# fetch_unit

===== src/rtl/fetch_unit_pkg.sv =====
// Shared definitions for the fetch unit: FSM state type, widths and branch-table contents.
package fetch_unit_pkg;

  localparam int unsigned PC_W      = 10;
  localparam int unsigned LUT_DEPTH = 32;
  localparam int unsigned LUT_IDX_W = $clog2(LUT_DEPTH);
  localparam int unsigned CNT_W     = 16;

  typedef enum logic [1:0] {
    IDLE = 2'd0,
    RUN  = 2'd1,
    DONE = 2'd2
  } state_e;

  // Entries 0..3 are fixed targets; the rest follow a regular stride of 8 from 64.
  function automatic logic [15:0] lut_entry(input logic [LUT_IDX_W-1:0] idx);
    logic [15:0] v;
    case (idx)
      5'd0:    v = 16'd0;
      5'd1:    v = 16'd20;
      5'd2:    v = 16'd30;
      5'd3:    v = 16'd40;
      default: v = 16'd64 + (16'(idx) * 16'd8);
    endcase
    return v;
  endfunction

endpackage


===== src/rtl/fetch_unit_jump_lut.sv =====
// Combinational branch-target table: index in, D-bit target address out.
module jump_lut
  import fetch_unit_pkg::*;
#(
  parameter int unsigned D = PC_W
) (
  input  logic [LUT_IDX_W-1:0] idx,
  output logic [D-1:0]         addr
);

  always_comb begin
    addr = D'(lut_entry(idx));
  end

endmodule


===== src/rtl/fetch_unit.sv =====
// Program-counter sequencer with IDLE/RUN/DONE control and branch/jump/halt selection.
// Optional retired-instruction counter enabled by defining INSTR_COUNT_EN.
module fetch_unit
  import fetch_unit_pkg::*;
#(
  parameter int unsigned D          = PC_W,
  parameter int unsigned START_ADDR = 0
) (
  input  logic                 clk,
  input  logic                 reset,
  input  logic                 req,
  input  logic                 branch,
  input  logic                 eq_flag,
  input  logic [LUT_IDX_W-1:0] branch_idx,
  input  logic                 jump,
  input  logic [D-1:0]         jump_target,
  input  logic                 halt,
  output logic [D-1:0]         prog_ctr,
  output logic                 fetch_en,
  output logic [D-1:0]         link_addr,
  output logic                 done,
  output logic [CNT_W-1:0]     instr_count
);

  localparam logic [D-1:0] START_PC = D'(START_ADDR);

  state_e       state_q, state_d;
  logic [D-1:0] pc_q, pc_d;
  logic [D-1:0] lut_addr;

  jump_lut #(.D(D)) u_jump_lut (
    .idx  (branch_idx),
    .addr (lut_addr)
  );

  always_ff @(posedge clk) begin
    if (reset) begin
      state_q <= IDLE;
      pc_q    <= START_PC;
    end else begin
      state_q <= state_d;
      pc_q    <= pc_d;
    end
  end

  always_comb begin
    state_d = state_q;
    pc_d    = pc_q;
    case (state_q)
      IDLE, DONE: begin
        if (req) begin
          state_d = RUN;
          pc_d    = START_PC;
        end
      end
      RUN: begin
        if (halt) begin
          state_d = DONE;
        end else if (jump) begin
          pc_d = jump_target;
        end else if (branch && eq_flag) begin
          pc_d = lut_addr;
        end else begin
          pc_d = pc_q + D'(1);
        end
      end
      default: begin
        state_d = IDLE;
        pc_d    = START_PC;
      end
    endcase
  end

  always_comb begin
    fetch_en  = (state_q == RUN);
    done      = (state_q == DONE);
    prog_ctr  = pc_q;
    link_addr = pc_q + D'(1);
  end

`ifdef INSTR_COUNT_EN
  logic [CNT_W-1:0] cnt_q, cnt_d;

  // Clear on entry to RUN; every RUN cycle (halt included) retires one instruction.
  always_comb begin
    cnt_d = cnt_q;
    if (state_q != RUN && state_d == RUN) begin
      cnt_d = '0;
    end else if (state_q == RUN && cnt_q != '1) begin
      cnt_d = cnt_q + CNT_W'(1);
    end
  end

  always_ff @(posedge clk) begin
    if (reset) begin
      cnt_q <= '0;
    end else begin
      cnt_q <= cnt_d;
    end
  end

  assign instr_count = cnt_q;
`else
  assign instr_count = '0;
`endif

endmodule


===== config.mk =====
export PLATFORM = sky130hd
export DESIGN_NAME = fetch_unit
export DESIGN_NICKNAME = d
export VERILOG_FILES = /design/src/rtl/fetch_unit_pkg.sv /design/src/rtl/fetch_unit_jump_lut.sv /design/src/rtl/fetch_unit.sv
export SDC_FILE = /design/constraint.sdc
export NUM_CORES = 1
export LEC_CHECK = 0
export CAP_MARGIN = 10
export CORE_UTILIZATION = 35
export DETAILED_ROUTE_END_ITERATION = 12
export HOLD_SLACK_MARGIN = 0.15
export PLACE_DENSITY = 0.77
export SLEW_MARGIN = 20
export SYNTH_ARGS = -nofsm -noshare
export SYNTH_HDL_FRONTEND = slang
export SYNTH_SLANG_ARGS = --single-unit

===== constraint.sdc =====
create_clock -name clk -period 1.4 [get_ports clk]
set_clock_uncertainty 0.1 [all_clocks]
set_input_delay 0.28 -clock clk [delete_from_list [all_inputs] [get_ports clk]]
set_output_delay 0.28 -clock clk [all_outputs]
set_load 0.01 [all_outputs]

# color_quad_detector_flat

### config.mk
export PLATFORM = sky130hd
export DESIGN_NAME = color_quad_detector_flat
export DESIGN_NICKNAME = d
export VERILOG_FILES = /design/src/rtl/game_pkg.sv /design/src/rtl/color_quad_detector_if.sv /design/src/rtl/quad_hit_counter.sv /design/src/rtl/color_quad_detector.sv /design/src/flat_wrapper.sv
export SDC_FILE = /design/constraint.sdc
export NUM_CORES = 1
export LEC_CHECK = 0
export CAP_MARGIN = 20
export CORE_MARGIN = 4
export CORE_UTILIZATION = 40
export CTS_CLUSTER_DIAMETER = 120
export DETAILED_ROUTE_END_ITERATION = 8
export GPL_TIMING_DRIVEN = 0
export PLACE_DENSITY = 0.63
export SLEW_MARGIN = 10
export SYNTH_ARGS = -nofsm -noshare
export SYNTH_HDL_FRONTEND = slang
export SYNTH_SLANG_ARGS = --single-unit
### constraint.sdc
create_clock -name clk -period 5.7 [get_ports clk]
set_input_delay 0.855 -clock clk [delete_from_list [all_inputs] [get_ports clk]]
set_output_delay 0.855 -clock clk [all_outputs]
set_load 0.01 [all_outputs]
### src/rtl/game_pkg.sv
// Shared types for the colour-marker detector: quadrant codes, RGB565 field
// positions and the detector FSM states.
package game_pkg;

  // The quadrant code is {bottom_half, right_half}, which matches the region encoding the game FSM uses.
  typedef enum logic [1:0] {
    Q_LT = 2'd0,
    Q_RT = 2'd1,
    Q_LB = 2'd2,
    Q_RB = 2'd3
  } quad_e;

  localparam int R5_MSB = 15;
  localparam int R5_LSB = 11;
  localparam int G6_MSB = 10;
  localparam int G6_LSB = 5;
  localparam int B5_MSB = 4;
  localparam int B5_LSB = 0;

  typedef enum logic {
    SYNC   = 1'b0,
    ACTIVE = 1'b1
  } det_state_e;

endpackage

### src/rtl/color_quad_detector_if.sv
// Camera pixel stream: frame sync, pixel qualifier, coordinates and RGB565 data.
interface color_quad_detector_if;
  logic        vsync;
  logic        de;
  logic [9:0]  x;
  logic [9:0]  y;
  logic [15:0] pixel;

  modport master (output vsync, de, x, y, pixel);
  modport slave  (input  vsync, de, x, y, pixel);
endinterface

### src/rtl/quad_hit_counter.sv
// Saturating per-quadrant hit counter. A frame boundary clears it, or loads 1
// when a hit arrives in the same cycle.
module quad_hit_counter #(
  parameter int CNT_W = 17
) (
  input  logic             clk,
  input  logic             reset,
  input  logic             inc,
  input  logic             clear,
  input  logic             load_one,
  output logic [CNT_W-1:0] cnt
);

  // NOTE: state registers use non-blocking assignment so every flop samples pre-edge values.
  always_ff @(posedge clk or posedge reset) begin
    if (reset)
      cnt <= '0;
    else if (load_one)
      cnt <= CNT_W'(1);
    else if (clear)
      cnt <= '0;
    else if (inc && cnt != '1)
      cnt <= cnt + CNT_W'(1);
  end

endmodule

### src/rtl/color_quad_detector.sv
// Per-frame colour-marker detector: classifies pixels, counts hits per quadrant
// and updates hysteresis detect flags at each frame boundary.
module color_quad_detector
  import game_pkg::*;
#(
  parameter int H_RES  = 320,
  parameter int V_RES  = 240,
  parameter int CNT_W  = 17,
  parameter int R_MIN  = 20,
  parameter int G_MAX  = 24,
  parameter int B_MAX  = 12,
  parameter int ON_TH  = 400,
  parameter int OFF_TH = 200
) (
  input  logic                  clk,
  input  logic                  reset,
  color_quad_detector_if.slave  pix,
  output logic                  detect_LT,
  output logic                  detect_RT,
  output logic                  detect_LB,
  output logic                  detect_RB,
  output logic                  frame_tick,
  input  logic [1:0]            dbg_sel,
  output logic [CNT_W-1:0]      dbg_cnt
);

  localparam logic [9:0]       H_LIM   = 10'(H_RES);
  localparam logic [9:0]       V_LIM   = 10'(V_RES);
  localparam logic [9:0]       H_MID   = 10'(H_RES / 2);
  localparam logic [9:0]       V_MID   = 10'(V_RES / 2);
  localparam logic [4:0]       R_MIN5  = 5'(R_MIN);
  localparam logic [5:0]       G_MAX6  = 6'(G_MAX);
  localparam logic [4:0]       B_MAX5  = 5'(B_MAX);
  localparam logic [CNT_W-1:0] ON_CNT  = CNT_W'(ON_TH);
  localparam logic [CNT_W-1:0] OFF_CNT = CNT_W'(OFF_TH);

  logic             vs_d, vs_rise;
  logic             hit_c, hit_q;
  quad_e            quad_c, quad_q;
  det_state_e       state, state_nxt;
  logic             snap_en, cnt_clr;
  logic [CNT_W-1:0] cnt  [4];
  logic [CNT_W-1:0] snap [4];
  logic [3:0]       det;

  assign hit_c = pix.de && (pix.x < H_LIM) && (pix.y < V_LIM)
              && (pix.pixel[R5_MSB:R5_LSB] >= R_MIN5)
              && (pix.pixel[G6_MSB:G6_LSB] <= G_MAX6)
              && (pix.pixel[B5_MSB:B5_LSB] <= B_MAX5);
  assign quad_c = quad_e'({pix.y >= V_MID, pix.x >= H_MID});

  always_ff @(posedge clk or posedge reset) begin
    if (reset) begin
      vs_d    <= 1'b0;
      vs_rise <= 1'b0;
      hit_q   <= 1'b0;
      quad_q  <= Q_LT;
    end else begin
      vs_d    <= pix.vsync;
      vs_rise <= pix.vsync & ~vs_d;
      hit_q   <= hit_c;
      quad_q  <= quad_c;
    end
  end

  always_ff @(posedge clk or posedge reset) begin
    if (reset) state <= SYNC;
    else       state <= state_nxt;
  end

  // The first boundary after reset only clears: that frame was seen partially.
  always_comb begin
    // NOTE: defaults first so every path assigns every output and no latch is inferred.
    state_nxt = state;
    snap_en   = 1'b0;
    cnt_clr   = 1'b0;
    case (state)
      SYNC: begin
        if (vs_rise) begin
          cnt_clr   = 1'b1;
          state_nxt = ACTIVE;
        end
      end
      ACTIVE: begin
        if (vs_rise) begin
          cnt_clr = 1'b1;
          snap_en = 1'b1;
        end
      end
      default: state_nxt = SYNC;
    endcase
  end

  for (genvar q = 0; q < 4; q++) begin : g_cnt
    logic inc;
    assign inc = hit_q && (quad_q == quad_e'(q));
    quad_hit_counter #(.CNT_W(CNT_W)) u_cnt (
      .clk      (clk),
      .reset    (reset),
      .inc      (inc),
      .clear    (cnt_clr),
      .load_one (cnt_clr && inc),
      .cnt      (cnt[q])
    );
  end

  always_ff @(posedge clk or posedge reset) begin
    if (reset) begin
      // NOTE: the snapshot array is four flops per bit, not a RAM, so it is reset like any register.
      for (int q = 0; q < 4; q++) snap[q] <= '0;
      det        <= '0;
      frame_tick <= 1'b0;
      dbg_cnt    <= '0;
    end else begin
      frame_tick <= snap_en;
      dbg_cnt    <= snap[dbg_sel];
      if (snap_en) begin
        for (int q = 0; q < 4; q++) begin
          snap[q] <= cnt[q];
          // Between OFF and ON the flag keeps its previous value.
          if (cnt[q] >= ON_CNT)
            det[q] <= 1'b1;
          else if (cnt[q] < OFF_CNT)
            det[q] <= 1'b0;
        end
      end
    end
  end

  assign detect_LT = det[Q_LT];
  assign detect_RT = det[Q_RT];
  assign detect_LB = det[Q_LB];
  assign detect_RB = det[Q_RB];

endmodule

### src/flat_wrapper.sv
// flat-port wrapper written by rule: the top's interface ports become plain ports
module color_quad_detector_flat import game_pkg::*;
#(
  parameter int H_RES  = 320,
  parameter int V_RES  = 240,
  parameter int CNT_W  = 17,
  parameter int R_MIN  = 20,
  parameter int G_MAX  = 24,
  parameter int B_MAX  = 12,
  parameter int ON_TH  = 400,
  parameter int OFF_TH = 200
)
  (clk, reset, detect_LT, detect_RT, detect_LB, detect_RB, frame_tick, dbg_sel, dbg_cnt, pix_vsync, pix_de, pix_x, pix_y, pix_pixel);
  color_quad_detector_if pix_i ();
  input  logic clk;
  input  logic reset;
  output logic detect_LT;
  output logic detect_RT;
  output logic detect_LB;
  output logic detect_RB;
  output logic frame_tick;
  input  logic [1:0] dbg_sel;
  output logic [CNT_W-1:0] dbg_cnt;
  input wire logic [$bits(pix_i.vsync)-1:0] pix_vsync;
  input wire logic [$bits(pix_i.de)-1:0] pix_de;
  input wire logic [$bits(pix_i.x)-1:0] pix_x;
  input wire logic [$bits(pix_i.y)-1:0] pix_y;
  input wire logic [$bits(pix_i.pixel)-1:0] pix_pixel;
  assign pix_i.vsync = pix_vsync;
  assign pix_i.de = pix_de;
  assign pix_i.x = pix_x;
  assign pix_i.y = pix_y;
  assign pix_i.pixel = pix_pixel;
  color_quad_detector #(.H_RES(H_RES), .V_RES(V_RES), .CNT_W(CNT_W), .R_MIN(R_MIN), .G_MAX(G_MAX), .B_MAX(B_MAX), .ON_TH(ON_TH), .OFF_TH(OFF_TH)) u_core (.clk(clk), .reset(reset), .pix(pix_i), .detect_LT(detect_LT), .detect_RT(detect_RT), .detect_LB(detect_LB), .detect_RB(detect_RB), .frame_tick(frame_tick), .dbg_sel(dbg_sel), .dbg_cnt(dbg_cnt));
endmodule
**fetch_unit: pin map**

Scale: 8 px per um. Pins as bars across the die edge, other pins in grey.
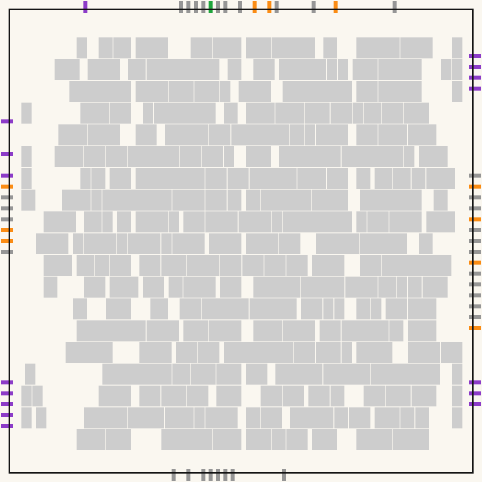
| colour | port | pins | direction | edge |
|---|---|---|---|---|
| orange | `prog_ctr` | 10 | output | 4 right, 3 top, 3 left |
| purple | `instr_count` | 16 | output | 8 left, 7 right, 1 top |
| green | `fetch_en` | 1 | output | top |
all pins by edge: 22 right, 15 top, 15 left, 8 bottom
overall die width: 57.77 um
chip height: 57.77 um
count of port buffers added during placement: 43

**fetch_unit: cell placement**

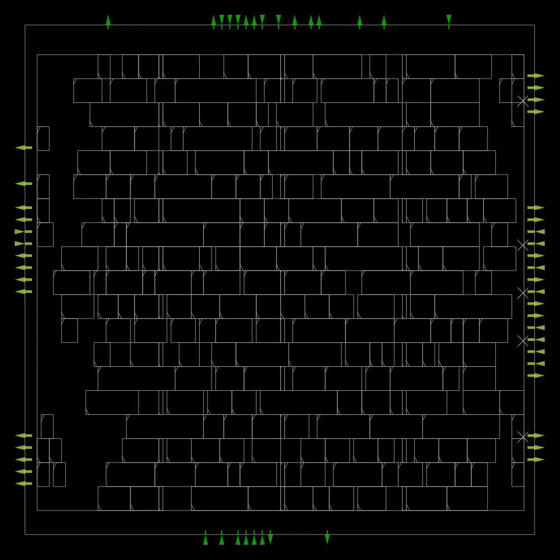
proportion of cell area occupied by registers: 12.08%
total core area: 0.002853 mm2
final core utilization: 79.87%
FP Rows: 19
number of flip-flops and latches: 12

==> results.sh, fetch_unit <==
# implementation run metrics
export IMPL_outcome="complete, but fails checks"
export IMPL_violations_in_the_final_reports="design-rule violations, negative setup slack"
export IMPL_endpoint="link_addr[8]"
export IMPL_grt_use_total_pct=32.26
export IMPL_syn_instance_count=143
export IMPL_switching_share_pct=34.53
export IMPL_origin_of_the_worst_setup_path="prog_ctr[1]$_SDFFE_PP0P_"
export IMPL_simple_gate_area_share_pct=24.94
export IMPL_async_reset_ff_share_pct=0
export IMPL_met2WireLength_um=2849
export IMPL_syn_area_mm2=0.001089
export IMPL_yosys_area_share_adder_pct=2.299
export IMPL_report_power_total_w=0.001033
export IMPL_netlist_top_cells_area="sky130_fd_sc_hd__dfxtp_1 (22%), sky130_fd_sc_hd__buf_4 (11%), sky130_fd_sc_hd__nand2_1 (5.2%)"
export IMPL_synth_flop_count=12
export IMPL_synth_largest_area_cell="sky130_fd_sc_hd__dfxtp_1"
export IMPL_report_final_setup_viol=22
export IMPL_regToRegEndpoint="prog_ctr[8]$_SDFFE_PP0P_"
export IMPL_remaining_drc_errors=5
export IMPL_critical_path_reg2reg_startpoint="state_q[1]$_SDFFE_PP0P_"
export IMPL_viasPerCell=5.799
export IMPL_layout_setup_ws_ns=-0.5128
export IMPL_first_pass_grt_wire_length_um=8114
export IMPL_gp_congestion=0.8302
export IMPL_mi_logic_area_mm2=0.001010
-- fetch_unit: placed cells by master, fill, tap and decap left out, types with 3 or more instances in the layout --
cell / count
sky130_fd_sc_hd__nand2_4: 3
sky130_fd_sc_hd__a21oi_1: 4
sky130_fd_sc_hd__conb_1: 16
sky130_fd_sc_hd__nand3_4: 3
sky130_fd_sc_hd__a21oi_2: 4
sky130_fd_sc_hd__buf_4: 39
sky130_fd_sc_hd__dfxtp_2: 4
sky130_fd_sc_hd__nand2_1: 12
sky130_fd_sc_hd__dlygate4sd2_1: 9
sky130_fd_sc_hd__clkbuf_2: 3
sky130_fd_sc_hd__xnor2_2: 3
sky130_fd_sc_hd__nor3_1: 4
sky130_fd_sc_hd__clkdlybuf4s50_1: 13
sky130_fd_sc_hd__buf_2: 11
sky130_fd_sc_hd__buf_6: 24
sky130_fd_sc_hd__nor3_4: 3
sky130_fd_sc_hd__dfxtp_4: 8
sky130_fd_sc_hd__clkbuf_4: 3
sky130_fd_sc_hd__a221oi_2: 4
sky130_fd_sc_hd__a22oi_2: 3
sky130_fd_sc_hd__nor2_1: 7
sky130_fd_sc_hd__xor2_1: 3
sky130_fd_sc_hd__buf_8: 3
sky130_fd_sc_hd__o21ai_0: 3
**color_quad_detector_flat: selected gate families**

Scale: 3 px per um.
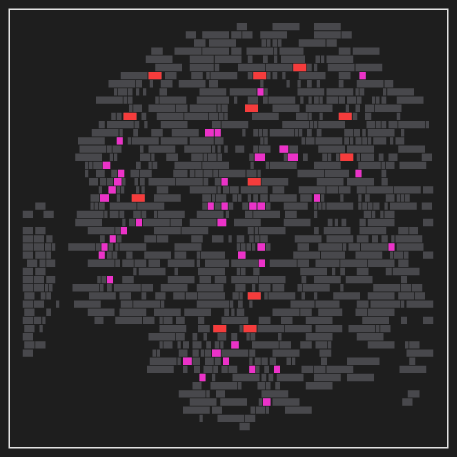
| colour | family | cells | most used |
|---|---|---|---|
| magenta | AND and OR gates | 39 | or3_1 |
| red | adder and majority cells | 12 | ha_1 |

==> results.sh, color_quad_detector_flat <==
# implementation run metrics
export IMPL_outcome="completed"
export IMPL_max_slew_margin_pct=39.70
export IMPL_synth_area_yosys_mm2=0.007577
export IMPL_worst_r2r_path_depth=10
export IMPL_part_of_the_power_in_the_clock_network_pct=47.5
export IMPL_first_global_vias=5775
export IMPL_number_of_flip_flops_and_latches=164
export IMPL_ff2ff_setup_slack_ns=2.67
export IMPL_clkSlewWorstSetupHoldPaths_ns=0.06
export IMPL_power_leakage_nw=3.924
export IMPL_power_group_top="sequential cells"
export IMPL_synth_yosys_num_cells=663
export IMPL_post_synth_num_cell_types=53
export IMPL_warnings=44
export IMPL_clk_power_w=0.00115
export IMPL_mi_logic_area_mm2=0.003266
export IMPL_drive_gt1_share_pct=14.08
export IMPL_timing_worst_slew_pin_value_ns=0.8920
export IMPL_power_combinational_fraction_pct=4.3
export IMPL_synth_warnings=0
color_quad_detector_flat: synth_stat cells (all sizes together) (2+ instances only):
library cell,count,area (um2)
buf,11,53.80
dfrtp,164,4104
mux2,56,634.4
nand4,22,137.6
nor2,55,206.5
a311oi,2,17.52
nor3,12,60.06
xnor2,11,96.34
nand2b,4,25.02
o31ai,8,60.06
nand4bb,2,22.52
and2,4,25.02
o311ai,4,35.03
nor4,18,140.1
a21oi,29,145.1
ha,12,150.1
mux2i,2,20.02
o31a,2,17.52
mux4,17,382.9
nand3,21,110.1
clkbuf,24,90.09
or3,11,68.82
or4,9,67.56
and3,6,37.54
nor4bb,2,20.02
o21ai,34,170.2
and4,5,43.79
inv,17,63.81
a31o,3,26.28
xor2,22,192.7
nand2,57,214.0
nor2b,4,25.02
color_quad_detector_flat: per-layer routing:
metal  vias to the layer above  routed length [um]
met5                         -                   0
li1                       2540                   -
met3                        41                1050
met4                         0                 601
met2                       182                9174
met1                      2800                8330
color_quad_detector_flat: critical path: cells and delay by family, from the launching register on:
kind	cells	cell delay, ns
multiplexers	1	0.31
flip-flops	1	0.35
buffers and inverters	2	0.39
adder cells (fa/ha/maj)	1	0.23
AND/OR/NAND/NOR	6	1.62

==> screenshots <==
Nets reached from selected ports.
shot_01.png
Scale: 4 px per um.
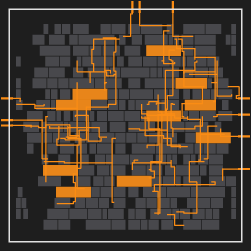
shot_02.png
Scale: 2 px per um.
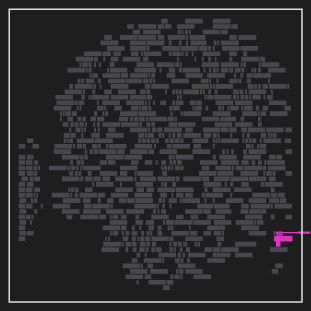
fetch_unit -> shot_01.png
color_quad_detector_flat -> shot_02.png
The one with the largest die is shot_02.png.


# wedge_tx

`src/rtl/wedge_pkg.sv`:
```
// Shared types and width helpers for the wedge transmitter.
package wedge_pkg;

    typedef enum logic [1:0] {
        IDLE = 2'd0,
        HIGH = 2'd1,
        LOW  = 2'd2
    } wedge_state_e;

    // Bits needed to hold the values 0..max_val (never less than one bit).
    function automatic int wedge_cnt_w(input int max_val);
        return (max_val < 1) ? 1 : $clog2(max_val + 1);
    endfunction

    function automatic int wedge_max(input int a, input int b);
        return (a > b) ? a : b;
    endfunction

endpackage

```
`src/rtl/wedge_tx_pending.sv`:
```
// Saturating up/down counter of queued pulse requests with drop detection.
module wedge_tx_pending
    import wedge_pkg::*;
#(
    parameter  int MAX_PENDING = 7,
    localparam int CNT_W       = wedge_cnt_w(MAX_PENDING)
) (
    input  logic             clk_i,
    input  logic             rst_ni,
    input  logic             clr_i,
    input  logic             en_i,
    input  logic             inc_i,
    input  logic             dec_i,
    output logic [CNT_W-1:0] cnt_o,
    output logic             overflow_o
);

    localparam logic [CNT_W-1:0] CNT_MAX = CNT_W'(MAX_PENDING);
    localparam logic [CNT_W-1:0] CNT_ONE = CNT_W'(1);

    logic [CNT_W-1:0] cnt_q, cnt_d;
    logic             ovf_q, ovf_d;

    // Next count: increment and decrement together cancel, so a full queue
    // only drops a request when nothing is taken in the same cycle.
    always_comb begin
        cnt_d = cnt_q;
        ovf_d = 1'b0;
        if (en_i) begin
            if (inc_i && !dec_i) begin
                if (cnt_q == CNT_MAX) begin
                    ovf_d = 1'b1;
                end else begin
                    cnt_d = cnt_q + CNT_ONE;
                end
            end else if (!inc_i && dec_i) begin
                cnt_d = cnt_q - CNT_ONE;
            end
        end
        if (clr_i) begin
            cnt_d = '0;
            ovf_d = 1'b0;
        end
    end

    // Count and overflow pulse registers.
    always_ff @(posedge clk_i or negedge rst_ni) begin
        if (!rst_ni) begin
            cnt_q <= '0;
            ovf_q <= 1'b0;
        end else begin
            cnt_q <= cnt_d;
            ovf_q <= ovf_d;
        end
    end

    assign cnt_o      = cnt_q;
    assign overflow_o = ovf_q;

endmodule

```
`src/rtl/wedge_tx.sv`:
```
// Pulse-to-level transmitter: each request becomes a high phase of fixed
// length followed by a low phase of minimum length, so a synchronizing edge
// detector in a slower domain sees every edge. Requests arriving while a
// pulse is in flight are queued.
module wedge_tx
    import wedge_pkg::*;
#(
    parameter  int HIGH_CYCLES = 3,
    parameter  int LOW_CYCLES  = 3,
    parameter  int MAX_PENDING = 7,
    localparam int CNT_W       = wedge_cnt_w(MAX_PENDING)
) (
    input  logic             clk_i,
    input  logic             rst_ni,
    input  logic             clr_i,
    input  logic             en_i,
    input  logic             req_i,
    output logic             serial_o,
    output logic             r_edge_o,
    output logic             f_edge_o,
    output logic             busy_o,
    output logic [CNT_W-1:0] pending_o,
    output logic             overflow_o
);

    localparam int PH_W = wedge_cnt_w(wedge_max(HIGH_CYCLES, LOW_CYCLES));
    localparam logic [PH_W-1:0] PH_HIGH = PH_W'(HIGH_CYCLES);
    localparam logic [PH_W-1:0] PH_LOW  = PH_W'(LOW_CYCLES);
    localparam logic [PH_W-1:0] PH_ONE  = PH_W'(1);

    if (HIGH_CYCLES < 1) begin : g_bad_high
        $error("wedge_tx: HIGH_CYCLES must be >= 1");
    end
    if (LOW_CYCLES < 1) begin : g_bad_low
        $error("wedge_tx: LOW_CYCLES must be >= 1");
    end
    if (MAX_PENDING < 1) begin : g_bad_pend
        $error("wedge_tx: MAX_PENDING must be >= 1");
    end

    wedge_state_e     state_q, state_d;
    logic [PH_W-1:0]  phase_q, phase_d;
    logic             serial_q, serial_d;
    logic             r_edge_q, r_edge_d;
    logic             f_edge_q, f_edge_d;
    logic             launch;
    logic             pend_nz;
    logic             req_v;
    logic             take;
    logic             inc;
    logic [CNT_W-1:0] pend_cnt;

    assign req_v   = req_i & en_i;
    assign pend_nz = (pend_cnt != '0);

    // Next-state logic: a launch starts a high phase from IDLE or from the
    // end of a low phase; clear overrides everything.
    always_comb begin
        state_d  = state_q;
        phase_d  = phase_q;
        serial_d = serial_q;
        r_edge_d = 1'b0;
        f_edge_d = 1'b0;
        launch   = 1'b0;
        if (en_i) begin
            case (state_q)
                IDLE: begin
                    launch = req_v | pend_nz;
                end
                HIGH: begin
                    if (phase_q == PH_HIGH) begin
                        state_d  = LOW;
                        phase_d  = PH_ONE;
                        serial_d = 1'b0;
                        f_edge_d = 1'b1;
                    end else begin
                        phase_d = phase_q + PH_ONE;
                    end
                end
                LOW: begin
                    if (phase_q == PH_LOW) begin
                        if (req_v || pend_nz) begin
                            launch = 1'b1;
                        end else begin
                            state_d = IDLE;
                            phase_d = '0;
                        end
                    end else begin
                        phase_d = phase_q + PH_ONE;
                    end
                end
                default: begin
                    state_d  = IDLE;
                    phase_d  = '0;
                    serial_d = 1'b0;
                end
            endcase
            if (launch) begin
                state_d  = HIGH;
                phase_d  = PH_ONE;
                serial_d = 1'b1;
                r_edge_d = 1'b1;
            end
        end
        if (clr_i) begin
            state_d  = IDLE;
            phase_d  = '0;
            serial_d = 1'b0;
            r_edge_d = 1'b0;
            f_edge_d = 1'b0;
            launch   = 1'b0;
        end
    end

    // A launch with an empty queue consumes the current request directly;
    // otherwise it takes a queued one and the current request is queued.
    assign take = launch & pend_nz;
    assign inc  = req_i & ~(launch & ~pend_nz);

    // FSM, phase counter, output level and edge-flag registers.
    always_ff @(posedge clk_i or negedge rst_ni) begin
        if (!rst_ni) begin
            state_q  <= IDLE;
            phase_q  <= '0;
            serial_q <= 1'b0;
            r_edge_q <= 1'b0;
            f_edge_q <= 1'b0;
        end else begin
            state_q  <= state_d;
            phase_q  <= phase_d;
            serial_q <= serial_d;
            r_edge_q <= r_edge_d;
            f_edge_q <= f_edge_d;
        end
    end

    wedge_tx_pending #(
        .MAX_PENDING(MAX_PENDING)
    ) u_pending (
        .clk_i     (clk_i),
        .rst_ni    (rst_ni),
        .clr_i     (clr_i),
        .en_i      (en_i),
        .inc_i     (inc),
        .dec_i     (take),
        .cnt_o     (pend_cnt),
        .overflow_o(overflow_o)
    );

    assign serial_o  = serial_q;
    assign r_edge_o  = r_edge_q;
    assign f_edge_o  = f_edge_q;
    assign pending_o = pend_cnt;
    assign busy_o    = (state_q != IDLE) | pend_nz;

endmodule

```
`config.mk`:
```
export PLATFORM = sky130hd
export DESIGN_NAME = wedge_tx
export DESIGN_NICKNAME = d
export VERILOG_FILES = /design/src/rtl/wedge_pkg.sv /design/src/rtl/wedge_tx_pending.sv /design/src/rtl/wedge_tx.sv
export SDC_FILE = /design/constraint.sdc
export NUM_CORES = 1
export LEC_CHECK = 0
export CAP_MARGIN = 0
export CORE_MARGIN = 1
export CORE_UTILIZATION = 45
export CTS_CLUSTER_DIAMETER = 120
export CTS_CLUSTER_SIZE = 30
export DETAILED_ROUTE_END_ITERATION = 6
export PLACE_DENSITY = 0.82
export SYNTH_ARGS = -nofsm -noshare
export SYNTH_HDL_FRONTEND = slang
export SYNTH_SLANG_ARGS = --single-unit
```
`constraint.sdc`:
```
create_clock -name clk_i -period 2.28 [get_ports clk_i]
set_clock_uncertainty 0.2 [all_clocks]
set_input_delay 0.228 -clock clk_i [delete_from_list [all_inputs] [get_ports clk_i]]
set_output_delay 0.228 -clock clk_i [all_outputs]
set_load 0.03 [all_outputs]
```
# enum_code_decoder

==> src/rtl/enum_code_pkg.sv <==
// Shared types for the raw-code to Colors decoder slice.
// Colors enum, decoder FSM states and the legal code limit.
package enum_code_pkg;

    typedef enum logic [1:0] {
        RED   = 2'd0,
        GREEN = 2'd1,
        BLUE  = 2'd2
    } Colors;

    typedef enum logic {
        RUN   = 1'b0,
        FAULT = 1'b1
    } dec_state_e;

    localparam logic [1:0] CODE_MAX = 2'd2;

endpackage

==> src/rtl/enum_code_sat_cnt.sv <==
// Saturating up-counter with synchronous clear.
// A clear and an increment in the same cycle leave the count at 1.
module enum_code_sat_cnt #(
    parameter int W = 8
) (
    input  logic         clk,
    input  logic         rst_n,
    input  logic         clr,
    input  logic         inc,
    output logic [W-1:0] cnt
);

    always_ff @(posedge clk or negedge rst_n) begin
        if (!rst_n) begin
            cnt <= '0;
        end else if (clr) begin
            cnt <= inc ? W'(1) : '0;
        end else if (inc && (cnt != '1)) begin
            cnt <= cnt + 1'b1;
        end
    end

endmodule

==> src/rtl/enum_code_decoder.sv <==
// Range-checks raw 2-bit codes and casts legal ones to Colors.
// ENUM_CODE_DECODER_STATS_EN builds the err_cnt saturating counter.
module enum_code_decoder
    import enum_code_pkg::*;
#(
    parameter int CNT_W = 8
) (
    input  logic             clk,
    input  logic             rst_n,
    input  logic             in_valid,
    output logic             in_ready,
    input  logic [1:0]       in_code,
    input  logic             strict,
    input  logic             clear,
    output logic             out_valid,
    input  logic             out_ready,
    output Colors            out_color,
    output logic             err_sticky,
    output logic [CNT_W-1:0] err_cnt,
    output logic             fault
);

    dec_state_e state;
    logic       acc;
    logic       legal;
    logic       bad;

    // Gated by rst_n so nothing is offered while reset is held.
    assign in_ready = rst_n && (state == RUN) && (!out_valid || out_ready);
    assign acc      = in_valid && in_ready;
    assign legal    = acc && (in_code <= CODE_MAX);
    assign bad      = acc && (in_code > CODE_MAX);

    always_ff @(posedge clk or negedge rst_n) begin
        if (!rst_n) begin
            out_valid <= 1'b0;
            out_color <= RED;
        end else if (legal) begin
            out_valid <= 1'b1;
            out_color <= Colors'(in_code);
        end else if (out_ready) begin
            out_valid <= 1'b0;
        end
    end

    always_ff @(posedge clk or negedge rst_n) begin
        if (!rst_n) begin
            state <= RUN;
            fault <= 1'b0;
        end else begin
            unique case (state)
                RUN: begin
                    if (bad && strict) begin
                        state <= FAULT;
                        fault <= 1'b1;
                    end
                end
                FAULT: begin
                    if (clear) begin
                        state <= RUN;
                        fault <= 1'b0;
                    end
                end
            endcase
        end
    end

    always_ff @(posedge clk or negedge rst_n) begin
        if (!rst_n) begin
            err_sticky <= 1'b0;
        end else if (bad) begin
            err_sticky <= 1'b1;
        end else if (clear) begin
            err_sticky <= 1'b0;
        end
    end

`ifdef ENUM_CODE_DECODER_STATS_EN
    enum_code_sat_cnt #(
        .W(CNT_W)
    ) u_cnt (
        .clk  (clk),
        .rst_n(rst_n),
        .clr  (clear),
        .inc  (bad),
        .cnt  (err_cnt)
    );
`else
    assign err_cnt = '0;
`endif

endmodule

==> config.mk <==
export PLATFORM = sky130hd
export DESIGN_NAME = enum_code_decoder
export DESIGN_NICKNAME = d
export VERILOG_FILES = /design/src/rtl/enum_code_pkg.sv /design/src/rtl/enum_code_sat_cnt.sv /design/src/rtl/enum_code_decoder.sv
export SDC_FILE = /design/constraint.sdc
export NUM_CORES = 1
export LEC_CHECK = 0
export ABC_AREA = 1
export CORE_AREA = 2 2 39 41
export DETAILED_ROUTE_END_ITERATION = 12
export DIE_AREA = 0 0 41 43
export SLEW_MARGIN = 25
export SYNTH_ARGS = -nofsm -noshare
export SYNTH_HDL_FRONTEND = slang
export SYNTH_SLANG_ARGS = --single-unit
==> constraint.sdc <==
create_clock -name clk -period 1.05 [get_ports clk]
set_input_delay 0.2625 -clock clk [delete_from_list [all_inputs] [get_ports clk]]
set_output_delay 0.2625 -clock clk [all_outputs]
set_load 0.05 [all_outputs]
# fft_frame_packer

File: src/rtl/fft_frame_packer_pkg.sv
`default_nettype none
// ============================================================================
// Module      : fft_frame_packer_pkg
// Description : Shared FFT front-end definitions. Holds the sample and word
//               geometry, the lane field offset helper and the idle word that
//               both the frame packer and the downstream demux drive when no
//               valid data is present.
// Revision    : 1.0 - initial release
// ============================================================================
package fft_frame_packer_pkg;

    localparam int SAMPLE_W        = 17;
    localparam int LANES           = 4;
    localparam int WORD_W          = 136;
    localparam int WORDS_PER_FRAME = 4;
    localparam int LANE_BITS       = 2 * SAMPLE_W;

    localparam logic [WORD_W-1:0] IDLE_WORD = '0;

    // One complex sample as it sits inside a lane field: re above im.
    typedef struct packed {
        logic [SAMPLE_W-1:0] re;
        logic [SAMPLE_W-1:0] im;
    } sample_t;

    // Bit offset of lane k inside a packed word.
    function automatic int lane_lsb(input int k);
        return k * LANE_BITS;
    endfunction

endpackage : fft_frame_packer_pkg
`default_nettype wire

File: src/rtl/fft_frame_packer_outreg.sv
`default_nettype none
// ============================================================================
// Module      : fft_frame_packer_outreg
// Description : Two-entry output stage (output register + one pending word)
//               with valid/ready on the output side. A completed word goes
//               straight to the output register when it is empty or draining
//               this cycle, otherwise it parks in the pending slot and input
//               acceptance is halted until the pending word is promoted.
// Ports       : clk, rst          - clock, synchronous active-high reset
//               load_valid        - completed word presented this cycle
//               load_data         - the completed word
//               out_ready         - consumer accepts data_out
//               data_out          - output word (IDLE_WORD when not valid)
//               out_valid         - data_out valid
//               in_ready          - registered, equals !pending
// Revision    : 1.0 - initial release
// ============================================================================
module fft_frame_packer_outreg
    import fft_frame_packer_pkg::*;
(
    input  logic              clk,
    input  logic              rst,
    input  logic              load_valid,
    input  logic [WORD_W-1:0] load_data,
    input  logic              out_ready,
    output logic [WORD_W-1:0] data_out,
    output logic              out_valid,
    output logic              in_ready
);

    logic [WORD_W-1:0] r_out;
    logic              r_out_valid;
    logic [WORD_W-1:0] r_pend;
    logic              r_pend_valid;
    logic              r_in_ready;
    logic              w_out_hs;

    assign w_out_hs = r_out_valid & out_ready;

    // load_valid never arrives while a word is pending because the upstream
    // accept is gated by in_ready, so the pending slot cannot be overwritten.
    always_ff @(posedge clk) begin
        if (rst) begin
            r_out        <= IDLE_WORD;
            r_out_valid  <= 1'b0;
            r_pend       <= IDLE_WORD;
            r_pend_valid <= 1'b0;
            r_in_ready   <= 1'b1;
        end else if (load_valid && (!r_out_valid || w_out_hs)) begin
            r_out        <= load_data;
            r_out_valid  <= 1'b1;
        end else if (load_valid) begin
            r_pend       <= load_data;
            r_pend_valid <= 1'b1;
            r_in_ready   <= 1'b0;
        end else if (w_out_hs && r_pend_valid) begin
            // Promotion keeps out_valid high across the handshake.
            r_out        <= r_pend;
            r_pend_valid <= 1'b0;
            r_in_ready   <= 1'b1;
        end else if (w_out_hs) begin
            r_out        <= IDLE_WORD;
            r_out_valid  <= 1'b0;
        end
    end

    assign data_out  = r_out;
    assign out_valid = r_out_valid;
    assign in_ready  = r_in_ready;

endmodule : fft_frame_packer_outreg
`default_nettype wire

File: src/rtl/fft_frame_packer.sv
`default_nettype none
// ============================================================================
// Module      : fft_frame_packer
// Description : Packs LANES complex samples into one 136-bit word for the FFT
//               input demux and generates the demux routing flag, which is
//               toggled only between frames of WORDS_PER_FRAME words.
// Ports       : clk, rst          - clock, synchronous active-high reset
//               in_valid/in_ready - sample input handshake
//               in_re, in_im      - sample real/imag parts
//               data_out          - packed word to the demux
//               out_valid/out_ready - word output handshake
//               demux_flag        - 1 routes frame to output 1, 0 to output 2
//               frame_done        - pulse on last-word handshake of a frame
// Revision    : 1.0 - initial release
// ============================================================================
module fft_frame_packer
    import fft_frame_packer_pkg::*;
#(
    parameter int SAMPLE_W        = fft_frame_packer_pkg::SAMPLE_W,
    parameter int LANES           = fft_frame_packer_pkg::LANES,
    parameter int WORDS_PER_FRAME = fft_frame_packer_pkg::WORDS_PER_FRAME
) (
    input  logic                clk,
    input  logic                rst,
    input  logic                in_valid,
    output logic                in_ready,
    input  logic [SAMPLE_W-1:0] in_re,
    input  logic [SAMPLE_W-1:0] in_im,
    output logic [WORD_W-1:0]   data_out,
    output logic                out_valid,
    input  logic                out_ready,
    output logic                demux_flag,
    output logic                frame_done
);

    localparam int c_FIELD_W = 2 * SAMPLE_W;
    localparam int c_LANE_CW = (LANES > 1) ? $clog2(LANES) : 1;
    localparam int c_WORD_CW = (WORDS_PER_FRAME > 1) ? $clog2(WORDS_PER_FRAME) : 1;
    localparam logic [c_LANE_CW-1:0] c_LAST_LANE = c_LANE_CW'(LANES - 1);
    localparam logic [c_WORD_CW-1:0] c_LAST_WORD = c_WORD_CW'(WORDS_PER_FRAME - 1);

    logic [c_FIELD_W-1:0] r_field [LANES-1];
    logic [c_LANE_CW-1:0] r_lane;
    logic [c_WORD_CW-1:0] r_word;
    logic                 r_flag;

    logic                 w_accept;
    logic                 w_last_lane;
    logic                 w_word_load;
    logic                 w_out_hs;
    logic                 w_last_word;
    logic [WORD_W-1:0]    w_word;

    assign w_accept    = in_valid & in_ready;
    assign w_last_lane = (r_lane == c_LAST_LANE);
    assign w_word_load = w_accept & w_last_lane;
    assign w_out_hs    = out_valid & out_ready;
    assign w_last_word = (r_word == c_LAST_WORD);

    // Lanes 0..LANES-2 come from the holding registers; the last lane is the
    // sample being accepted right now, so the word is complete this cycle.
    for (genvar k = 0; k < LANES; k++) begin : g_lane
        if (k == LANES - 1) begin : g_live
            assign w_word[lane_lsb(k) +: c_FIELD_W] = {in_re, in_im};
        end else begin : g_held
            assign w_word[lane_lsb(k) +: c_FIELD_W] = r_field[k];
        end
    end

    always_ff @(posedge clk) begin
        if (rst) begin
            r_lane <= '0;
            for (int k = 0; k < LANES - 1; k++) begin
                r_field[k] <= '0;
            end
        end else if (w_accept) begin
            r_lane <= w_last_lane ? '0 : r_lane + 1'b1;
            for (int k = 0; k < LANES - 1; k++) begin
                if (r_lane == c_LANE_CW'(k)) begin
                    r_field[k] <= {in_re, in_im};
                end
            end
        end
    end

    // Flag flips only after the final word of a frame has been handed off,
    // so every word of one frame carries the same routing.
    always_ff @(posedge clk) begin
        if (rst) begin
            r_word <= '0;
            r_flag <= 1'b1;
        end else if (w_out_hs) begin
            if (w_last_word) begin
                r_word <= '0;
                r_flag <= ~r_flag;
            end else begin
                r_word <= r_word + 1'b1;
            end
        end
    end

    fft_frame_packer_outreg u_outreg (
        .clk        (clk),
        .rst        (rst),
        .load_valid (w_word_load),
        .load_data  (w_word),
        .out_ready  (out_ready),
        .data_out   (data_out),
        .out_valid  (out_valid),
        .in_ready   (in_ready)
    );

    assign demux_flag = r_flag;
    // Masked during reset so a reset never produces a spurious frame end.
    assign frame_done = w_out_hs & w_last_word & ~rst;

endmodule : fft_frame_packer
`default_nettype wire

File: config.mk
export PLATFORM = sky130hd
export DESIGN_NAME = fft_frame_packer
export DESIGN_NICKNAME = d
export VERILOG_FILES = /design/src/rtl/fft_frame_packer_pkg.sv /design/src/rtl/fft_frame_packer_outreg.sv /design/src/rtl/fft_frame_packer.sv
export SDC_FILE = /design/constraint.sdc
export NUM_CORES = 1
export LEC_CHECK = 0
export CORE_ASPECT_RATIO = 1.75
export CORE_MARGIN = 5
export CORE_UTILIZATION = 35
export DETAILED_ROUTE_END_ITERATION = 10
export HOLD_SLACK_MARGIN = 0.08
export PLACE_DENSITY = 0.65
export SYNTH_ARGS = -nofsm -noshare
export SYNTH_HDL_FRONTEND = slang
export SYNTH_SLANG_ARGS = --single-unit
File: constraint.sdc
create_clock -name clk -period 1.6 [get_ports clk]
set_input_delay 0.24 -clock clk [delete_from_list [all_inputs] [get_ports clk]]
set_output_delay 0.24 -clock clk [all_outputs]
set_load 0.05 [all_outputs]
# operand_stack

## src/rtl/operand_stack.sv

```systemverilog
// rtl/operand_stack.sv - eight-entry operand stack feeding the ALU, with guarded commands and sticky error
module operand_stack #(
  parameter int DEPTH = 8,
  parameter int W     = 8,
  localparam int CW   = $clog2(DEPTH + 1),
  localparam int AW   = (DEPTH > 1) ? $clog2(DEPTH) : 1
) (
  input  logic          clk,
  input  logic          reset,
  input  logic [2:0]    cmd,
  input  logic [W-1:0]  push_data,
  input  logic [W-1:0]  wb0,
  input  logic [W-1:0]  wb1,
  output logic [W-1:0]  stack0,
  output logic [W-1:0]  stack1,
  output logic [CW-1:0] count,
  output logic          empty,
  output logic          full,
  output logic          err
);

  localparam logic [2:0] CMD_NOP   = 3'd0;
  localparam logic [2:0] CMD_PUSH  = 3'd1;
  localparam logic [2:0] CMD_POP   = 3'd2;
  localparam logic [2:0] CMD_POP2  = 3'd3;
  localparam logic [2:0] CMD_WB0   = 3'd4;
  localparam logic [2:0] CMD_WB01  = 3'd5;
  localparam logic [2:0] CMD_BINOP = 3'd6;
  localparam logic [2:0] CMD_DUP   = 3'd7;

  logic [W-1:0]  mem_q [DEPTH];
  logic [W-1:0]  mem_d [DEPTH];
  logic [CW-1:0] count_q, count_d;
  logic          err_q, err_d;

  logic          has_one, has_two, has_room, legal;
  logic [AW-1:0] cnt_idx, top_idx, sec_idx;

  assign has_one  = count_q >= CW'(1);
  assign has_two  = count_q >= CW'(2);
  assign has_room = count_q < CW'(DEPTH);
  // Indices are only dereferenced when the matching has_* guard holds.
  assign cnt_idx  = AW'(count_q);
  assign top_idx  = AW'(count_q - CW'(1));
  assign sec_idx  = AW'(count_q - CW'(2));

  always_comb begin
    mem_d   = mem_q;
    count_d = count_q;
    err_d   = err_q;
    legal   = 1'b1;
    case (cmd)
      CMD_PUSH:  legal = has_room;
      CMD_POP:   legal = has_one;
      CMD_POP2:  legal = has_two;
      CMD_WB0:   legal = has_one;
      CMD_WB01:  legal = has_two;
      CMD_BINOP: legal = has_two;
      CMD_DUP:   legal = has_one && has_room;
      default:   legal = 1'b1;
    endcase
    if (!legal) begin
      err_d = 1'b1;
    end else begin
      case (cmd)
        CMD_PUSH: begin
          mem_d[cnt_idx] = push_data;
          count_d        = count_q + CW'(1);
        end
        CMD_POP:  count_d = count_q - CW'(1);
        CMD_POP2: count_d = count_q - CW'(2);
        CMD_WB0:  mem_d[top_idx] = wb0;
        CMD_WB01: begin
          mem_d[top_idx] = wb0;
          mem_d[sec_idx] = wb1;
        end
        CMD_BINOP: begin
          mem_d[sec_idx] = wb0;
          count_d        = count_q - CW'(1);
        end
        CMD_DUP: begin
          mem_d[cnt_idx] = mem_q[top_idx];
          count_d        = count_q + CW'(1);
        end
        default: ;
      endcase
    end
  end

  always_ff @(posedge clk) begin
    if (reset) begin
      mem_q   <= '{default: '0};
      count_q <= '0;
      err_q   <= 1'b0;
    end else begin
      mem_q   <= mem_d;
      count_q <= count_d;
      err_q   <= err_d;
    end
  end

  // Reads depend on registered state only, so no loop forms through the ALU.
  assign stack0 = has_one ? mem_q[top_idx] : '0;
  assign stack1 = has_two ? mem_q[sec_idx] : '0;
  assign count  = count_q;
  assign empty  = (count_q == '0);
  assign full   = (count_q == CW'(DEPTH));
  assign err    = err_q;

endmodule

```

## config.mk

```make
export PLATFORM = sky130hd
export DESIGN_NAME = operand_stack
export DESIGN_NICKNAME = d
export VERILOG_FILES = /design/src/rtl/operand_stack.sv
export SDC_FILE = /design/constraint.sdc
export NUM_CORES = 1
export LEC_CHECK = 0
export CAP_MARGIN = 20
export CORE_MARGIN = 2
export CORE_UTILIZATION = 60
export DETAILED_ROUTE_END_ITERATION = 7
export PLACE_DENSITY = 0.82
export SKIP_CTS_REPAIR_TIMING = 1
export SLEW_MARGIN = 20
export SYNTH_ARGS = -nofsm -noshare
export SYNTH_HDL_FRONTEND = slang
export SYNTH_SLANG_ARGS = --single-unit
```

## constraint.sdc

```tcl
create_clock -name clk -period 4.4 [get_ports clk]
set_input_delay 0.66 -clock clk [delete_from_list [all_inputs] [get_ports clk]]
set_output_delay 0.66 -clock clk [all_outputs]
set_load 0.01 [all_outputs]
```

# pipe_seg_elastic

**src/rtl/pipe_seg_elastic.sv**
```systemverilog
// pipe_seg_elastic
//   Generic pipeline segment register between two CPU stages. Carries PC,
//   GPR write enable/index, HI/LO write mask and a DATA_W payload behind a
//   valid/ready handshake, with synchronous flush.
//
//   SKID=1 : main register plus one skid entry. in_ready is decoded from the
//            occupancy register only, so no combinational path from
//            out_ready reaches upstream.
//   SKID=0 : single register, in_ready = !out_valid | out_ready.
//
// Ports
//   clk, reset             clock; synchronous active-high reset
//   flush                  kill held and incoming entries (next cycle empty)
//   in_valid / in_ready    upstream handshake
//   in_pc, in_regwen, in_wreg, in_whilo, in_data   upstream entry fields
//   out_valid / out_ready  downstream handshake
//   out_pc, out_regwen, out_wreg, out_whilo, out_data   registered entry;
//                          out_regwen/out_whilo forced 0 when !out_valid
module pipe_seg_elastic #(
  parameter int          DATA_W = 32,
  parameter int          WREG_W = 6,
  parameter int          HILO_W = 2,
  parameter logic [31:0] PC_RST = 32'hBFC00000,
  parameter bit          SKID   = 1'b1
) (
  input  logic              clk,
  input  logic              reset,
  input  logic              flush,
  input  logic              in_valid,
  output logic              in_ready,
  input  logic [31:0]       in_pc,
  input  logic              in_regwen,
  input  logic [WREG_W-1:0] in_wreg,
  input  logic [HILO_W-1:0] in_whilo,
  input  logic [DATA_W-1:0] in_data,
  output logic              out_valid,
  input  logic              out_ready,
  output logic [31:0]       out_pc,
  output logic              out_regwen,
  output logic [WREG_W-1:0] out_wreg,
  output logic [HILO_W-1:0] out_whilo,
  output logic [DATA_W-1:0] out_data
);

  typedef struct packed {
    logic [31:0]       pc;
    logic              regwen;
    logic [WREG_W-1:0] wreg;
    logic [HILO_W-1:0] whilo;
    logic [DATA_W-1:0] data;
  } ent_t;

  localparam ent_t RST_ENT = '{pc: PC_RST, default: '0};

  ent_t in_ent;
  ent_t main_q;
  logic main_vld;
  logic accept;
  logic drain;

  assign in_ent = '{pc: in_pc, regwen: in_regwen, wreg: in_wreg,
                    whilo: in_whilo, data: in_data};
  assign accept = in_valid & in_ready;
  assign drain  = main_vld & out_ready;

  generate
    if (SKID) begin : g_skid
      typedef enum logic [1:0] {EMPTY, ONE, FULL} occ_t;

      occ_t state_q, state_d;
      ent_t skid_q;
      logic load_main;
      logic load_skid;
      logic from_skid;

      always_ff @(posedge clk) begin
        if (reset) begin
          state_q <= EMPTY;
          main_q  <= RST_ENT;
          skid_q  <= '0;
        end else begin
          state_q <= state_d;
          if (load_main) main_q <= from_skid ? skid_q : in_ent;
          if (load_skid) skid_q <= in_ent;
        end
      end

      always_comb begin
        state_d   = state_q;
        load_main = 1'b0;
        load_skid = 1'b0;
        from_skid = 1'b0;
        case (state_q)
          EMPTY: begin
            if (accept) begin
              state_d   = ONE;
              load_main = 1'b1;
            end
          end
          ONE: begin
            if (accept && drain) begin
              load_main = 1'b1;
            end else if (accept) begin
              // main is stalled and must hold; park the newcomer behind it
              state_d   = FULL;
              load_skid = 1'b1;
            end else if (drain) begin
              state_d = EMPTY;
            end
          end
          FULL: begin
            // in_ready is low here, so accept cannot happen
            if (drain) begin
              state_d   = ONE;
              load_main = 1'b1;
              from_skid = 1'b1;
            end
          end
          default: state_d = EMPTY;
        endcase
        // flushed entries are dropped; payload registers keep stale values
        if (flush) begin
          state_d   = EMPTY;
          load_main = 1'b0;
          load_skid = 1'b0;
        end
      end

      assign main_vld = (state_q != EMPTY);
      assign in_ready = (state_q != FULL);
    end else begin : g_noskid
      logic vld_q;

      always_ff @(posedge clk) begin
        if (reset) begin
          vld_q  <= 1'b0;
          main_q <= RST_ENT;
        end else if (flush) begin
          vld_q <= 1'b0;
        end else if (accept) begin
          vld_q  <= 1'b1;
          main_q <= in_ent;
        end else if (drain) begin
          vld_q <= 1'b0;
        end
      end

      assign main_vld = vld_q;
      assign in_ready = !vld_q | out_ready;
    end
  endgenerate

  assign out_valid  = main_vld;
  assign out_pc     = main_q.pc;
  assign out_wreg   = main_q.wreg;
  assign out_data   = main_q.data;
  // bubbles must never carry write side effects
  assign out_regwen = main_q.regwen & main_vld;
  assign out_whilo  = main_q.whilo & {HILO_W{main_vld}};

endmodule

```
**config.mk**
```make
export PLATFORM = sky130hd
export DESIGN_NAME = pipe_seg_elastic
export DESIGN_NICKNAME = d
export VERILOG_FILES = /design/src/rtl/pipe_seg_elastic.sv
export SDC_FILE = /design/constraint.sdc
export NUM_CORES = 1
export LEC_CHECK = 0
export ABC_CLOCK_PERIOD_IN_PS = 2400
export CORE_MARGIN = 1.5
export CORE_UTILIZATION = 25
export CTS_BUF_LIST = sky130_fd_sc_hd__clkbuf_8
export CTS_CLUSTER_DIAMETER = 200
export DETAILED_ROUTE_END_ITERATION = 6
export PLACE_DENSITY = 0.57
export SYNTH_ARGS = -nofsm -noshare
export SYNTH_HDL_FRONTEND = slang
export SYNTH_SLANG_ARGS = --single-unit
```
**constraint.sdc**
```tcl
create_clock -name clk -period 2.4 [get_ports clk]
set_input_delay 0.48 -clock clk [delete_from_list [all_inputs] [get_ports clk]]
set_output_delay 0.48 -clock clk [all_outputs]
set_load 0.05 [all_outputs]
```
**wedge_tx: selected gate families**

Scale: 12 px per um.
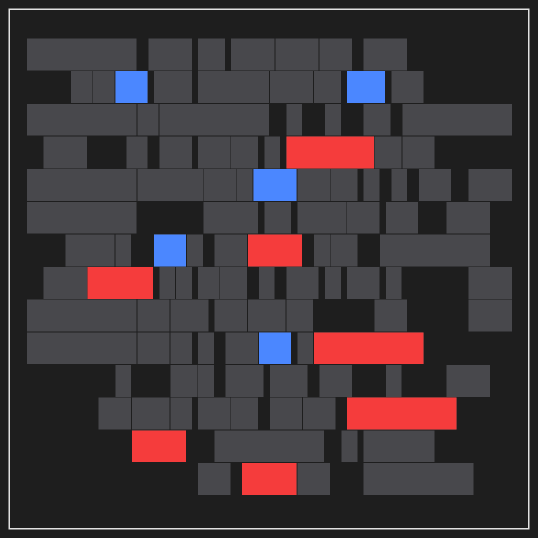
| colour | family | cells | most used |
|---|---|---|---|
| red | adder and majority cells | 7 | ha_1 |
| blue | AND-OR and OR-AND gates | 5 | a21o_1 |

**wedge_tx: nets reached from selected ports**

Scale: 6 px per um.
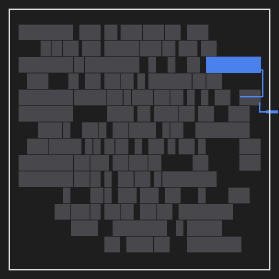
| colour | port | direction | edge | end cells | buffers | wire |
|---|---|---|---|---|---|---|
| blue | `overflow_o` | output | right | 1 | 1 | 11.2 um |
I/O pin count: 13
count of port buffers added during placement: 12

==> results.sh, wedge_tx <==
# implementation run metrics
export IMPL_first_pass_grt_wire_length_um=3070
export IMPL_clock_cell_area_share_pct=2.417
export IMPL_grt_start_max_net_pins=16
export IMPL_grt_overflow_total=0
export IMPL_largest_stage_delay_on_the_critical_path_ns=0.66
export IMPL_timing_hold_violations_final=0
export IMPL_setup_worst_path_start_class="flop"
export IMPL_grt_busiest_layer="met2"
export IMPL_mi_logic_area_um2=495.5
export IMPL_row_count=14
export IMPL_cts_buffers_inserted=3
export IMPL_post_layout_nonfiller_instances=127
export IMPL_routed_via_count=769
export IMPL_ff2ff_setup_slack_ns=0.08
export IMPL_maxCapViolations=0
export IMPL_comb_area_share_pct=45.57
export IMPL_achievable_frequency_mhz=454.6
export IMPL_chip_height_um=43.15
export IMPL_synth_warnings=0
export IMPL_routed_length_per_instance_um=14.97
export IMPL_most_instantiated_logic_cell_after_routing="sky130_fd_sc_hd__buf_4"
export IMPL_logic_family="simple AND/OR/NAND/NOR gates"
export IMPL_synth_mux_area_fraction_pct=2.956
export IMPL_endpoint="busy_o"
export IMPL_final_core_utilization_pct=70.54
export IMPL_num_nonclk_buffers=28
export IMPL_final_min_period_over_clock_period_pct=96.48
export IMPL_outcome="completed"
export IMPL_seq_cell_share_pct=25.32
export IMPL_post_cts_resize_count=1
==> wedge_tx: report_power, final <==
part	leakage (nW)	switching [W]	internal (W)	total [W]
clock	0.0150	0.0000736	0.0000678	0.000141
combinational	0.295	0.000174	0.000149	0.000323
sequential	0.150	0.0000195	0.000214	0.000234
total	0.461	0.000267	0.000431	0.000698
==> wedge_tx: routing by layer <==
layer	routed length (um)	vias up
met3	137	2
met2	873	37
met4	13	0
met5	0	-
met1	876	367
li1	-	363
==> wedge_tx: cells in the mapped netlist, drive strengths merged <==
cell	number	area, um2
o211ai	2	15.01
or4	1	11.26
a311oi	2	17.52
nor3b	1	7.510
nor3	2	15.01
nor2	8	30.03
o31ai	2	15.01
o21bai	1	7.510
o21ai	1	5.000
dfrtp	11	275.3
clkbuf	1	3.750
nand2	4	15.01
fa	1	20.02
buf	1	5.000
nor4	1	6.260
a221o	1	10.01
nand2b	2	12.51
nand4	1	6.260
a21o	2	15.01
a211o	1	8.760
nor2b	4	25.02
or3	1	6.260
o21a	1	7.510
o2111ai	1	8.760
nand4b	2	17.52
ha	6	75.07
o32ai	1	8.760
a22oi	1	12.51
mux2	2	22.52
a21oi	3	18.77
inv	8	30.03
nand3	3	15.01
a31oi	2	12.51
**operand_stack: nets reached from selected ports**

Scale: 2 px per um.
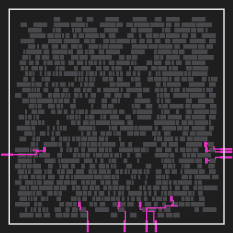
| colour | port | direction | edge | end cells | buffers | wire |
|---|---|---|---|---|---|---|
| magenta | `stack0` | output | 4 bottom, 3 right, 1 left | 8 | 8 | 98.8 um |
count of port buffers added during placement: 51
I/O pin count: 52

**operand_stack: drive-strength map**

Scale: 4 px per um.
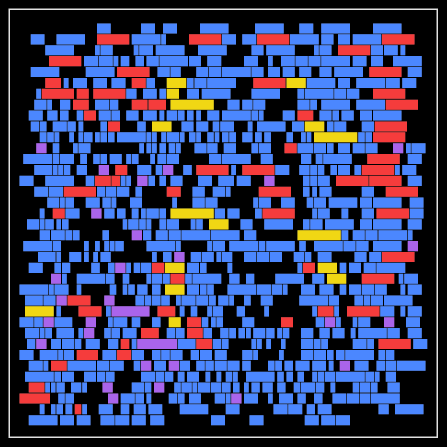
| colour | size | cells | most used |
|---|---|---|---|
| purple | drive 3 to 4 | 29 | buf_4 |
| yellow | drive 6 and up | 16 | clkbuf_8 |
| red | drive 2 | 64 | mux4_2 |
| blue | drive 1 or less | 662 | dfxtp_1 |

==> results.sh, operand_stack <==
# implementation run metrics
export IMPL_remaining_drc_errors=0
export IMPL_maxCapViolations=0
export IMPL_synth_area_yosys_mm2=0.006320
export IMPL_synth_largest_area_cell="sky130_fd_sc_hd__dfxtp_1"
export IMPL_final_min_period_over_clock_period_pct=88.35
export IMPL_antenna_violating_nets_post_route=0
export IMPL_total_die_size_mm2=0.01137
export IMPL_synthesis_area_per_instance_um2=8.472
export IMPL_layout_top_cells_excl_fill_tap="sky130_fd_sc_hd__dfxtp_1 (68), sky130_fd_sc_hd__nor2_1 (67), sky130_fd_sc_hd__a21oi_1 (50), sky130_fd_sc_hd__clkdlybuf4s50_1 (50), sky130_fd_sc_hd__a22o_1 (46)"
export IMPL_outcome="completed"
export IMPL_switching_share_pct=46.45
export IMPL_critical_path_peak_fanout=9
export IMPL_part_of_the_power_in_the_clock_network_pct=22.3
export IMPL_drtPass1Iterations=8
export IMPL_antenna_cells_inserted=0
export IMPL_finalSetupTns_ns=0
export IMPL_clk_power_w=0.000741
export IMPL_synth_warnings=0
export IMPL_cts_buffers_inserted=9
export IMPL_first_pass_grt_wire_length_um=41550
export IMPL_route_top_layer_used="met4"
export IMPL_post_synth_num_cell_types=78
export IMPL_initial_core_util_pct=61.49
export IMPL_most_instantiated_logic_cell_after_routing="sky130_fd_sc_hd__dfxtp_1"
-- operand_stack: final cells by class --
cell class | instances | area [um2]
fillers | 882 | 3110
well taps | 136 | 170.2
clock buffers | 9 | 123.9
clock inverters | 7 | 145.1
flip-flops and latches | 69 | 1383
multi-input cells | 595 | 4576
inverters | 13 | 48.80
repair buffers | 78 | 720.7
-- operand_stack: worst max-delay path: stages (launching register included) --
cell and delay [ns]:
sky130_fd_sc_hd__dfxtp_1 0.32, sky130_fd_sc_hd__inv_1 0.14, sky130_fd_sc_hd__ha_1 0.41, sky130_fd_sc_hd__xor2_2 0.38
sky130_fd_sc_hd__buf_4 0.26, sky130_fd_sc_hd__mux4_2 0.67, sky130_fd_sc_hd__nor2_1 0.13, sky130_fd_sc_hd__clkdlybuf4s50_1 0.54
-- operand_stack: kinds of logic after synthesis --
| family | synth area share [%] |
|---|---|
| AND/OR/NAND/NOR | 18.31 |
| adder cells (fa/ha/maj) | 1.544 |
| flip-flops | 21.86 |
| buffers and inverters | 5.741 |
| multiplexers | 16.51 |
| XOR/XNOR | 0.6535 |
| AND-OR/OR-AND | 35.38 |
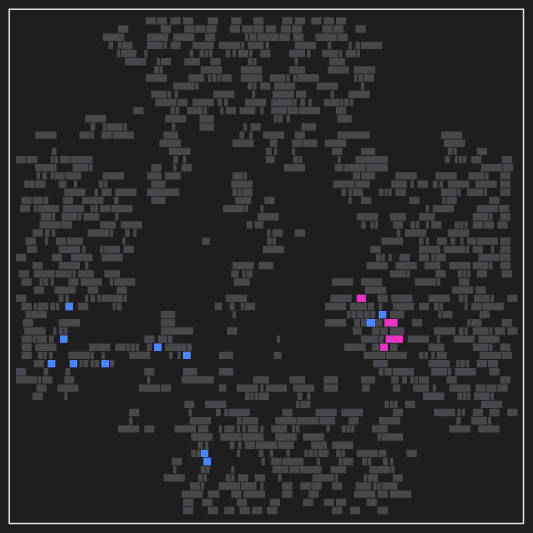
**Above:** pipe_seg_elastic (selected gate families).
Scale: 3 px per um.
| colour | family | cells |
|---|---|---|
| magenta | AND and OR gates | 4 |
| blue | AND-OR and OR-AND gates | 11 |

**pipe_seg_elastic: cell placement**

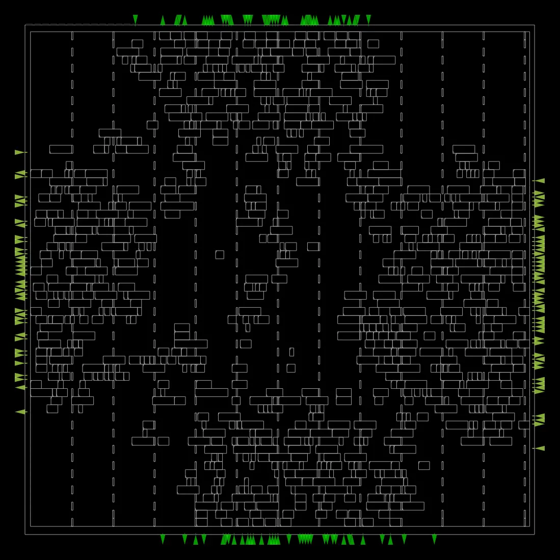
proportion of cell area occupied by registers: 33.16%
final core utilization: 32.16%
number of flip-flops and latches: 148

==> results.sh, pipe_seg_elastic <==
# implementation run metrics
export IMPL_gp_congestion=0.6974
export IMPL_grt_setup_unrepaired="false"
export IMPL_max_clock_path_buffers=2
export IMPL_nFillCells=2926
export IMPL_antenna_cells_inserted=1
export IMPL_most_common_cell="sky130_fd_sc_hd__dfxtp_1"
export IMPL_critical_path_reg2reg_startpoint="g_skid.state_q[0]$_SDFFE_PP0P_"
export IMPL_antenna_found_initial=1
export IMPL_net_switching_power_w=0.001635
export IMPL_worstPathCellList="clkdlybuf4s50_1"
export IMPL_report_final_setup_viol=0
export IMPL_outcome="completed"
export IMPL_grt_busiest_layer="met2"
export IMPL_initial_core_util_pct=25.37
export IMPL_timing_worst_slew_pin_value_ns=0.7174
export IMPL_total_die_size_mm2=0.02921
pipe_seg_elastic: routing by layer:
layer | up-vias | share of wire, %
li1 | 2656 | -
met2 | 106 | 46
met5 | - | 0
met3 | 7 | 5.0
met4 | 0 | 0.78
met1 | 2541 | 48
pipe_seg_elastic: how the worst max path moves through the flow:
stage,from,endpoint,slack [ns]
CTS,g_skid.state_q[0]$_SDFFE_PP0P_,out_whilo[1],0.20
detailed placement,in_valid,out_wreg[2]$_SDFFE_PP0P_,0.12
global route,g_skid.state_q[0]$_SDFFE_PP0P_,out_whilo[1],0.17
finish,out_wreg[0]$_SDFFE_PP0P_,out_wreg[0],0.28
floorplan,g_skid.state_q[0]$_SDFFE_PP0P_,out_regwen,0.67
global placement,out_ready,g_skid.skid_q[65]$_SDFFE_PP0P_,0.16
pipe_seg_elastic: through the flow:
step	instance area (um2)	util [%]	std cells	power (W)	setup slack (ns)
4_1_cts	8932	32.15	1206	0.006111	0.1976
2_1_floorplan	7048	-	752	0.003395	0.6668
3_5_place_dp	8447	30.40	1175	0.003683	0.1211
5_1_grt	8932	32.15	1206	0.006259	0.1724
3_3_place_gp	8447	30.40	1175	0.003676	0.1587
6_report	8935	32.16	1207	0.005997	0.2826
**fft_frame_packer: pin map**

Scale: 2 px per um. Pins as bars across the die edge, other pins in grey.
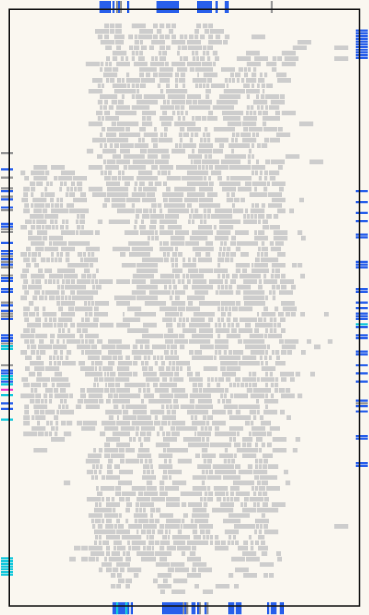
| colour | port | pins | direction | edge |
|---|---|---|---|---|
| cyan | `in_re` | 17 | input | 14 left, 2 bottom, 1 right |
| magenta | `in_ready` | 1 | output | left |
| blue | `data_out` | 136 | output | 42 right, 36 bottom, 32 top, 26 left |
all pins by edge: 57 left, 44 right, 42 bottom, 35 top
count of port buffers added during placement: 177
overall die width: 174.4 um

**fft_frame_packer: selected gate families**

Scale: 2 px per um.
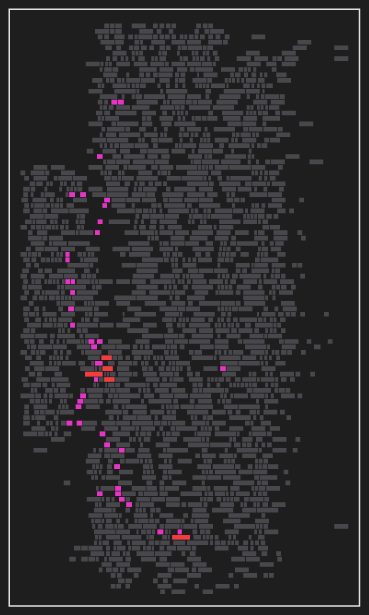
| colour | family | cells | most used |
|---|---|---|---|
| magenta | AND and OR gates | 38 | and2_4 |
| red | adder and majority cells | 5 | ha_2 |
most instantiated logic cell after routing: sky130_fd_sc_hd__dfxtp_1
multi-input combinational area share: 32.01%

==> results.sh, fft_frame_packer <==
# implementation run metrics
export IMPL_crit_family="buffers and inverters"
export IMPL_syn_area_mm2=0.01655
export IMPL_syn_nets=1690
export IMPL_drtPass1Iterations=6
export IMPL_violations_in_the_final_reports="negative setup slack"
export IMPL_seq_share_synth_pct=52.38
export IMPL_report_final_setup_viol=191
export IMPL_yosysTopAreaCellShare_pct=33.87
export IMPL_use_met3_pct=2.423
export IMPL_clkSlewWorstSetupHoldPaths_ns=0.07
export IMPL_routed_via_count=14880
export IMPL_outcome="complete, but fails checks"
export IMPL_layout_setup_ws_ns=-0.1266
export IMPL_antenna_found_initial=0
export IMPL_final_core_utilization_pct=47.10
export IMPL_met2WireLength_um=28300
export IMPL_logic_family="AND-OR/OR-AND gates"
-- fft_frame_packer: flip-flops by register name (all words and copies together), names as in the netlist --
signal / cells
r_field: 102
r_word: 2
r_lane: 2
u_outreg.in_ready: 1
u_outreg.r_pend_valid: 1
demux_flag: 1
u_outreg.r_pend: 136
u_outreg.out_valid: 1
u_outreg.data_out: 136
-- fft_frame_packer: report_power, final --
group	total, W	switching [W]	internal [W]
registers	0.0104	0.000214	0.0102
clock network	0.00846	0.00377	0.00470
logic	0.00158	0.000933	0.000648
total	0.0205	0.00492	0.0156
-- fft_frame_packer: worst paths after layout --
check | depth (start not counted) | start | end
setup / recovery | 7 | r_lane[0]$_SDFFE_PP0P_ | u_outreg.data_out[11]$_SDFFE_PP0P_
hold / removal | 3 | rst | u_outreg.r_pend[3]$_SDFFE_PP0P_
setup reg to reg | 7 | r_lane[0]$_SDFFE_PP0P_ | u_outreg.data_out[11]$_SDFFE_PP0P_
hold reg to reg | 2 | u_outreg.r_pend[19]$_SDFFE_PP0P_ | u_outreg.r_pend[19]$_SDFFE_PP0P_
**enum_code_decoder: cell placement**

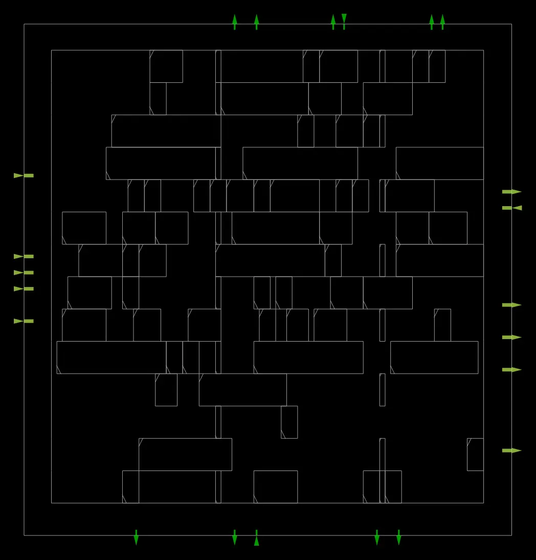
total core area: 0.001384 mm2
Post-Layout Cell Count: 82

==> results.sh, enum_code_decoder <==
# implementation run metrics
export IMPL_final_core_utilization_pct=45.48
export IMPL_layout_setup_ws_ns=-0.2366
export IMPL_synth_warnings=0
export IMPL_cp_data_arrival_time_ns=1.02
export IMPL_async_reset_ff_share_pct=100.0
export IMPL_ctsRootBufferMaster="sky130_fd_sc_hd__clkbuf_4"
export IMPL_post_route_clock_skew_ns=0.001111
export IMPL_violations_in_the_final_reports="negative setup slack"
export IMPL_report_final_setup_viol=6
export IMPL_grt_use_met2_pct=15.00
export IMPL_crit_required_ns=0.79
export IMPL_most_common_cell="sky130_fd_sc_hd__nand2_1"
export IMPL_ioPinCount=22
export IMPL_yosysTopAreaCellShare_pct=43.17
export IMPL_power_leakage_nw=0.3276
export IMPL_timing_final_crit_period_ns=1.287
export IMPL_warnings=29
export IMPL_finalSetupTns_ns=-0.4219
export IMPL_antenna_violating_nets_post_route=0
export IMPL_wire_length_reported_by_the_detailed_router_um=712
export IMPL_regToRegEndpoint="out_color[0]$_DFFE_PN0P_"
export IMPL_grt_use_total_pct=10.53
export IMPL_routed_via_count=324
export IMPL_outcome="complete, but fails checks"
export IMPL_post_synth_num_cell_types=13
export IMPL_tritoncts="done"
export IMPL_initial_core_util_pct=25.14
export IMPL_num_nets_final=75
export IMPL_critical_path_peak_fanout=2
enum_code_decoder: per-stage QoR:
step | instance area [um2] | std cells
final | 629.4 | 82
after global routing | 629.4 | 82
after CTS | 620.6 | 83
after detailed placement | 573.1 | 77
after global placement | 573.1 | 77
after floorplan | 377.9 | 50
enum_code_decoder: logic make-up after synthesis:
kind of cell	count (synthesis)	synth area share (%)
DFF	6	43.16
buffers and inverters	14	23.74
other	1	1.078
and+or+nand+nor	21	30.57
AOI/OAI and AO/OA	1	1.437
enum_code_decoder: sequential cells by signal, summed over array words and instances, names as in the netlist:
signal / flops
fault: 1
state: 1
out_color: 2
out_valid: 1
err_sticky: 1
enum_code_decoder: cell type report:
class / instances / area, um2
fillers: 155 / 754.5
clock buffers: 4 / 26.28
multi-input cells: 30 / 165.2
well taps: 16 / 20.02
repair buffers: 20 / 244.0
flip-flops and latches: 6 / 151.4
inverters: 6 / 22.52
enum_code_decoder: power by group:
group          internal (W)  switching (W)
Clock              0.000144      0.0000863
Sequential         0.000266      0.0000337
Combinational      0.000201       0.000269
Total              0.000611       0.000389
enum_code_decoder: what timing repair did:
action	CTS	global route
resized	4	3
buffers inserted	2	2
pin swaps	2	1
setup endpoints to repair	11	11

# apb2axi_wr_packer

**apb2axi_wr_packer: pin map**

Scale: 1.5 px per um. Pins as bars across the die edge, other pins in grey.
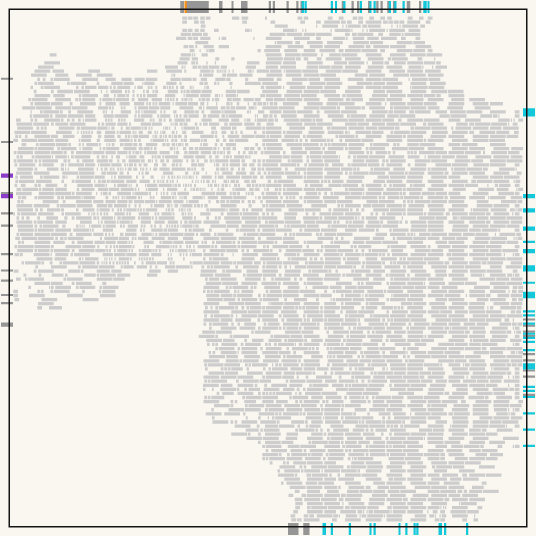

**config.mk**
```make
export PLATFORM = sky130hd
export DESIGN_NAME = apb2axi_wr_packer
export DESIGN_NICKNAME = d
export VERILOG_FILES = /design/src/rtl/apb2axi_wr_packer.sv
export SDC_FILE = /design/constraint.sdc
export NUM_CORES = 2
export LEC_CHECK = 0
export ABC_CLOCK_PERIOD_IN_PS = 10000
export CAP_MARGIN = 20
export CORE_MARGIN = 1.5
export CORE_UTILIZATION = 50
export DETAILED_ROUTE_END_ITERATION = 16
export PLACE_DENSITY = 0.8
export SYNTH_ARGS = -nofsm -noshare
export SYNTH_HDL_FRONTEND = slang
export SYNTH_SLANG_ARGS = --single-unit
```
**constraint.sdc**
```tcl
create_clock -name pclk -period 10 [get_ports pclk]
set_clock_uncertainty 0.05 [all_clocks]
set_input_delay 1 -clock pclk [delete_from_list [all_inputs] [get_ports pclk]]
set_output_delay 1 -clock pclk [all_outputs]
set_load 0.01 [all_outputs]
```
**src/rtl/apb2axi_wr_packer.sv**
```systemverilog
// Packs per-tag APB word pulses into AXI-width write beats and queues them,
// tagged and LAST-marked, in a shared output FIFO for the W-channel builder.
module apb2axi_wr_packer #(
  parameter int TAG_NUM    = 16,
  parameter int TAG_W      = 4,
  parameter int APB_DATA_W = 32,
  parameter int AXI_DATA_W = 64,
  parameter int FIFO_DEPTH = 8
) (
  input  logic                            pclk,
  input  logic                            preset,
  input  logic                            wr_word_valid,
  input  logic [TAG_W-1:0]                wr_word_tag,
  input  logic [APB_DATA_W-1:0]           wr_word_data,
  input  logic                            alloc_vld,
  input  logic [TAG_W-1:0]                alloc_tag,
  input  logic [7:0]                      alloc_len,
  output logic                            wpk_beat_valid,
  input  logic                            wpk_beat_ready,
  output logic [TAG_W-1:0]                wpk_beat_tag,
  output logic [AXI_DATA_W-1:0]           wpk_beat_data,
  output logic [AXI_DATA_W/8-1:0]         wpk_beat_strb,
  output logic                            wpk_beat_last,
  output logic                            wpk_tag_done,
  output logic [TAG_W-1:0]                wpk_tag_done_tag,
  output logic                            wpk_err,
  output logic                            wpk_ovf_sticky,
  output logic [$clog2(FIFO_DEPTH):0]     wpk_fifo_level
);
  localparam int N  = AXI_DATA_W / APB_DATA_W;
  localparam int SW = (N > 1) ? N - 1 : 1;
  localparam int IW = (N > 1) ? $clog2(N) : 1;
  localparam int PW = $clog2(FIFO_DEPTH);
  localparam int LW = PW + 1;

  typedef enum logic {IDLE, FILL} ctx_st_e;

  typedef struct packed {
    logic [TAG_W-1:0]      tag;
    logic [AXI_DATA_W-1:0] data;
    logic                  last;
  } beat_t;

  ctx_st_e                          st_q   [TAG_NUM];
  ctx_st_e                          st_d   [TAG_NUM];
  logic [IW-1:0]                    idx_q  [TAG_NUM];
  logic [7:0]                       cnt_q  [TAG_NUM];
  logic [7:0]                       len_q  [TAG_NUM];
  logic [SW-1:0][APB_DATA_W-1:0]    stg_q  [TAG_NUM];

  beat_t                            mem    [FIFO_DEPTH];
  logic [PW-1:0]                    wr_ptr, rd_ptr;
  logic [LW-1:0]                    fifo_cnt;

  logic w_fill, w_drop, beat_done, beat_last, a_ok, a_rej;
  logic pop, push, full, ovf;
  logic [AXI_DATA_W-1:0] beat_data;

  // Current word always lands in the top lane; earlier lanes come from staging.
  if (N > 1) begin : g_stg
    assign beat_data = {wr_word_data, stg_q[wr_word_tag]};
  end else begin : g_nostg
    assign beat_data = wr_word_data;
  end

  always_comb begin
    w_fill    = wr_word_valid && (st_q[wr_word_tag] == FILL);
    w_drop    = wr_word_valid && (st_q[wr_word_tag] == IDLE);
    beat_done = w_fill && (idx_q[wr_word_tag] == IW'(N - 1));
    beat_last = beat_done && (cnt_q[wr_word_tag] == len_q[wr_word_tag]);
    a_ok      = alloc_vld && (st_q[alloc_tag] == IDLE);
    a_rej     = alloc_vld && (st_q[alloc_tag] == FILL);
    pop       = (fifo_cnt != '0) && wpk_beat_ready;
    full      = (fifo_cnt == LW'(FIFO_DEPTH));
    push      = beat_done && (!full || pop);
    ovf       = beat_done && !push;
  end

  // Word and alloc both judge the pre-cycle state, so they never fight over one tag.
  always_comb begin
    for (int i = 0; i < TAG_NUM; i++) st_d[i] = st_q[i];
    if (beat_last) st_d[wr_word_tag] = IDLE;
    if (a_ok)      st_d[alloc_tag]   = FILL;
  end

  always_ff @(posedge pclk) begin
    if (preset) begin
      for (int i = 0; i < TAG_NUM; i++) begin
        st_q[i]  <= IDLE;
        idx_q[i] <= '0;
        cnt_q[i] <= '0;
        len_q[i] <= '0;
        stg_q[i] <= '0;
      end
      wr_ptr           <= '0;
      rd_ptr           <= '0;
      fifo_cnt         <= '0;
      wpk_err          <= 1'b0;
      wpk_tag_done     <= 1'b0;
      wpk_tag_done_tag <= '0;
      wpk_ovf_sticky   <= 1'b0;
    end else begin
      for (int i = 0; i < TAG_NUM; i++) st_q[i] <= st_d[i];
      if (w_fill) begin
        if (beat_done) begin
          idx_q[wr_word_tag] <= '0;
          cnt_q[wr_word_tag] <= cnt_q[wr_word_tag] + 8'd1;
        end else begin
          for (int l = 0; l < SW; l++)
            if (idx_q[wr_word_tag] == IW'(l)) stg_q[wr_word_tag][l] <= wr_word_data;
          idx_q[wr_word_tag] <= idx_q[wr_word_tag] + 1'b1;
        end
      end
      if (a_ok) begin
        idx_q[alloc_tag] <= '0;
        cnt_q[alloc_tag] <= '0;
        len_q[alloc_tag] <= alloc_len;
      end
      if (push) wr_ptr <= wr_ptr + 1'b1;
      if (pop)  rd_ptr <= rd_ptr + 1'b1;
      fifo_cnt         <= fifo_cnt + LW'(push) - LW'(pop);
      wpk_err          <= w_drop || a_rej || ovf;
      // A dropped final beat still closes the burst.
      wpk_tag_done     <= beat_last;
      wpk_tag_done_tag <= beat_last ? wr_word_tag : '0;
      if (ovf) wpk_ovf_sticky <= 1'b1;
    end
  end

  always_ff @(posedge pclk) begin
    if (push) mem[wr_ptr] <= '{tag: wr_word_tag, data: beat_data, last: beat_last};
  end

  assign wpk_beat_valid = (fifo_cnt != '0);
  assign wpk_beat_tag   = wpk_beat_valid ? mem[rd_ptr].tag  : '0;
  assign wpk_beat_data  = wpk_beat_valid ? mem[rd_ptr].data : '0;
  assign wpk_beat_last  = wpk_beat_valid ? mem[rd_ptr].last : 1'b0;
  assign wpk_beat_strb  = {(AXI_DATA_W/8){wpk_beat_valid}};
  assign wpk_fifo_level = fifo_cnt;

endmodule
```
# ysyx_22050499_mem_arbiter

`config.mk`:
```
export PLATFORM = sky130hd
export DESIGN_NAME = ysyx_22050499_mem_arbiter
export DESIGN_NICKNAME = d
export VERILOG_FILES = /design/src/rtl/ysyx_22050499_mem_arbiter_pkg.sv /design/src/rtl/ysyx_22050499_mem_arbiter_addr_decode.sv /design/src/rtl/ysyx_22050499_mem_arbiter.sv
export SDC_FILE = /design/constraint.sdc
export NUM_CORES = 1
export LEC_CHECK = 0
export ABC_AREA = 1
export CORE_ASPECT_RATIO = 1.25
export CORE_MARGIN = 3
export CORE_UTILIZATION = 40
export DETAILED_ROUTE_END_ITERATION = 7
export PLACE_DENSITY = 0.82
export SYNTH_ARGS = -nofsm -noshare
export SYNTH_HDL_FRONTEND = slang
export SYNTH_SLANG_ARGS = --single-unit
export TNS_END_PERCENT = 50
```
`constraint.sdc`:
```
create_clock -name clock -period 2.53 [get_ports clock]
set_input_delay 0.506 -clock clock [delete_from_list [all_inputs] [get_ports clock]]
set_output_delay 0.506 -clock clock [all_outputs]
set_load 0.005 [all_outputs]
```
`src/rtl/ysyx_22050499_mem_arbiter_pkg.sv`:
```
// Shared constants for the IFU/LSU memory arbiter: FSM encodings, address map,
// one-hot slave selects and the timeout error pattern (ARB_TIMEOUT_EN build).
package ysyx_22050499_mem_arbiter_pkg;

    localparam logic [1:0] ST_IDLE  = 2'd0;
    localparam logic [1:0] ST_ISSUE = 2'd1;
    localparam logic [1:0] ST_WAIT  = 2'd2;
    localparam logic [1:0] ST_RESP  = 2'd3;

    localparam logic OWN_IFU = 1'b0;
    localparam logic OWN_LSU = 1'b1;

    localparam logic [31:0] SRAM_BASE  = 32'h8000_0000;
    localparam logic [31:0] SRAM_LIMIT = 32'h87FF_FFFF;
    localparam logic [31:0] UART_BASE  = 32'hA000_03F8;
    localparam logic [31:0] UART_LIMIT = 32'hA000_03FF;
    localparam logic [31:0] CLINT_BASE  = 32'hA000_0048;
    localparam logic [31:0] CLINT_LIMIT = 32'hA000_004F;

    localparam logic [3:0] DEC_SRAM  = 4'b0001;
    localparam logic [3:0] DEC_UART  = 4'b0010;
    localparam logic [3:0] DEC_CLINT = 4'b0100;
    localparam logic [3:0] DEC_NONE  = 4'b1000;

    localparam logic [31:0] ERR_DATA = 32'hDEAD_BEEF;

endpackage

```
`src/rtl/ysyx_22050499_mem_arbiter_addr_decode.sv`:
```
// Combinational address decoder: 32-bit address to one-hot slave select,
// DEC_NONE when the address hits no mapped device.
module ysyx_22050499_addr_decode
    import ysyx_22050499_mem_arbiter_pkg::*;
(
    input  logic [31:0] i_addr,
    output logic [3:0]  o_sel
);

    always_comb begin
        o_sel = DEC_NONE;
        if (i_addr >= SRAM_BASE && i_addr <= SRAM_LIMIT)
            o_sel = DEC_SRAM;
        else if (i_addr >= UART_BASE && i_addr <= UART_LIMIT)
            o_sel = DEC_UART;
        else if (i_addr >= CLINT_BASE && i_addr <= CLINT_LIMIT)
            o_sel = DEC_CLINT;
    end

endmodule

```
`src/rtl/ysyx_22050499_mem_arbiter.sv`:
```
// Two-requester (IFU/LSU) round-robin memory arbiter with a single outstanding
// transaction. Define ARB_TIMEOUT_EN to bound the downstream response wait.
module ysyx_22050499_mem_arbiter
    import ysyx_22050499_mem_arbiter_pkg::*;
#(
    parameter int TIMEOUT_CYCLES = 16
) (
    input  logic        clock,
    input  logic        reset,
    input  logic        ifu_req_valid,
    output logic        ifu_req_ready,
    input  logic [31:0] ifu_req_addr,
    output logic        ifu_rsp_valid,
    output logic [31:0] ifu_rsp_rdata,
    output logic        ifu_rsp_err,
    input  logic        lsu_req_valid,
    output logic        lsu_req_ready,
    input  logic        lsu_req_wen,
    input  logic [31:0] lsu_req_addr,
    input  logic [31:0] lsu_req_wdata,
    input  logic [3:0]  lsu_req_wstrb,
    output logic        lsu_rsp_valid,
    output logic [31:0] lsu_rsp_rdata,
    output logic        lsu_rsp_err,
    output logic        m_req_valid,
    input  logic        m_req_ready,
    output logic        m_req_wen,
    output logic [31:0] m_req_addr,
    output logic [31:0] m_req_wdata,
    output logic [3:0]  m_req_wstrb,
    input  logic        m_rsp_valid,
    input  logic [31:0] m_rsp_rdata,
    output logic [3:0]  xbar_decode
);

    if (TIMEOUT_CYCLES < 1 || TIMEOUT_CYCLES > 255) begin : g_bad_timeout
        $error("TIMEOUT_CYCLES must be in 1..255");
    end

    logic [1:0]  r_state;
    logic        r_last_grant;
    logic        r_owner;
    logic        r_wen;
    logic [31:0] r_addr;
    logic [31:0] r_wdata;
    logic [3:0]  r_wstrb;
    logic [31:0] r_rdata;
    logic        r_err;
`ifdef ARB_TIMEOUT_EN
    logic [7:0]  r_cnt;
`endif

    logic        w_idle;
    logic        w_gnt_lsu;
    logic        w_gnt_ifu;
    logic [31:0] w_win_addr;
    logic [3:0]  w_win_sel;
    logic [3:0]  w_lat_sel;
    logic        w_resp;

    // On a tie the requester that did not win last time takes the bus.
    assign w_idle     = (r_state == ST_IDLE) && !reset;
    assign w_gnt_lsu  = w_idle && lsu_req_valid && (!ifu_req_valid || r_last_grant == OWN_IFU);
    assign w_gnt_ifu  = w_idle && ifu_req_valid && !w_gnt_lsu;
    assign w_win_addr = w_gnt_lsu ? lsu_req_addr : ifu_req_addr;

    ysyx_22050499_addr_decode u_dec_win (.i_addr(w_win_addr), .o_sel(w_win_sel));
    ysyx_22050499_addr_decode u_dec_lat (.i_addr(r_addr),     .o_sel(w_lat_sel));

    assign ifu_req_ready = w_gnt_ifu;
    assign lsu_req_ready = w_gnt_lsu;

    assign m_req_valid = (r_state == ST_ISSUE);
    assign m_req_wen   = r_wen;
    assign m_req_addr  = r_addr;
    assign m_req_wdata = r_wdata;
    assign m_req_wstrb = r_wstrb;
    assign xbar_decode = (r_state == ST_ISSUE || r_state == ST_WAIT) ? w_lat_sel : 4'b0000;

    assign w_resp        = (r_state == ST_RESP);
    assign ifu_rsp_valid = w_resp && (r_owner == OWN_IFU);
    assign ifu_rsp_rdata = ifu_rsp_valid ? r_rdata : 32'h0;
    assign ifu_rsp_err   = ifu_rsp_valid & r_err;
    assign lsu_rsp_valid = w_resp && (r_owner == OWN_LSU);
    assign lsu_rsp_rdata = lsu_rsp_valid ? r_rdata : 32'h0;
    assign lsu_rsp_err   = lsu_rsp_valid & r_err;

    always_ff @(posedge clock) begin
        if (reset) begin
            r_state      <= ST_IDLE;
            r_last_grant <= OWN_IFU;
            r_owner      <= OWN_IFU;
            r_wen        <= 1'b0;
            r_addr       <= 32'h0;
            r_wdata      <= 32'h0;
            r_wstrb      <= 4'h0;
            r_rdata      <= 32'h0;
            r_err        <= 1'b0;
`ifdef ARB_TIMEOUT_EN
            r_cnt        <= 8'h0;
`endif
        end else begin
            case (r_state)
                ST_IDLE: begin
                    if (w_gnt_lsu || w_gnt_ifu) begin
                        r_owner      <= w_gnt_lsu;
                        r_last_grant <= w_gnt_lsu;
                        r_addr       <= w_win_addr;
                        r_wen        <= w_gnt_lsu & lsu_req_wen;
                        r_wdata      <= w_gnt_lsu ? lsu_req_wdata : 32'h0;
                        r_wstrb      <= w_gnt_lsu ? lsu_req_wstrb : 4'h0;
                        r_rdata      <= 32'h0;
                        r_err        <= (w_win_sel == DEC_NONE);
                        r_state      <= (w_win_sel == DEC_NONE) ? ST_RESP : ST_ISSUE;
                    end
                end
                ST_ISSUE: begin
                    if (m_req_ready) begin
                        if (m_rsp_valid) begin
                            r_rdata <= r_wen ? 32'h0 : m_rsp_rdata;
                            r_state <= ST_RESP;
                        end else begin
                            r_state <= ST_WAIT;
                        end
`ifdef ARB_TIMEOUT_EN
                        r_cnt <= 8'h0;
`endif
                    end
                end
                ST_WAIT: begin
                    if (m_rsp_valid) begin
                        r_rdata <= r_wen ? 32'h0 : m_rsp_rdata;
                        r_state <= ST_RESP;
                    end
`ifdef ARB_TIMEOUT_EN
                    else if (r_cnt == 8'(TIMEOUT_CYCLES - 1)) begin
                        r_rdata <= ERR_DATA;
                        r_err   <= 1'b1;
                        r_state <= ST_RESP;
                    end else begin
                        r_cnt <= r_cnt + 8'd1;
                    end
`endif
                end
                default: r_state <= ST_IDLE;
            endcase
        end
    end

endmodule

```
# filter_dac_tx

==> config.mk <==
export PLATFORM = sky130hd
export DESIGN_NAME = filter_dac_tx
export DESIGN_NICKNAME = d
export VERILOG_FILES = /design/src/rtl/filter_dac_tx.sv
export SDC_FILE = /design/constraint.sdc
export NUM_CORES = 1
export LEC_CHECK = 0
export ABC_AREA = 1
export CAP_MARGIN = 20
export CORE_UTILIZATION = 52
export CTS_CLUSTER_DIAMETER = 60
export CTS_CLUSTER_SIZE = 28
export DETAILED_ROUTE_END_ITERATION = 7
export GPL_TIMING_DRIVEN = 0
export PLACE_DENSITY = 0.81
export SLEW_MARGIN = 20
export SYNTH_ARGS = -nofsm -noshare
export SYNTH_HDL_FRONTEND = slang
export SYNTH_SLANG_ARGS = --single-unit
==> constraint.sdc <==
create_clock -name clk -period 2 [get_ports clk]
set_input_delay 0.4 -clock clk [delete_from_list [all_inputs] [get_ports clk]]
set_output_delay 0.4 -clock clk [all_outputs]
set_load 0.05 [all_outputs]
==> src/rtl/filter_dac_tx.sv <==
// Serialises fixed-point filter samples into 16-bit offset-binary frames for a
// 12-bit SPI-style DAC: sync_n low for the frame, sclk idles high, MSB first.
module filter_dac_tx #(
    parameter int largo = 24,
    parameter int FRAC  = 16,
    parameter int DIV   = 2
) (
    input  logic           clk,
    input  logic           rst,
    input  logic [largo:0] data_i,
    input  logic           valid_i,
    output logic           busy_o,
    output logic           done_o,
    output logic           overrun_o,
    output logic           sync_n_o,
    output logic           sclk_o,
    output logic           sdata_o,
    output logic [1:0]     state_o
);

    localparam logic [1:0] S_IDLE  = 2'd0;
    localparam logic [1:0] S_SHIFT = 2'd1;
    localparam logic [1:0] S_GAP   = 2'd2;

    localparam int              W        = largo + 1;
    localparam int              SH       = FRAC - 11;
    localparam logic [7:0]      DIV_LAST = 8'(DIV - 1);
    localparam logic signed [largo:0] S_MAX = W'(2047);
    localparam logic signed [largo:0] S_MIN = W'(-2048);

    logic [1:0]  state_q, state_d;
    logic [15:0] shift_q, shift_d;
    logic [3:0]  bit_q, bit_d;
    logic [7:0]  div_q, div_d;
    logic        sclk_q, sclk_d;
    logic        sync_n_q, sync_n_d;
    logic        busy_q, busy_d;
    logic        done_q, done_d;
    logic        overrun_q, overrun_d;

    logic signed [largo:0] s_shift;
    logic [11:0]           code_c;
    logic [15:0]           word_c;

    // Scale to 12 integer bits, saturate, then flip the sign bit for offset binary.
    assign s_shift = $signed(data_i) >>> SH;

    always_comb begin
        code_c = {~s_shift[11], s_shift[10:0]};
        if (s_shift > S_MAX) begin
            code_c = 12'hFFF;
        end else if (s_shift < S_MIN) begin
            code_c = 12'h000;
        end
    end

    assign word_c = {4'b0000, code_c};

    always_comb begin
        state_d   = state_q;
        shift_d   = shift_q;
        bit_d     = bit_q;
        div_d     = div_q;
        sclk_d    = sclk_q;
        sync_n_d  = sync_n_q;
        busy_d    = busy_q;
        done_d    = 1'b0;
        overrun_d = overrun_q;
        case (state_q)
            S_IDLE: begin
                if (valid_i) begin
                    state_d  = S_SHIFT;
                    shift_d  = word_c;
                    sync_n_d = 1'b0;
                    busy_d   = 1'b1;
                    bit_d    = 4'd0;
                    div_d    = 8'd0;
                end
            end
            S_SHIFT: begin
                if (valid_i) overrun_d = 1'b1;
                if (div_q == DIV_LAST) begin
                    div_d  = 8'd0;
                    sclk_d = ~sclk_q;
                    // sclk currently low means this toggle is a rising edge.
                    if (!sclk_q) begin
                        if (bit_q == 4'd15) begin
                            state_d  = S_GAP;
                            sync_n_d = 1'b1;
                            shift_d  = 16'h0000;
                            bit_d    = 4'd0;
                        end else begin
                            shift_d = {shift_q[14:0], 1'b0};
                            bit_d   = bit_q + 4'd1;
                        end
                    end
                end else begin
                    div_d = div_q + 8'd1;
                end
            end
            S_GAP: begin
                if (valid_i) overrun_d = 1'b1;
                if (div_q == DIV_LAST) begin
                    state_d = S_IDLE;
                    busy_d  = 1'b0;
                    done_d  = 1'b1;
                    div_d   = 8'd0;
                end else begin
                    div_d = div_q + 8'd1;
                end
            end
            default: begin
                state_d  = S_IDLE;
                shift_d  = 16'h0000;
                sclk_d   = 1'b1;
                sync_n_d = 1'b1;
                busy_d   = 1'b0;
                bit_d    = 4'd0;
                div_d    = 8'd0;
            end
        endcase
    end

    always_ff @(posedge clk or negedge rst) begin
        if (!rst) begin
            state_q   <= S_IDLE;
            shift_q   <= 16'h0000;
            bit_q     <= 4'd0;
            div_q     <= 8'd0;
            sclk_q    <= 1'b1;
            sync_n_q  <= 1'b1;
            busy_q    <= 1'b0;
            done_q    <= 1'b0;
            overrun_q <= 1'b0;
        end else begin
            state_q   <= state_d;
            shift_q   <= shift_d;
            bit_q     <= bit_d;
            div_q     <= div_d;
            sclk_q    <= sclk_d;
            sync_n_q  <= sync_n_d;
            busy_q    <= busy_d;
            done_q    <= done_d;
            overrun_q <= overrun_d;
        end
    end

    // The shift register is zero outside a frame, so its MSB doubles as sdata.
    assign sdata_o   = shift_q[15];
    assign sclk_o    = sclk_q;
    assign sync_n_o  = sync_n_q;
    assign busy_o    = busy_q;
    assign done_o    = done_q;
    assign overrun_o = overrun_q;
    assign state_o   = state_q;

endmodule

# lsu_mem_arb

## config.mk

```make
export PLATFORM = sky130hd
export DESIGN_NAME = lsu_mem_arb
export DESIGN_NICKNAME = d
export VERILOG_FILES = /design/src/rtl/lsu_mem_arb.sv
export SDC_FILE = /design/constraint.sdc
export NUM_CORES = 1
export LEC_CHECK = 0
export CORE_MARGIN = 2
export CORE_UTILIZATION = 49
export DETAILED_ROUTE_END_ITERATION = 10
export HOLD_SLACK_MARGIN = 0.03
export MAX_ROUTING_LAYER = met4
export PLACE_DENSITY_LB_ADDON = 0.05
export SYNTH_ARGS = -nofsm -noshare
export SYNTH_HDL_FRONTEND = slang
export SYNTH_SLANG_ARGS = --single-unit
```

## constraint.sdc

```tcl
create_clock -name clk -period 4.4 [get_ports clk]
set_input_delay 0.44 -clock clk [delete_from_list [all_inputs] [get_ports clk]]
set_output_delay 0.44 -clock clk [all_outputs]
set_load 0.01 [all_outputs]
```

## src/rtl/lsu_mem_arb.sv

```systemverilog
// lsu_mem_arb: arbitrates one memory port between LSU load reads and a small
// write buffer of committed stores. At most one read outstanding, starvation
// protection for buffered stores, store-then-load ordering on address match.
// Optional build macro LSU_ARB_FWD_EN: forward matching store data to loads
// instead of draining the buffer before the read.
module lsu_mem_arb #(
  parameter int ADDR_W     = 32,
  parameter int DATA_W     = 32,
  parameter int WB_DEPTH   = 4,
  parameter int WB_HI      = 3,
  parameter int STARVE_MAX = 8
) (
  input  logic              clk,
  input  logic              rst,
  input  logic              ld_req_valid,
  output logic              ld_req_ready,
  input  logic [ADDR_W-1:0] ld_req_addr,
  output logic              ld_resp_valid,
  output logic [DATA_W-1:0] ld_resp_data,
  input  logic              st_valid,
  input  logic [ADDR_W-1:0] st_addr,
  input  logic [DATA_W-1:0] st_data,
  output logic              st_full,
  output logic              mem_req_valid,
  input  logic              mem_req_ready,
  output logic              mem_req_we,
  output logic [ADDR_W-1:0] mem_req_addr,
  output logic [DATA_W-1:0] mem_req_wdata,
  input  logic              mem_rd_resp,
  input  logic [DATA_W-1:0] mem_rd_data,
  output logic              err_overflow
);

  localparam int PW = $clog2(WB_DEPTH);
  localparam int CW = PW + 1;
  localparam int SW = $clog2(STARVE_MAX + 1);
  localparam logic [CW-1:0] DEPTH_C = CW'(WB_DEPTH);
  localparam logic [CW-1:0] HI_C    = CW'(WB_HI);
  localparam logic [SW-1:0] SMAX_C  = SW'(STARVE_MAX);

  typedef enum logic {IDLE, RD_WAIT} state_t;

  state_t            state, state_nxt;
  logic [PW-1:0]     head, tail, idx;
  logic [CW-1:0]     count, count_nxt;
  logic [SW-1:0]     starve;
  logic              pend_rd, pend_wr;
  logic              sel_rd, sel_wr, addr_match;
  logic              deq, rd_acc, enq_ok, drop;
  logic [ADDR_W-1:0] wb_addr [WB_DEPTH];
  logic [DATA_W-1:0] wb_data [WB_DEPTH];
`ifdef LSU_ARB_FWD_EN
  logic              sel_fwd;
  logic [DATA_W-1:0] fwd_data;
`endif

  // Saturating increment for the starve counter.
  function automatic logic [SW-1:0] sat_inc(input logic [SW-1:0] v);
    return (v == SMAX_C) ? v : v + 1'b1;
  endfunction

  // Compare the load address against every live buffer entry, oldest first,
  // so the last hit is the youngest matching store.
  always_comb begin
    addr_match = 1'b0;
    idx        = '0;
`ifdef LSU_ARB_FWD_EN
    fwd_data   = '0;
`endif
    for (int k = 0; k < WB_DEPTH; k++) begin
      idx = head + PW'(k);
      if ((CW'(k) < count) && (wb_addr[idx] == ld_req_addr)) begin
        addr_match = 1'b1;
`ifdef LSU_ARB_FWD_EN
        fwd_data   = wb_data[idx];
`endif
      end
    end
  end

  // Next-state and arbitration; a request left unaccepted is re-selected
  // so the memory port sees stable request fields.
  always_comb begin
    state_nxt = state;
    sel_rd    = 1'b0;
    sel_wr    = 1'b0;
`ifdef LSU_ARB_FWD_EN
    sel_fwd   = 1'b0;
`endif
    case (state)
      IDLE: begin
        if (pend_wr && (count != '0))
          sel_wr = 1'b1;
        else if (pend_rd && ld_req_valid)
          sel_rd = 1'b1;
        else if ((count != '0) && ((count >= HI_C) || (starve == SMAX_C)))
          sel_wr = 1'b1;
        else if (ld_req_valid && !addr_match)
          sel_rd = 1'b1;
        else if (ld_req_valid && addr_match)
`ifdef LSU_ARB_FWD_EN
          sel_fwd = 1'b1;
`else
          sel_wr = 1'b1;
`endif
        else if (count != '0)
          sel_wr = 1'b1;
        if (sel_rd && mem_req_ready)
          state_nxt = RD_WAIT;
      end
      RD_WAIT: begin
        if (mem_rd_resp)
          state_nxt = IDLE;
      end
      default: state_nxt = IDLE;
    endcase
  end

  // Memory request fields and handshake decode.
  always_comb begin
    mem_req_valid = sel_rd | sel_wr;
    mem_req_we    = sel_wr;
    mem_req_addr  = sel_wr ? wb_addr[head] : (sel_rd ? ld_req_addr : '0);
    mem_req_wdata = sel_wr ? wb_data[head] : '0;
`ifdef LSU_ARB_FWD_EN
    ld_req_ready  = (sel_rd & mem_req_ready) | sel_fwd;
`else
    ld_req_ready  = sel_rd & mem_req_ready;
`endif
    deq           = sel_wr & mem_req_ready;
    rd_acc        = sel_rd & mem_req_ready;
    enq_ok        = st_valid & ((count != DEPTH_C) | deq);
    drop          = st_valid & (count == DEPTH_C) & ~deq;
    count_nxt     = count + CW'(enq_ok) - CW'(deq);
  end

  // Write-buffer storage; contents need no reset since count gates validity.
  always_ff @(posedge clk) begin
    if (enq_ok) begin
      wb_addr[tail] <= st_addr;
      wb_data[tail] <= st_data;
    end
  end

  // Control state: FSM, pointers, occupancy, starvation, load response.
  always_ff @(posedge clk or negedge rst) begin
    if (!rst) begin
      state         <= IDLE;
      head          <= '0;
      tail          <= '0;
      count         <= '0;
      starve        <= '0;
      pend_rd       <= 1'b0;
      pend_wr       <= 1'b0;
      st_full       <= 1'b0;
      err_overflow  <= 1'b0;
      ld_resp_valid <= 1'b0;
      ld_resp_data  <= '0;
    end else begin
      state   <= state_nxt;
      count   <= count_nxt;
      st_full <= (count_nxt == DEPTH_C);
      pend_rd <= sel_rd & ~mem_req_ready;
      pend_wr <= sel_wr & ~mem_req_ready;
      if (deq)    head <= head + 1'b1;
      if (enq_ok) tail <= tail + 1'b1;
      if (drop)   err_overflow <= 1'b1;
      if (deq || (count == '0))
        starve <= '0;
      else if (rd_acc)
        starve <= sat_inc(starve);
      ld_resp_valid <= 1'b0;
      if ((state == RD_WAIT) && mem_rd_resp) begin
        ld_resp_valid <= 1'b1;
        ld_resp_data  <= mem_rd_data;
      end
`ifdef LSU_ARB_FWD_EN
      if (sel_fwd) begin
        ld_resp_valid <= 1'b1;
        ld_resp_data  <= fwd_data;
      end
`endif
    end
  end

endmodule

```

**ysyx_22050499_mem_arbiter: cell placement**

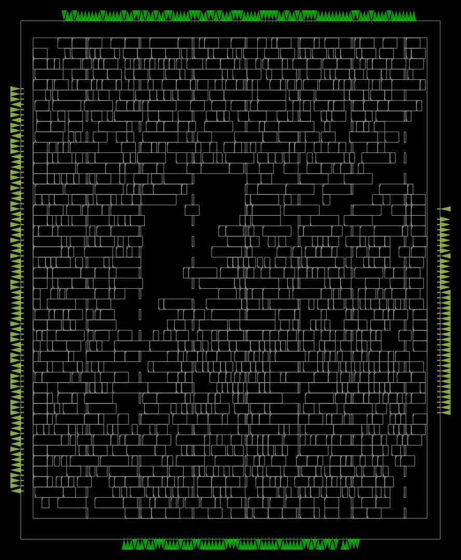
total core area: 0.01283 mm2
filler instances: 1039
number of flip-flops and latches: 105

==> results.sh, ysyx_22050499_mem_arbiter <==
# implementation run metrics
export IMPL_outcome="complete, but fails checks"
export IMPL_violations_in_the_final_reports="negative setup slack"
export IMPL_layout_setup_ws_ns=-0.05638
export IMPL_final_min_period_over_clock_period_pct=102.2
export IMPL_synth_mux_area_fraction_pct=0
export IMPL_num_nets_final=1249
export IMPL_yosys_area_share_adder_pct=1.175
export IMPL_grt_start_max_net_pins=72
export IMPL_max_slew_margin_pct=48.08
export IMPL_finalSetupTns_ns=-0.1039
export IMPL_vdd_ir_drop_max_mv=0.5830
export IMPL_timing_worst_slew_pin_value_ns=0.7788
export IMPL_routed_via_count=6207
export IMPL_initial_core_util_pct=41.49
export IMPL_hold_path_class="in -> reg"
export IMPL_netlist_top_cells_area="sky130_fd_sc_hd__dfxtp_1 (39%), sky130_fd_sc_hd__nand2_1 (14%), sky130_fd_sc_hd__inv_1 (8.6%)"
export IMPL_end_kind="primary output"
export IMPL_setup_worst_path_start_class="flop"
export IMPL_first_pass_grt_wire_length_um=29260
export IMPL_max_clock_path_buffers=2
export IMPL_crit_type="reg -> out"
export IMPL_syn_instance_count=807
export IMPL_report_final_setup_viol=3
export IMPL_crit_required_ns=2.02
export IMPL_detailedPlace_worstSlack_ns=-0.2675
export IMPL_seq_share_synth_pct=39.47
export IMPL_tritoncts="done"
export IMPL_ys_dominant_reg_cell="sky130_fd_sc_hd__dfxtp_1"
==> ysyx_22050499_mem_arbiter: final cells by class <==
| type | count | area (um2) |
|---|---|---|
| fillers | 1039 | 3845 |
| repair buffers | 338 | 3328 |
| multi-input cells | 526 | 2595 |
| flip-flops and latches | 105 | 2108 |
| inverters | 125 | 469.2 |
| clock buffers | 10 | 239.0 |
| well taps | 168 | 210.2 |
| clock inverters | 5 | 40.04 |
==> ysyx_22050499_mem_arbiter: where the power goes <==
| part | total [W] | switching [W] | internal (W) |
|---|---|---|---|
| combinational | 0.00375 | 0.00209 | 0.00166 |
| sequential | 0.00231 | 0.000196 | 0.00212 |
| clock | 0.00135 | 0.000648 | 0.000699 |
==> ysyx_22050499_mem_arbiter: critical path, delay by kind of cell (launching register included) <==
family,cells,cell delay (ns)
buffers and inverters,2,0.31
flip-flops,1,0.32
AND/OR/NAND/NOR,7,1.12
==> ysyx_22050499_mem_arbiter: metal layers <==
layer	vias to the layer above	wire, um	GRT usage [%]
li1	3165	-	-
met3	48	1611	7.317
met2	236	9142	41.73
met4	2	643	10.60
met5	-	9	0
met1	2756	7229	29.55
**lsu_mem_arb: pin map**

Scale: 2 px per um. Pins as bars across the die edge, other pins in grey.
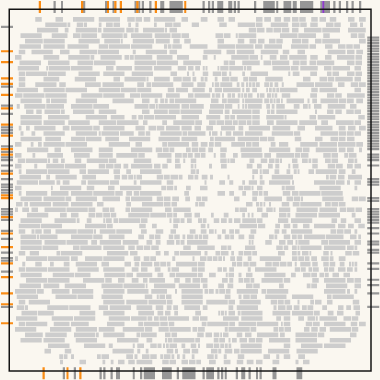
| colour | port | pins | direction | edge |
|---|---|---|---|---|
| purple | `ld_resp_valid` | 1 | output | top |
| orange | `st_data` | 32 | input | 21 left, 8 top, 3 bottom |
all pins by edge: 69 right, 67 top, 50 left, 50 bottom
count of port buffers added during placement: 235
overall die width: 180.1 um
chip height: 180.1 um

==> results.sh, lsu_mem_arb <==
# implementation run metrics
export IMPL_power_group_top="combinational logic"
export IMPL_antenna_found_initial=0
export IMPL_final_clkbuf_count=46
export IMPL_yosys_area_share_adder_pct=0.9552
export IMPL_worstPathCellList="buf_6 > mux4_2 > xor2_1 > nor4_1 > buf_4 > nand4_1 > or4_4 > or4_4 > nand3_4 > nand3_4 > buf_4 > buf_6 > buf_4 > o21ai_2 > buf_2"
export IMPL_violations_in_the_final_reports="negative setup slack"
export IMPL_outcome="complete, but fails checks"
export IMPL_drtPass1Iterations=5
export IMPL_met3_length_um=2307
export IMPL_finalSetupTns_ns=-8.405
export IMPL_layout_setup_ws_ns=-0.2690
export IMPL_post_layout_nonfiller_instances=1836
export IMPL_cts_buffers_inserted=34
export IMPL_row_count=64
export IMPL_holdBufCountCts=1
export IMPL_post_cts_setup_buffer_count=23
export IMPL_ff2ff_setup_slack_ns=-0.09
export IMPL_use_met3_pct=4.386
export IMPL_regToRegEndpoint="st_full$_DFF_PN0_"
export IMPL_report_final_setup_viol=61
export IMPL_post_route_clock_skew_ns=0.01757
export IMPL_grt_use_met2_pct=41.10
export IMPL_synth_flop_count=305
export IMPL_layout_top_cells_excl_fill_tap="sky130_fd_sc_hd__edfxtp_1 (256), sky130_fd_sc_hd__clkdlybuf4s50_1 (168), sky130_fd_sc_hd__mux2i_1 (128), sky130_fd_sc_hd__buf_4 (125), sky130_fd_sc_hd__xnor2_1 (64)"
export IMPL_remaining_drc_errors=0
export IMPL_pwr_group_combinational_w=0.00826
export IMPL_cts_sinks=305
export IMPL_first_pass_grt_wire_length_um=61570
[lsu_mem_arb: synthesized netlist by cell type, drive strengths merged, types with 7 or more instances]
cell    count
o21ai      43
o22ai      12
a21oi      15
edfxtp    256
mux2i     131
nor2       26
nand3      17
buf        52
mux2       60
nor3        7
nand4      11
xnor2      64
nor4       11
mux4       50
nor2b      35
clkbuf     20
ha         10
inv        28
xor2       31
nand2      43
dfrtp      49
[lsu_mem_arb: how the worst min path moves through the flow]
stage	startpoint	endpoint	slack (ns)	depth (start not counted)
after detailed placement	err_overflow$_DFFE_PN0P_	err_overflow$_DFFE_PN0P_	0.47	2
after floorplan	rst	count[0]$_DFF_PN0_	0.14	0
after global routing	rst	ld_resp_data[0]$_DFFE_PN0P_	0.52	2
final	err_overflow$_DFFE_PN0P_	err_overflow$_DFFE_PN0P_	0.47	2
after CTS	err_overflow$_DFFE_PN0P_	err_overflow$_DFFE_PN0P_	0.48	2
after global placement	err_overflow$_DFFE_PN0P_	err_overflow$_DFFE_PN0P_	0.47	2
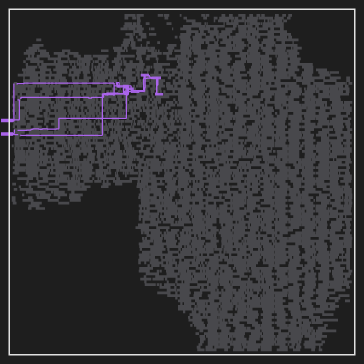
**Above:** apb2axi_wr_packer (nets reached from selected ports).
Scale: 1 px per um.
| colour | port | direction | edge | end cells | buffers | wire |
|---|---|---|---|---|---|---|
| purple | `alloc_tag` | input | left | 14 | 4 | 821 um |

**apb2axi_wr_packer: drive-strength map**

Scale: 1.5 px per um.
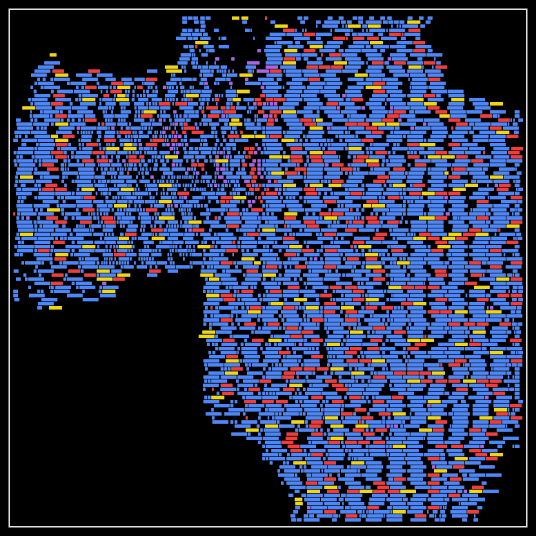
| colour | size | cells | most used |
|---|---|---|---|
| purple | drive 3 to 4 | 95 | buf_4 |
| blue | drive 1 or less | 3007 | edfxtp_1 |
| red | drive 2 | 436 | mux4_2 |
| yellow | drive 6 and up | 175 | clkbuf_16 |

About 'pin map' of apb2axi_wr_packer:
| colour | port | pins | direction | edge |
|---|---|---|---|---|
| orange | `wpk_tag_done` | 1 | output | top |
| cyan | `wpk_beat_data` | 64 | output | 36 right, 14 top, 14 bottom |
| purple | `alloc_tag` | 4 | input | left |

==> results.sh, apb2axi_wr_packer <==
# implementation run metrics
export IMPL_outcome="completed"
export IMPL_clkLatencyLatePin_ns=0.75
export IMPL_final_min_period_over_clock_period_pct=53.67
export IMPL_ys_dominant_reg_cell="sky130_fd_sc_hd__edfxtp_1"
export IMPL_min_to="cnt_q[0][1]$_SDFFE_PP0P_"
export IMPL_holdBufCountCts=0
export IMPL_use_met3_pct=4.404
export IMPL_hold_path_cell_count=2
export IMPL_synth_mux_area_fraction_pct=16.13
export IMPL_routed_via_count=32790
export IMPL_num_nets_final=3660
export IMPL_detailedPlace_worstSlack_ns=4.317
export IMPL_grt_busiest_layer="met2"
export IMPL_drtIter0Drc=3916
export IMPL_core_area_mm2=0.1148
export IMPL_grt_overflow_total=0
export IMPL_place_inst=4964
export IMPL_cp_common_cell="sky130_fd_sc_hd__buf_4"
export IMPL_cts_sinks=1372
export IMPL_finalSetupTns_ns=0
==> apb2axi_wr_packer: per-layer routing <==
layer  vias up  share of wire [%]
met5         -                  0
met4         0                3.2
li1      13760                  -
met3       323                 10
met1     16760                 38
met2      1948                 49
==> apb2axi_wr_packer: worst min-delay path, cell delays in order (launching register included) <==
cell	delay, ns
sky130_fd_sc_hd__dfxtp_1	0.30
sky130_fd_sc_hd__nand3_1	0.06
sky130_fd_sc_hd__a21oi_1	0.06
==> apb2axi_wr_packer: final cells by class <==
class / instances / area share, %
multi-input cells: 1846 / 26.81
well taps: 1512 / 2.886
diodes: 1 / 0.003818
clock buffers: 171 / 5.729
clock inverters: 85 / 1.203
repair buffers: 218 / 3.117
inverters: 21 / 0.1222
flip-flops and latches: 1372 / 60.13
==> apb2axi_wr_packer: state kept, by name (all words and copies together) (netlist names), named ones only <==
signal,flops
cnt_q,128
idx_q,16
len_q,128
mem,552
rd_ptr,3
st_q,16
stg_q,512
wpk_err,1
wpk_fifo_level,4
wpk_ovf_sticky,1
wpk_tag_done,1
wpk_tag_done_tag,4
wr_ptr,3
**filter_dac_tx: drive-strength map**

Scale: 8 px per um.
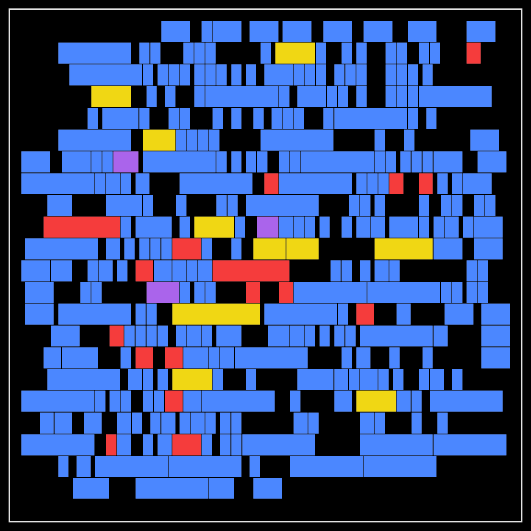
| colour | size | cells |
|---|---|---|
| purple | drive 3 to 4 | 3 |
| red | drive 2 | 17 |
| yellow | drive 6 and up | 10 |
| blue | drive 1 or less | 289 |
count of plain and timing-repair buffers: 41
area delta synth->final: 24.89%
post-layout instance area: 0.002486 mm2
final setup slack of the worst path: 0.08734 ns

==> results.sh, filter_dac_tx <==
# implementation run metrics
export IMPL_outcome="completed"
export IMPL_switching_share_pct=44.09
export IMPL_setup_worst_path_start_class="flop"
export IMPL_max_clock_path_buffers=2
export IMPL_n_tap_cell=48
export IMPL_critical_path_peak_fanout=4
export IMPL_buffer_share_of_cell_area_pct=15.65
export IMPL_antenna_cells_inserted=0
export IMPL_post_cts_resize_count=2
export IMPL_first_pass_grt_wire_length_um=6851
export IMPL_core_area_mm2=0.003661
export IMPL_detailedPlace_worstSlack_ns=0.1499
export IMPL_power_combinational_fraction_pct=50.1
export IMPL_wire_length_reported_by_the_detailed_router_um=3914
export IMPL_num_nonclk_inverters=30
export IMPL_power_in_sequential_cells_w=0.00108
export IMPL_origin_of_the_worst_setup_path="state_o[1]$_DFFE_PN0P_"
filter_dac_tx: kinds of logic (layout without fill, tap and decap cells):
| kind of cell | after synthesis | after routing | synth area share (%) |
|---|---|---|---|
| AND-OR/OR-AND | 20 | 20 | 5.217 |
| XOR/XNOR | 2 | 2 | 0.8801 |
| adder cells (fa/ha/maj) | 6 | 6 | 3.771 |
| buffers and inverters | 39 | 79 | 8.987 |
| flip-flops | 35 | 35 | 44.12 |
| multiplexers | 1 | 1 | 0.5028 |
| AND/OR/NAND/NOR | 176 | 176 | 36.52 |
filter_dac_tx: registers in the layout, summed over array words and instances, names as in the netlist:
| name | flops |
|---|---|
| state_o | 2 |
| div_q | 8 |
| done_o | 1 |
| shift_q | 16 |
| overrun_o | 1 |
| bit_q | 4 |
| sclk_o | 1 |
| busy_o | 1 |
| sync_n_o | 1 |
filter_dac_tx: metal layers:
metal / vias to the layer above / GRT usage, % / routed length [um]
met5: - / 0 / 0
met4: 0 / 9.659 / 85
met3: 10 / 5.714 / 176
met2: 36 / 34.71 / 1772
met1: 784 / 27.80 / 1879
li1: 937 / - / -


==> layout pictures side by side <==
Cell placement.
panel A
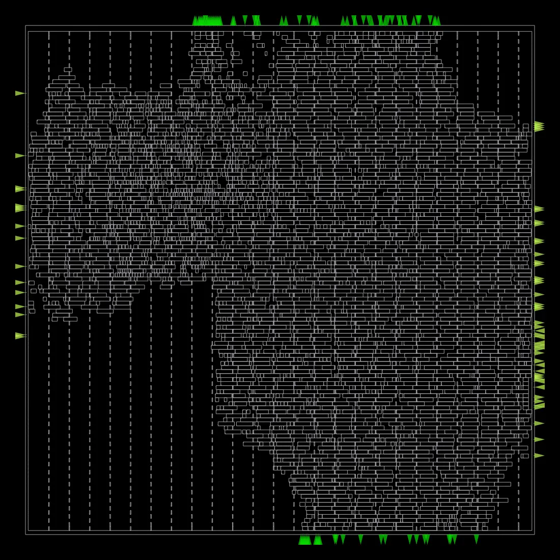
panel B
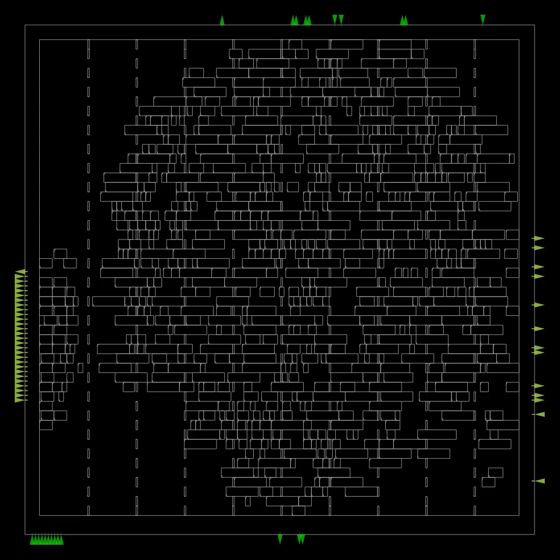
panel C
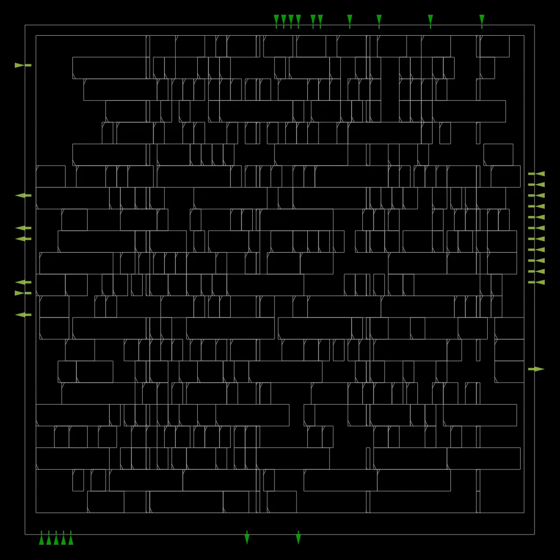
panel D
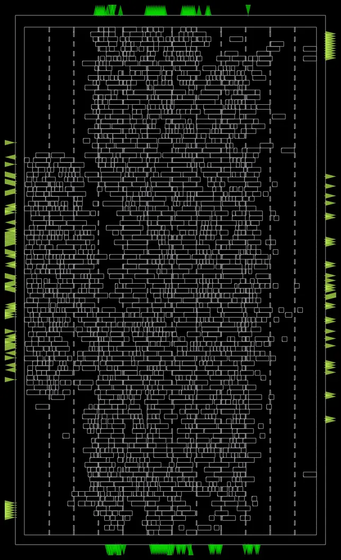
panel E
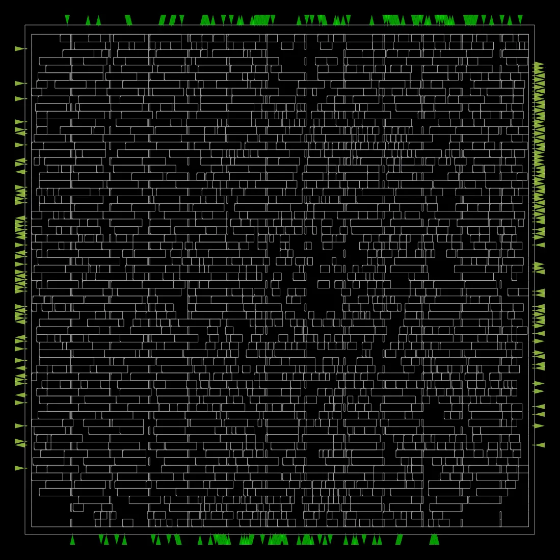
panel F
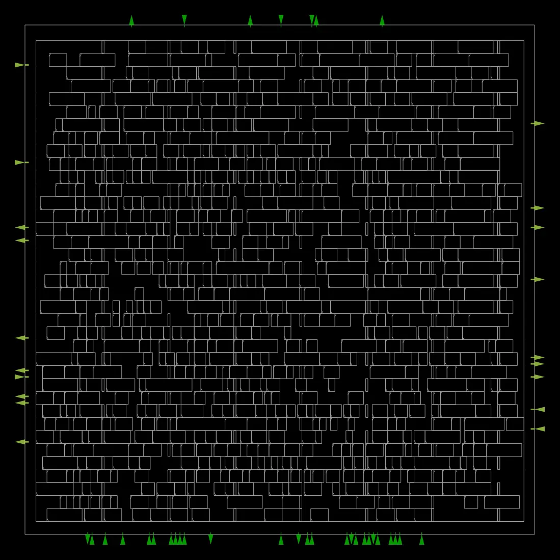
- most cells: panel A
- panel E = lsu_mem_arb
- panel C = filter_dac_tx
- panel F = operand_stack
- panel D = fft_frame_packer
- panel A = apb2axi_wr_packer
- panel B = color_quad_detector_flat


==> screenshots <==
Nets reached from selected ports.
picture 1
Scale: 2 px per um.
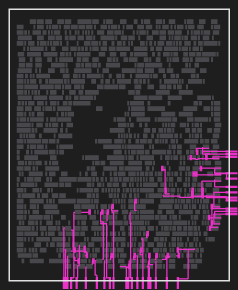
picture 2
Scale: 4 px per um.
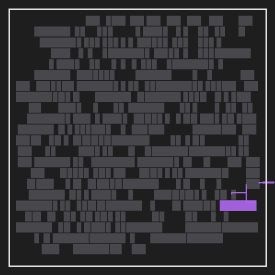
picture 3
Scale: 1 px per um.
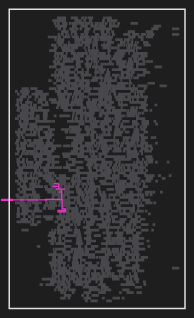
picture 4
Scale: 1.5 px per um.
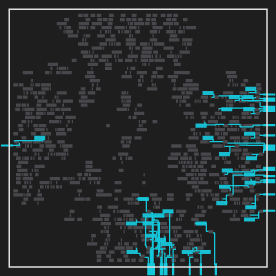
picture 5
Scale: 1.5 px per um.
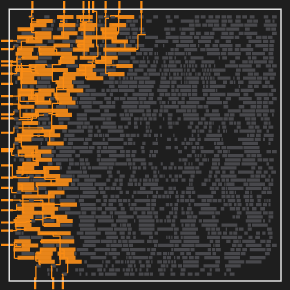
picture 6
Scale: 6 px per um.
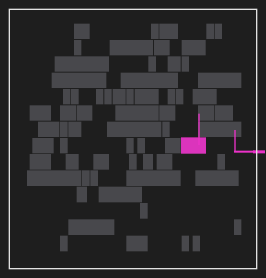
The one with the largest die is picture 3.
The one with the most cells is picture 3.
For fft_frame_packer, see picture 3.
For lsu_mem_arb, see picture 5.
For pipe_seg_elastic, see picture 4.
For filter_dac_tx, see picture 2.
For ysyx_22050499_mem_arbiter, see picture 1.
For enum_code_decoder, see picture 6.

Key to picture 5:
| colour | port | direction | edge | end cells | buffers | wire |
|---|---|---|---|---|---|---|
| orange | `st_data` | input | 21 left, 8 top, 3 bottom | 128 | 32 | 1420 um |

Power and IR drop assume default switching activity.
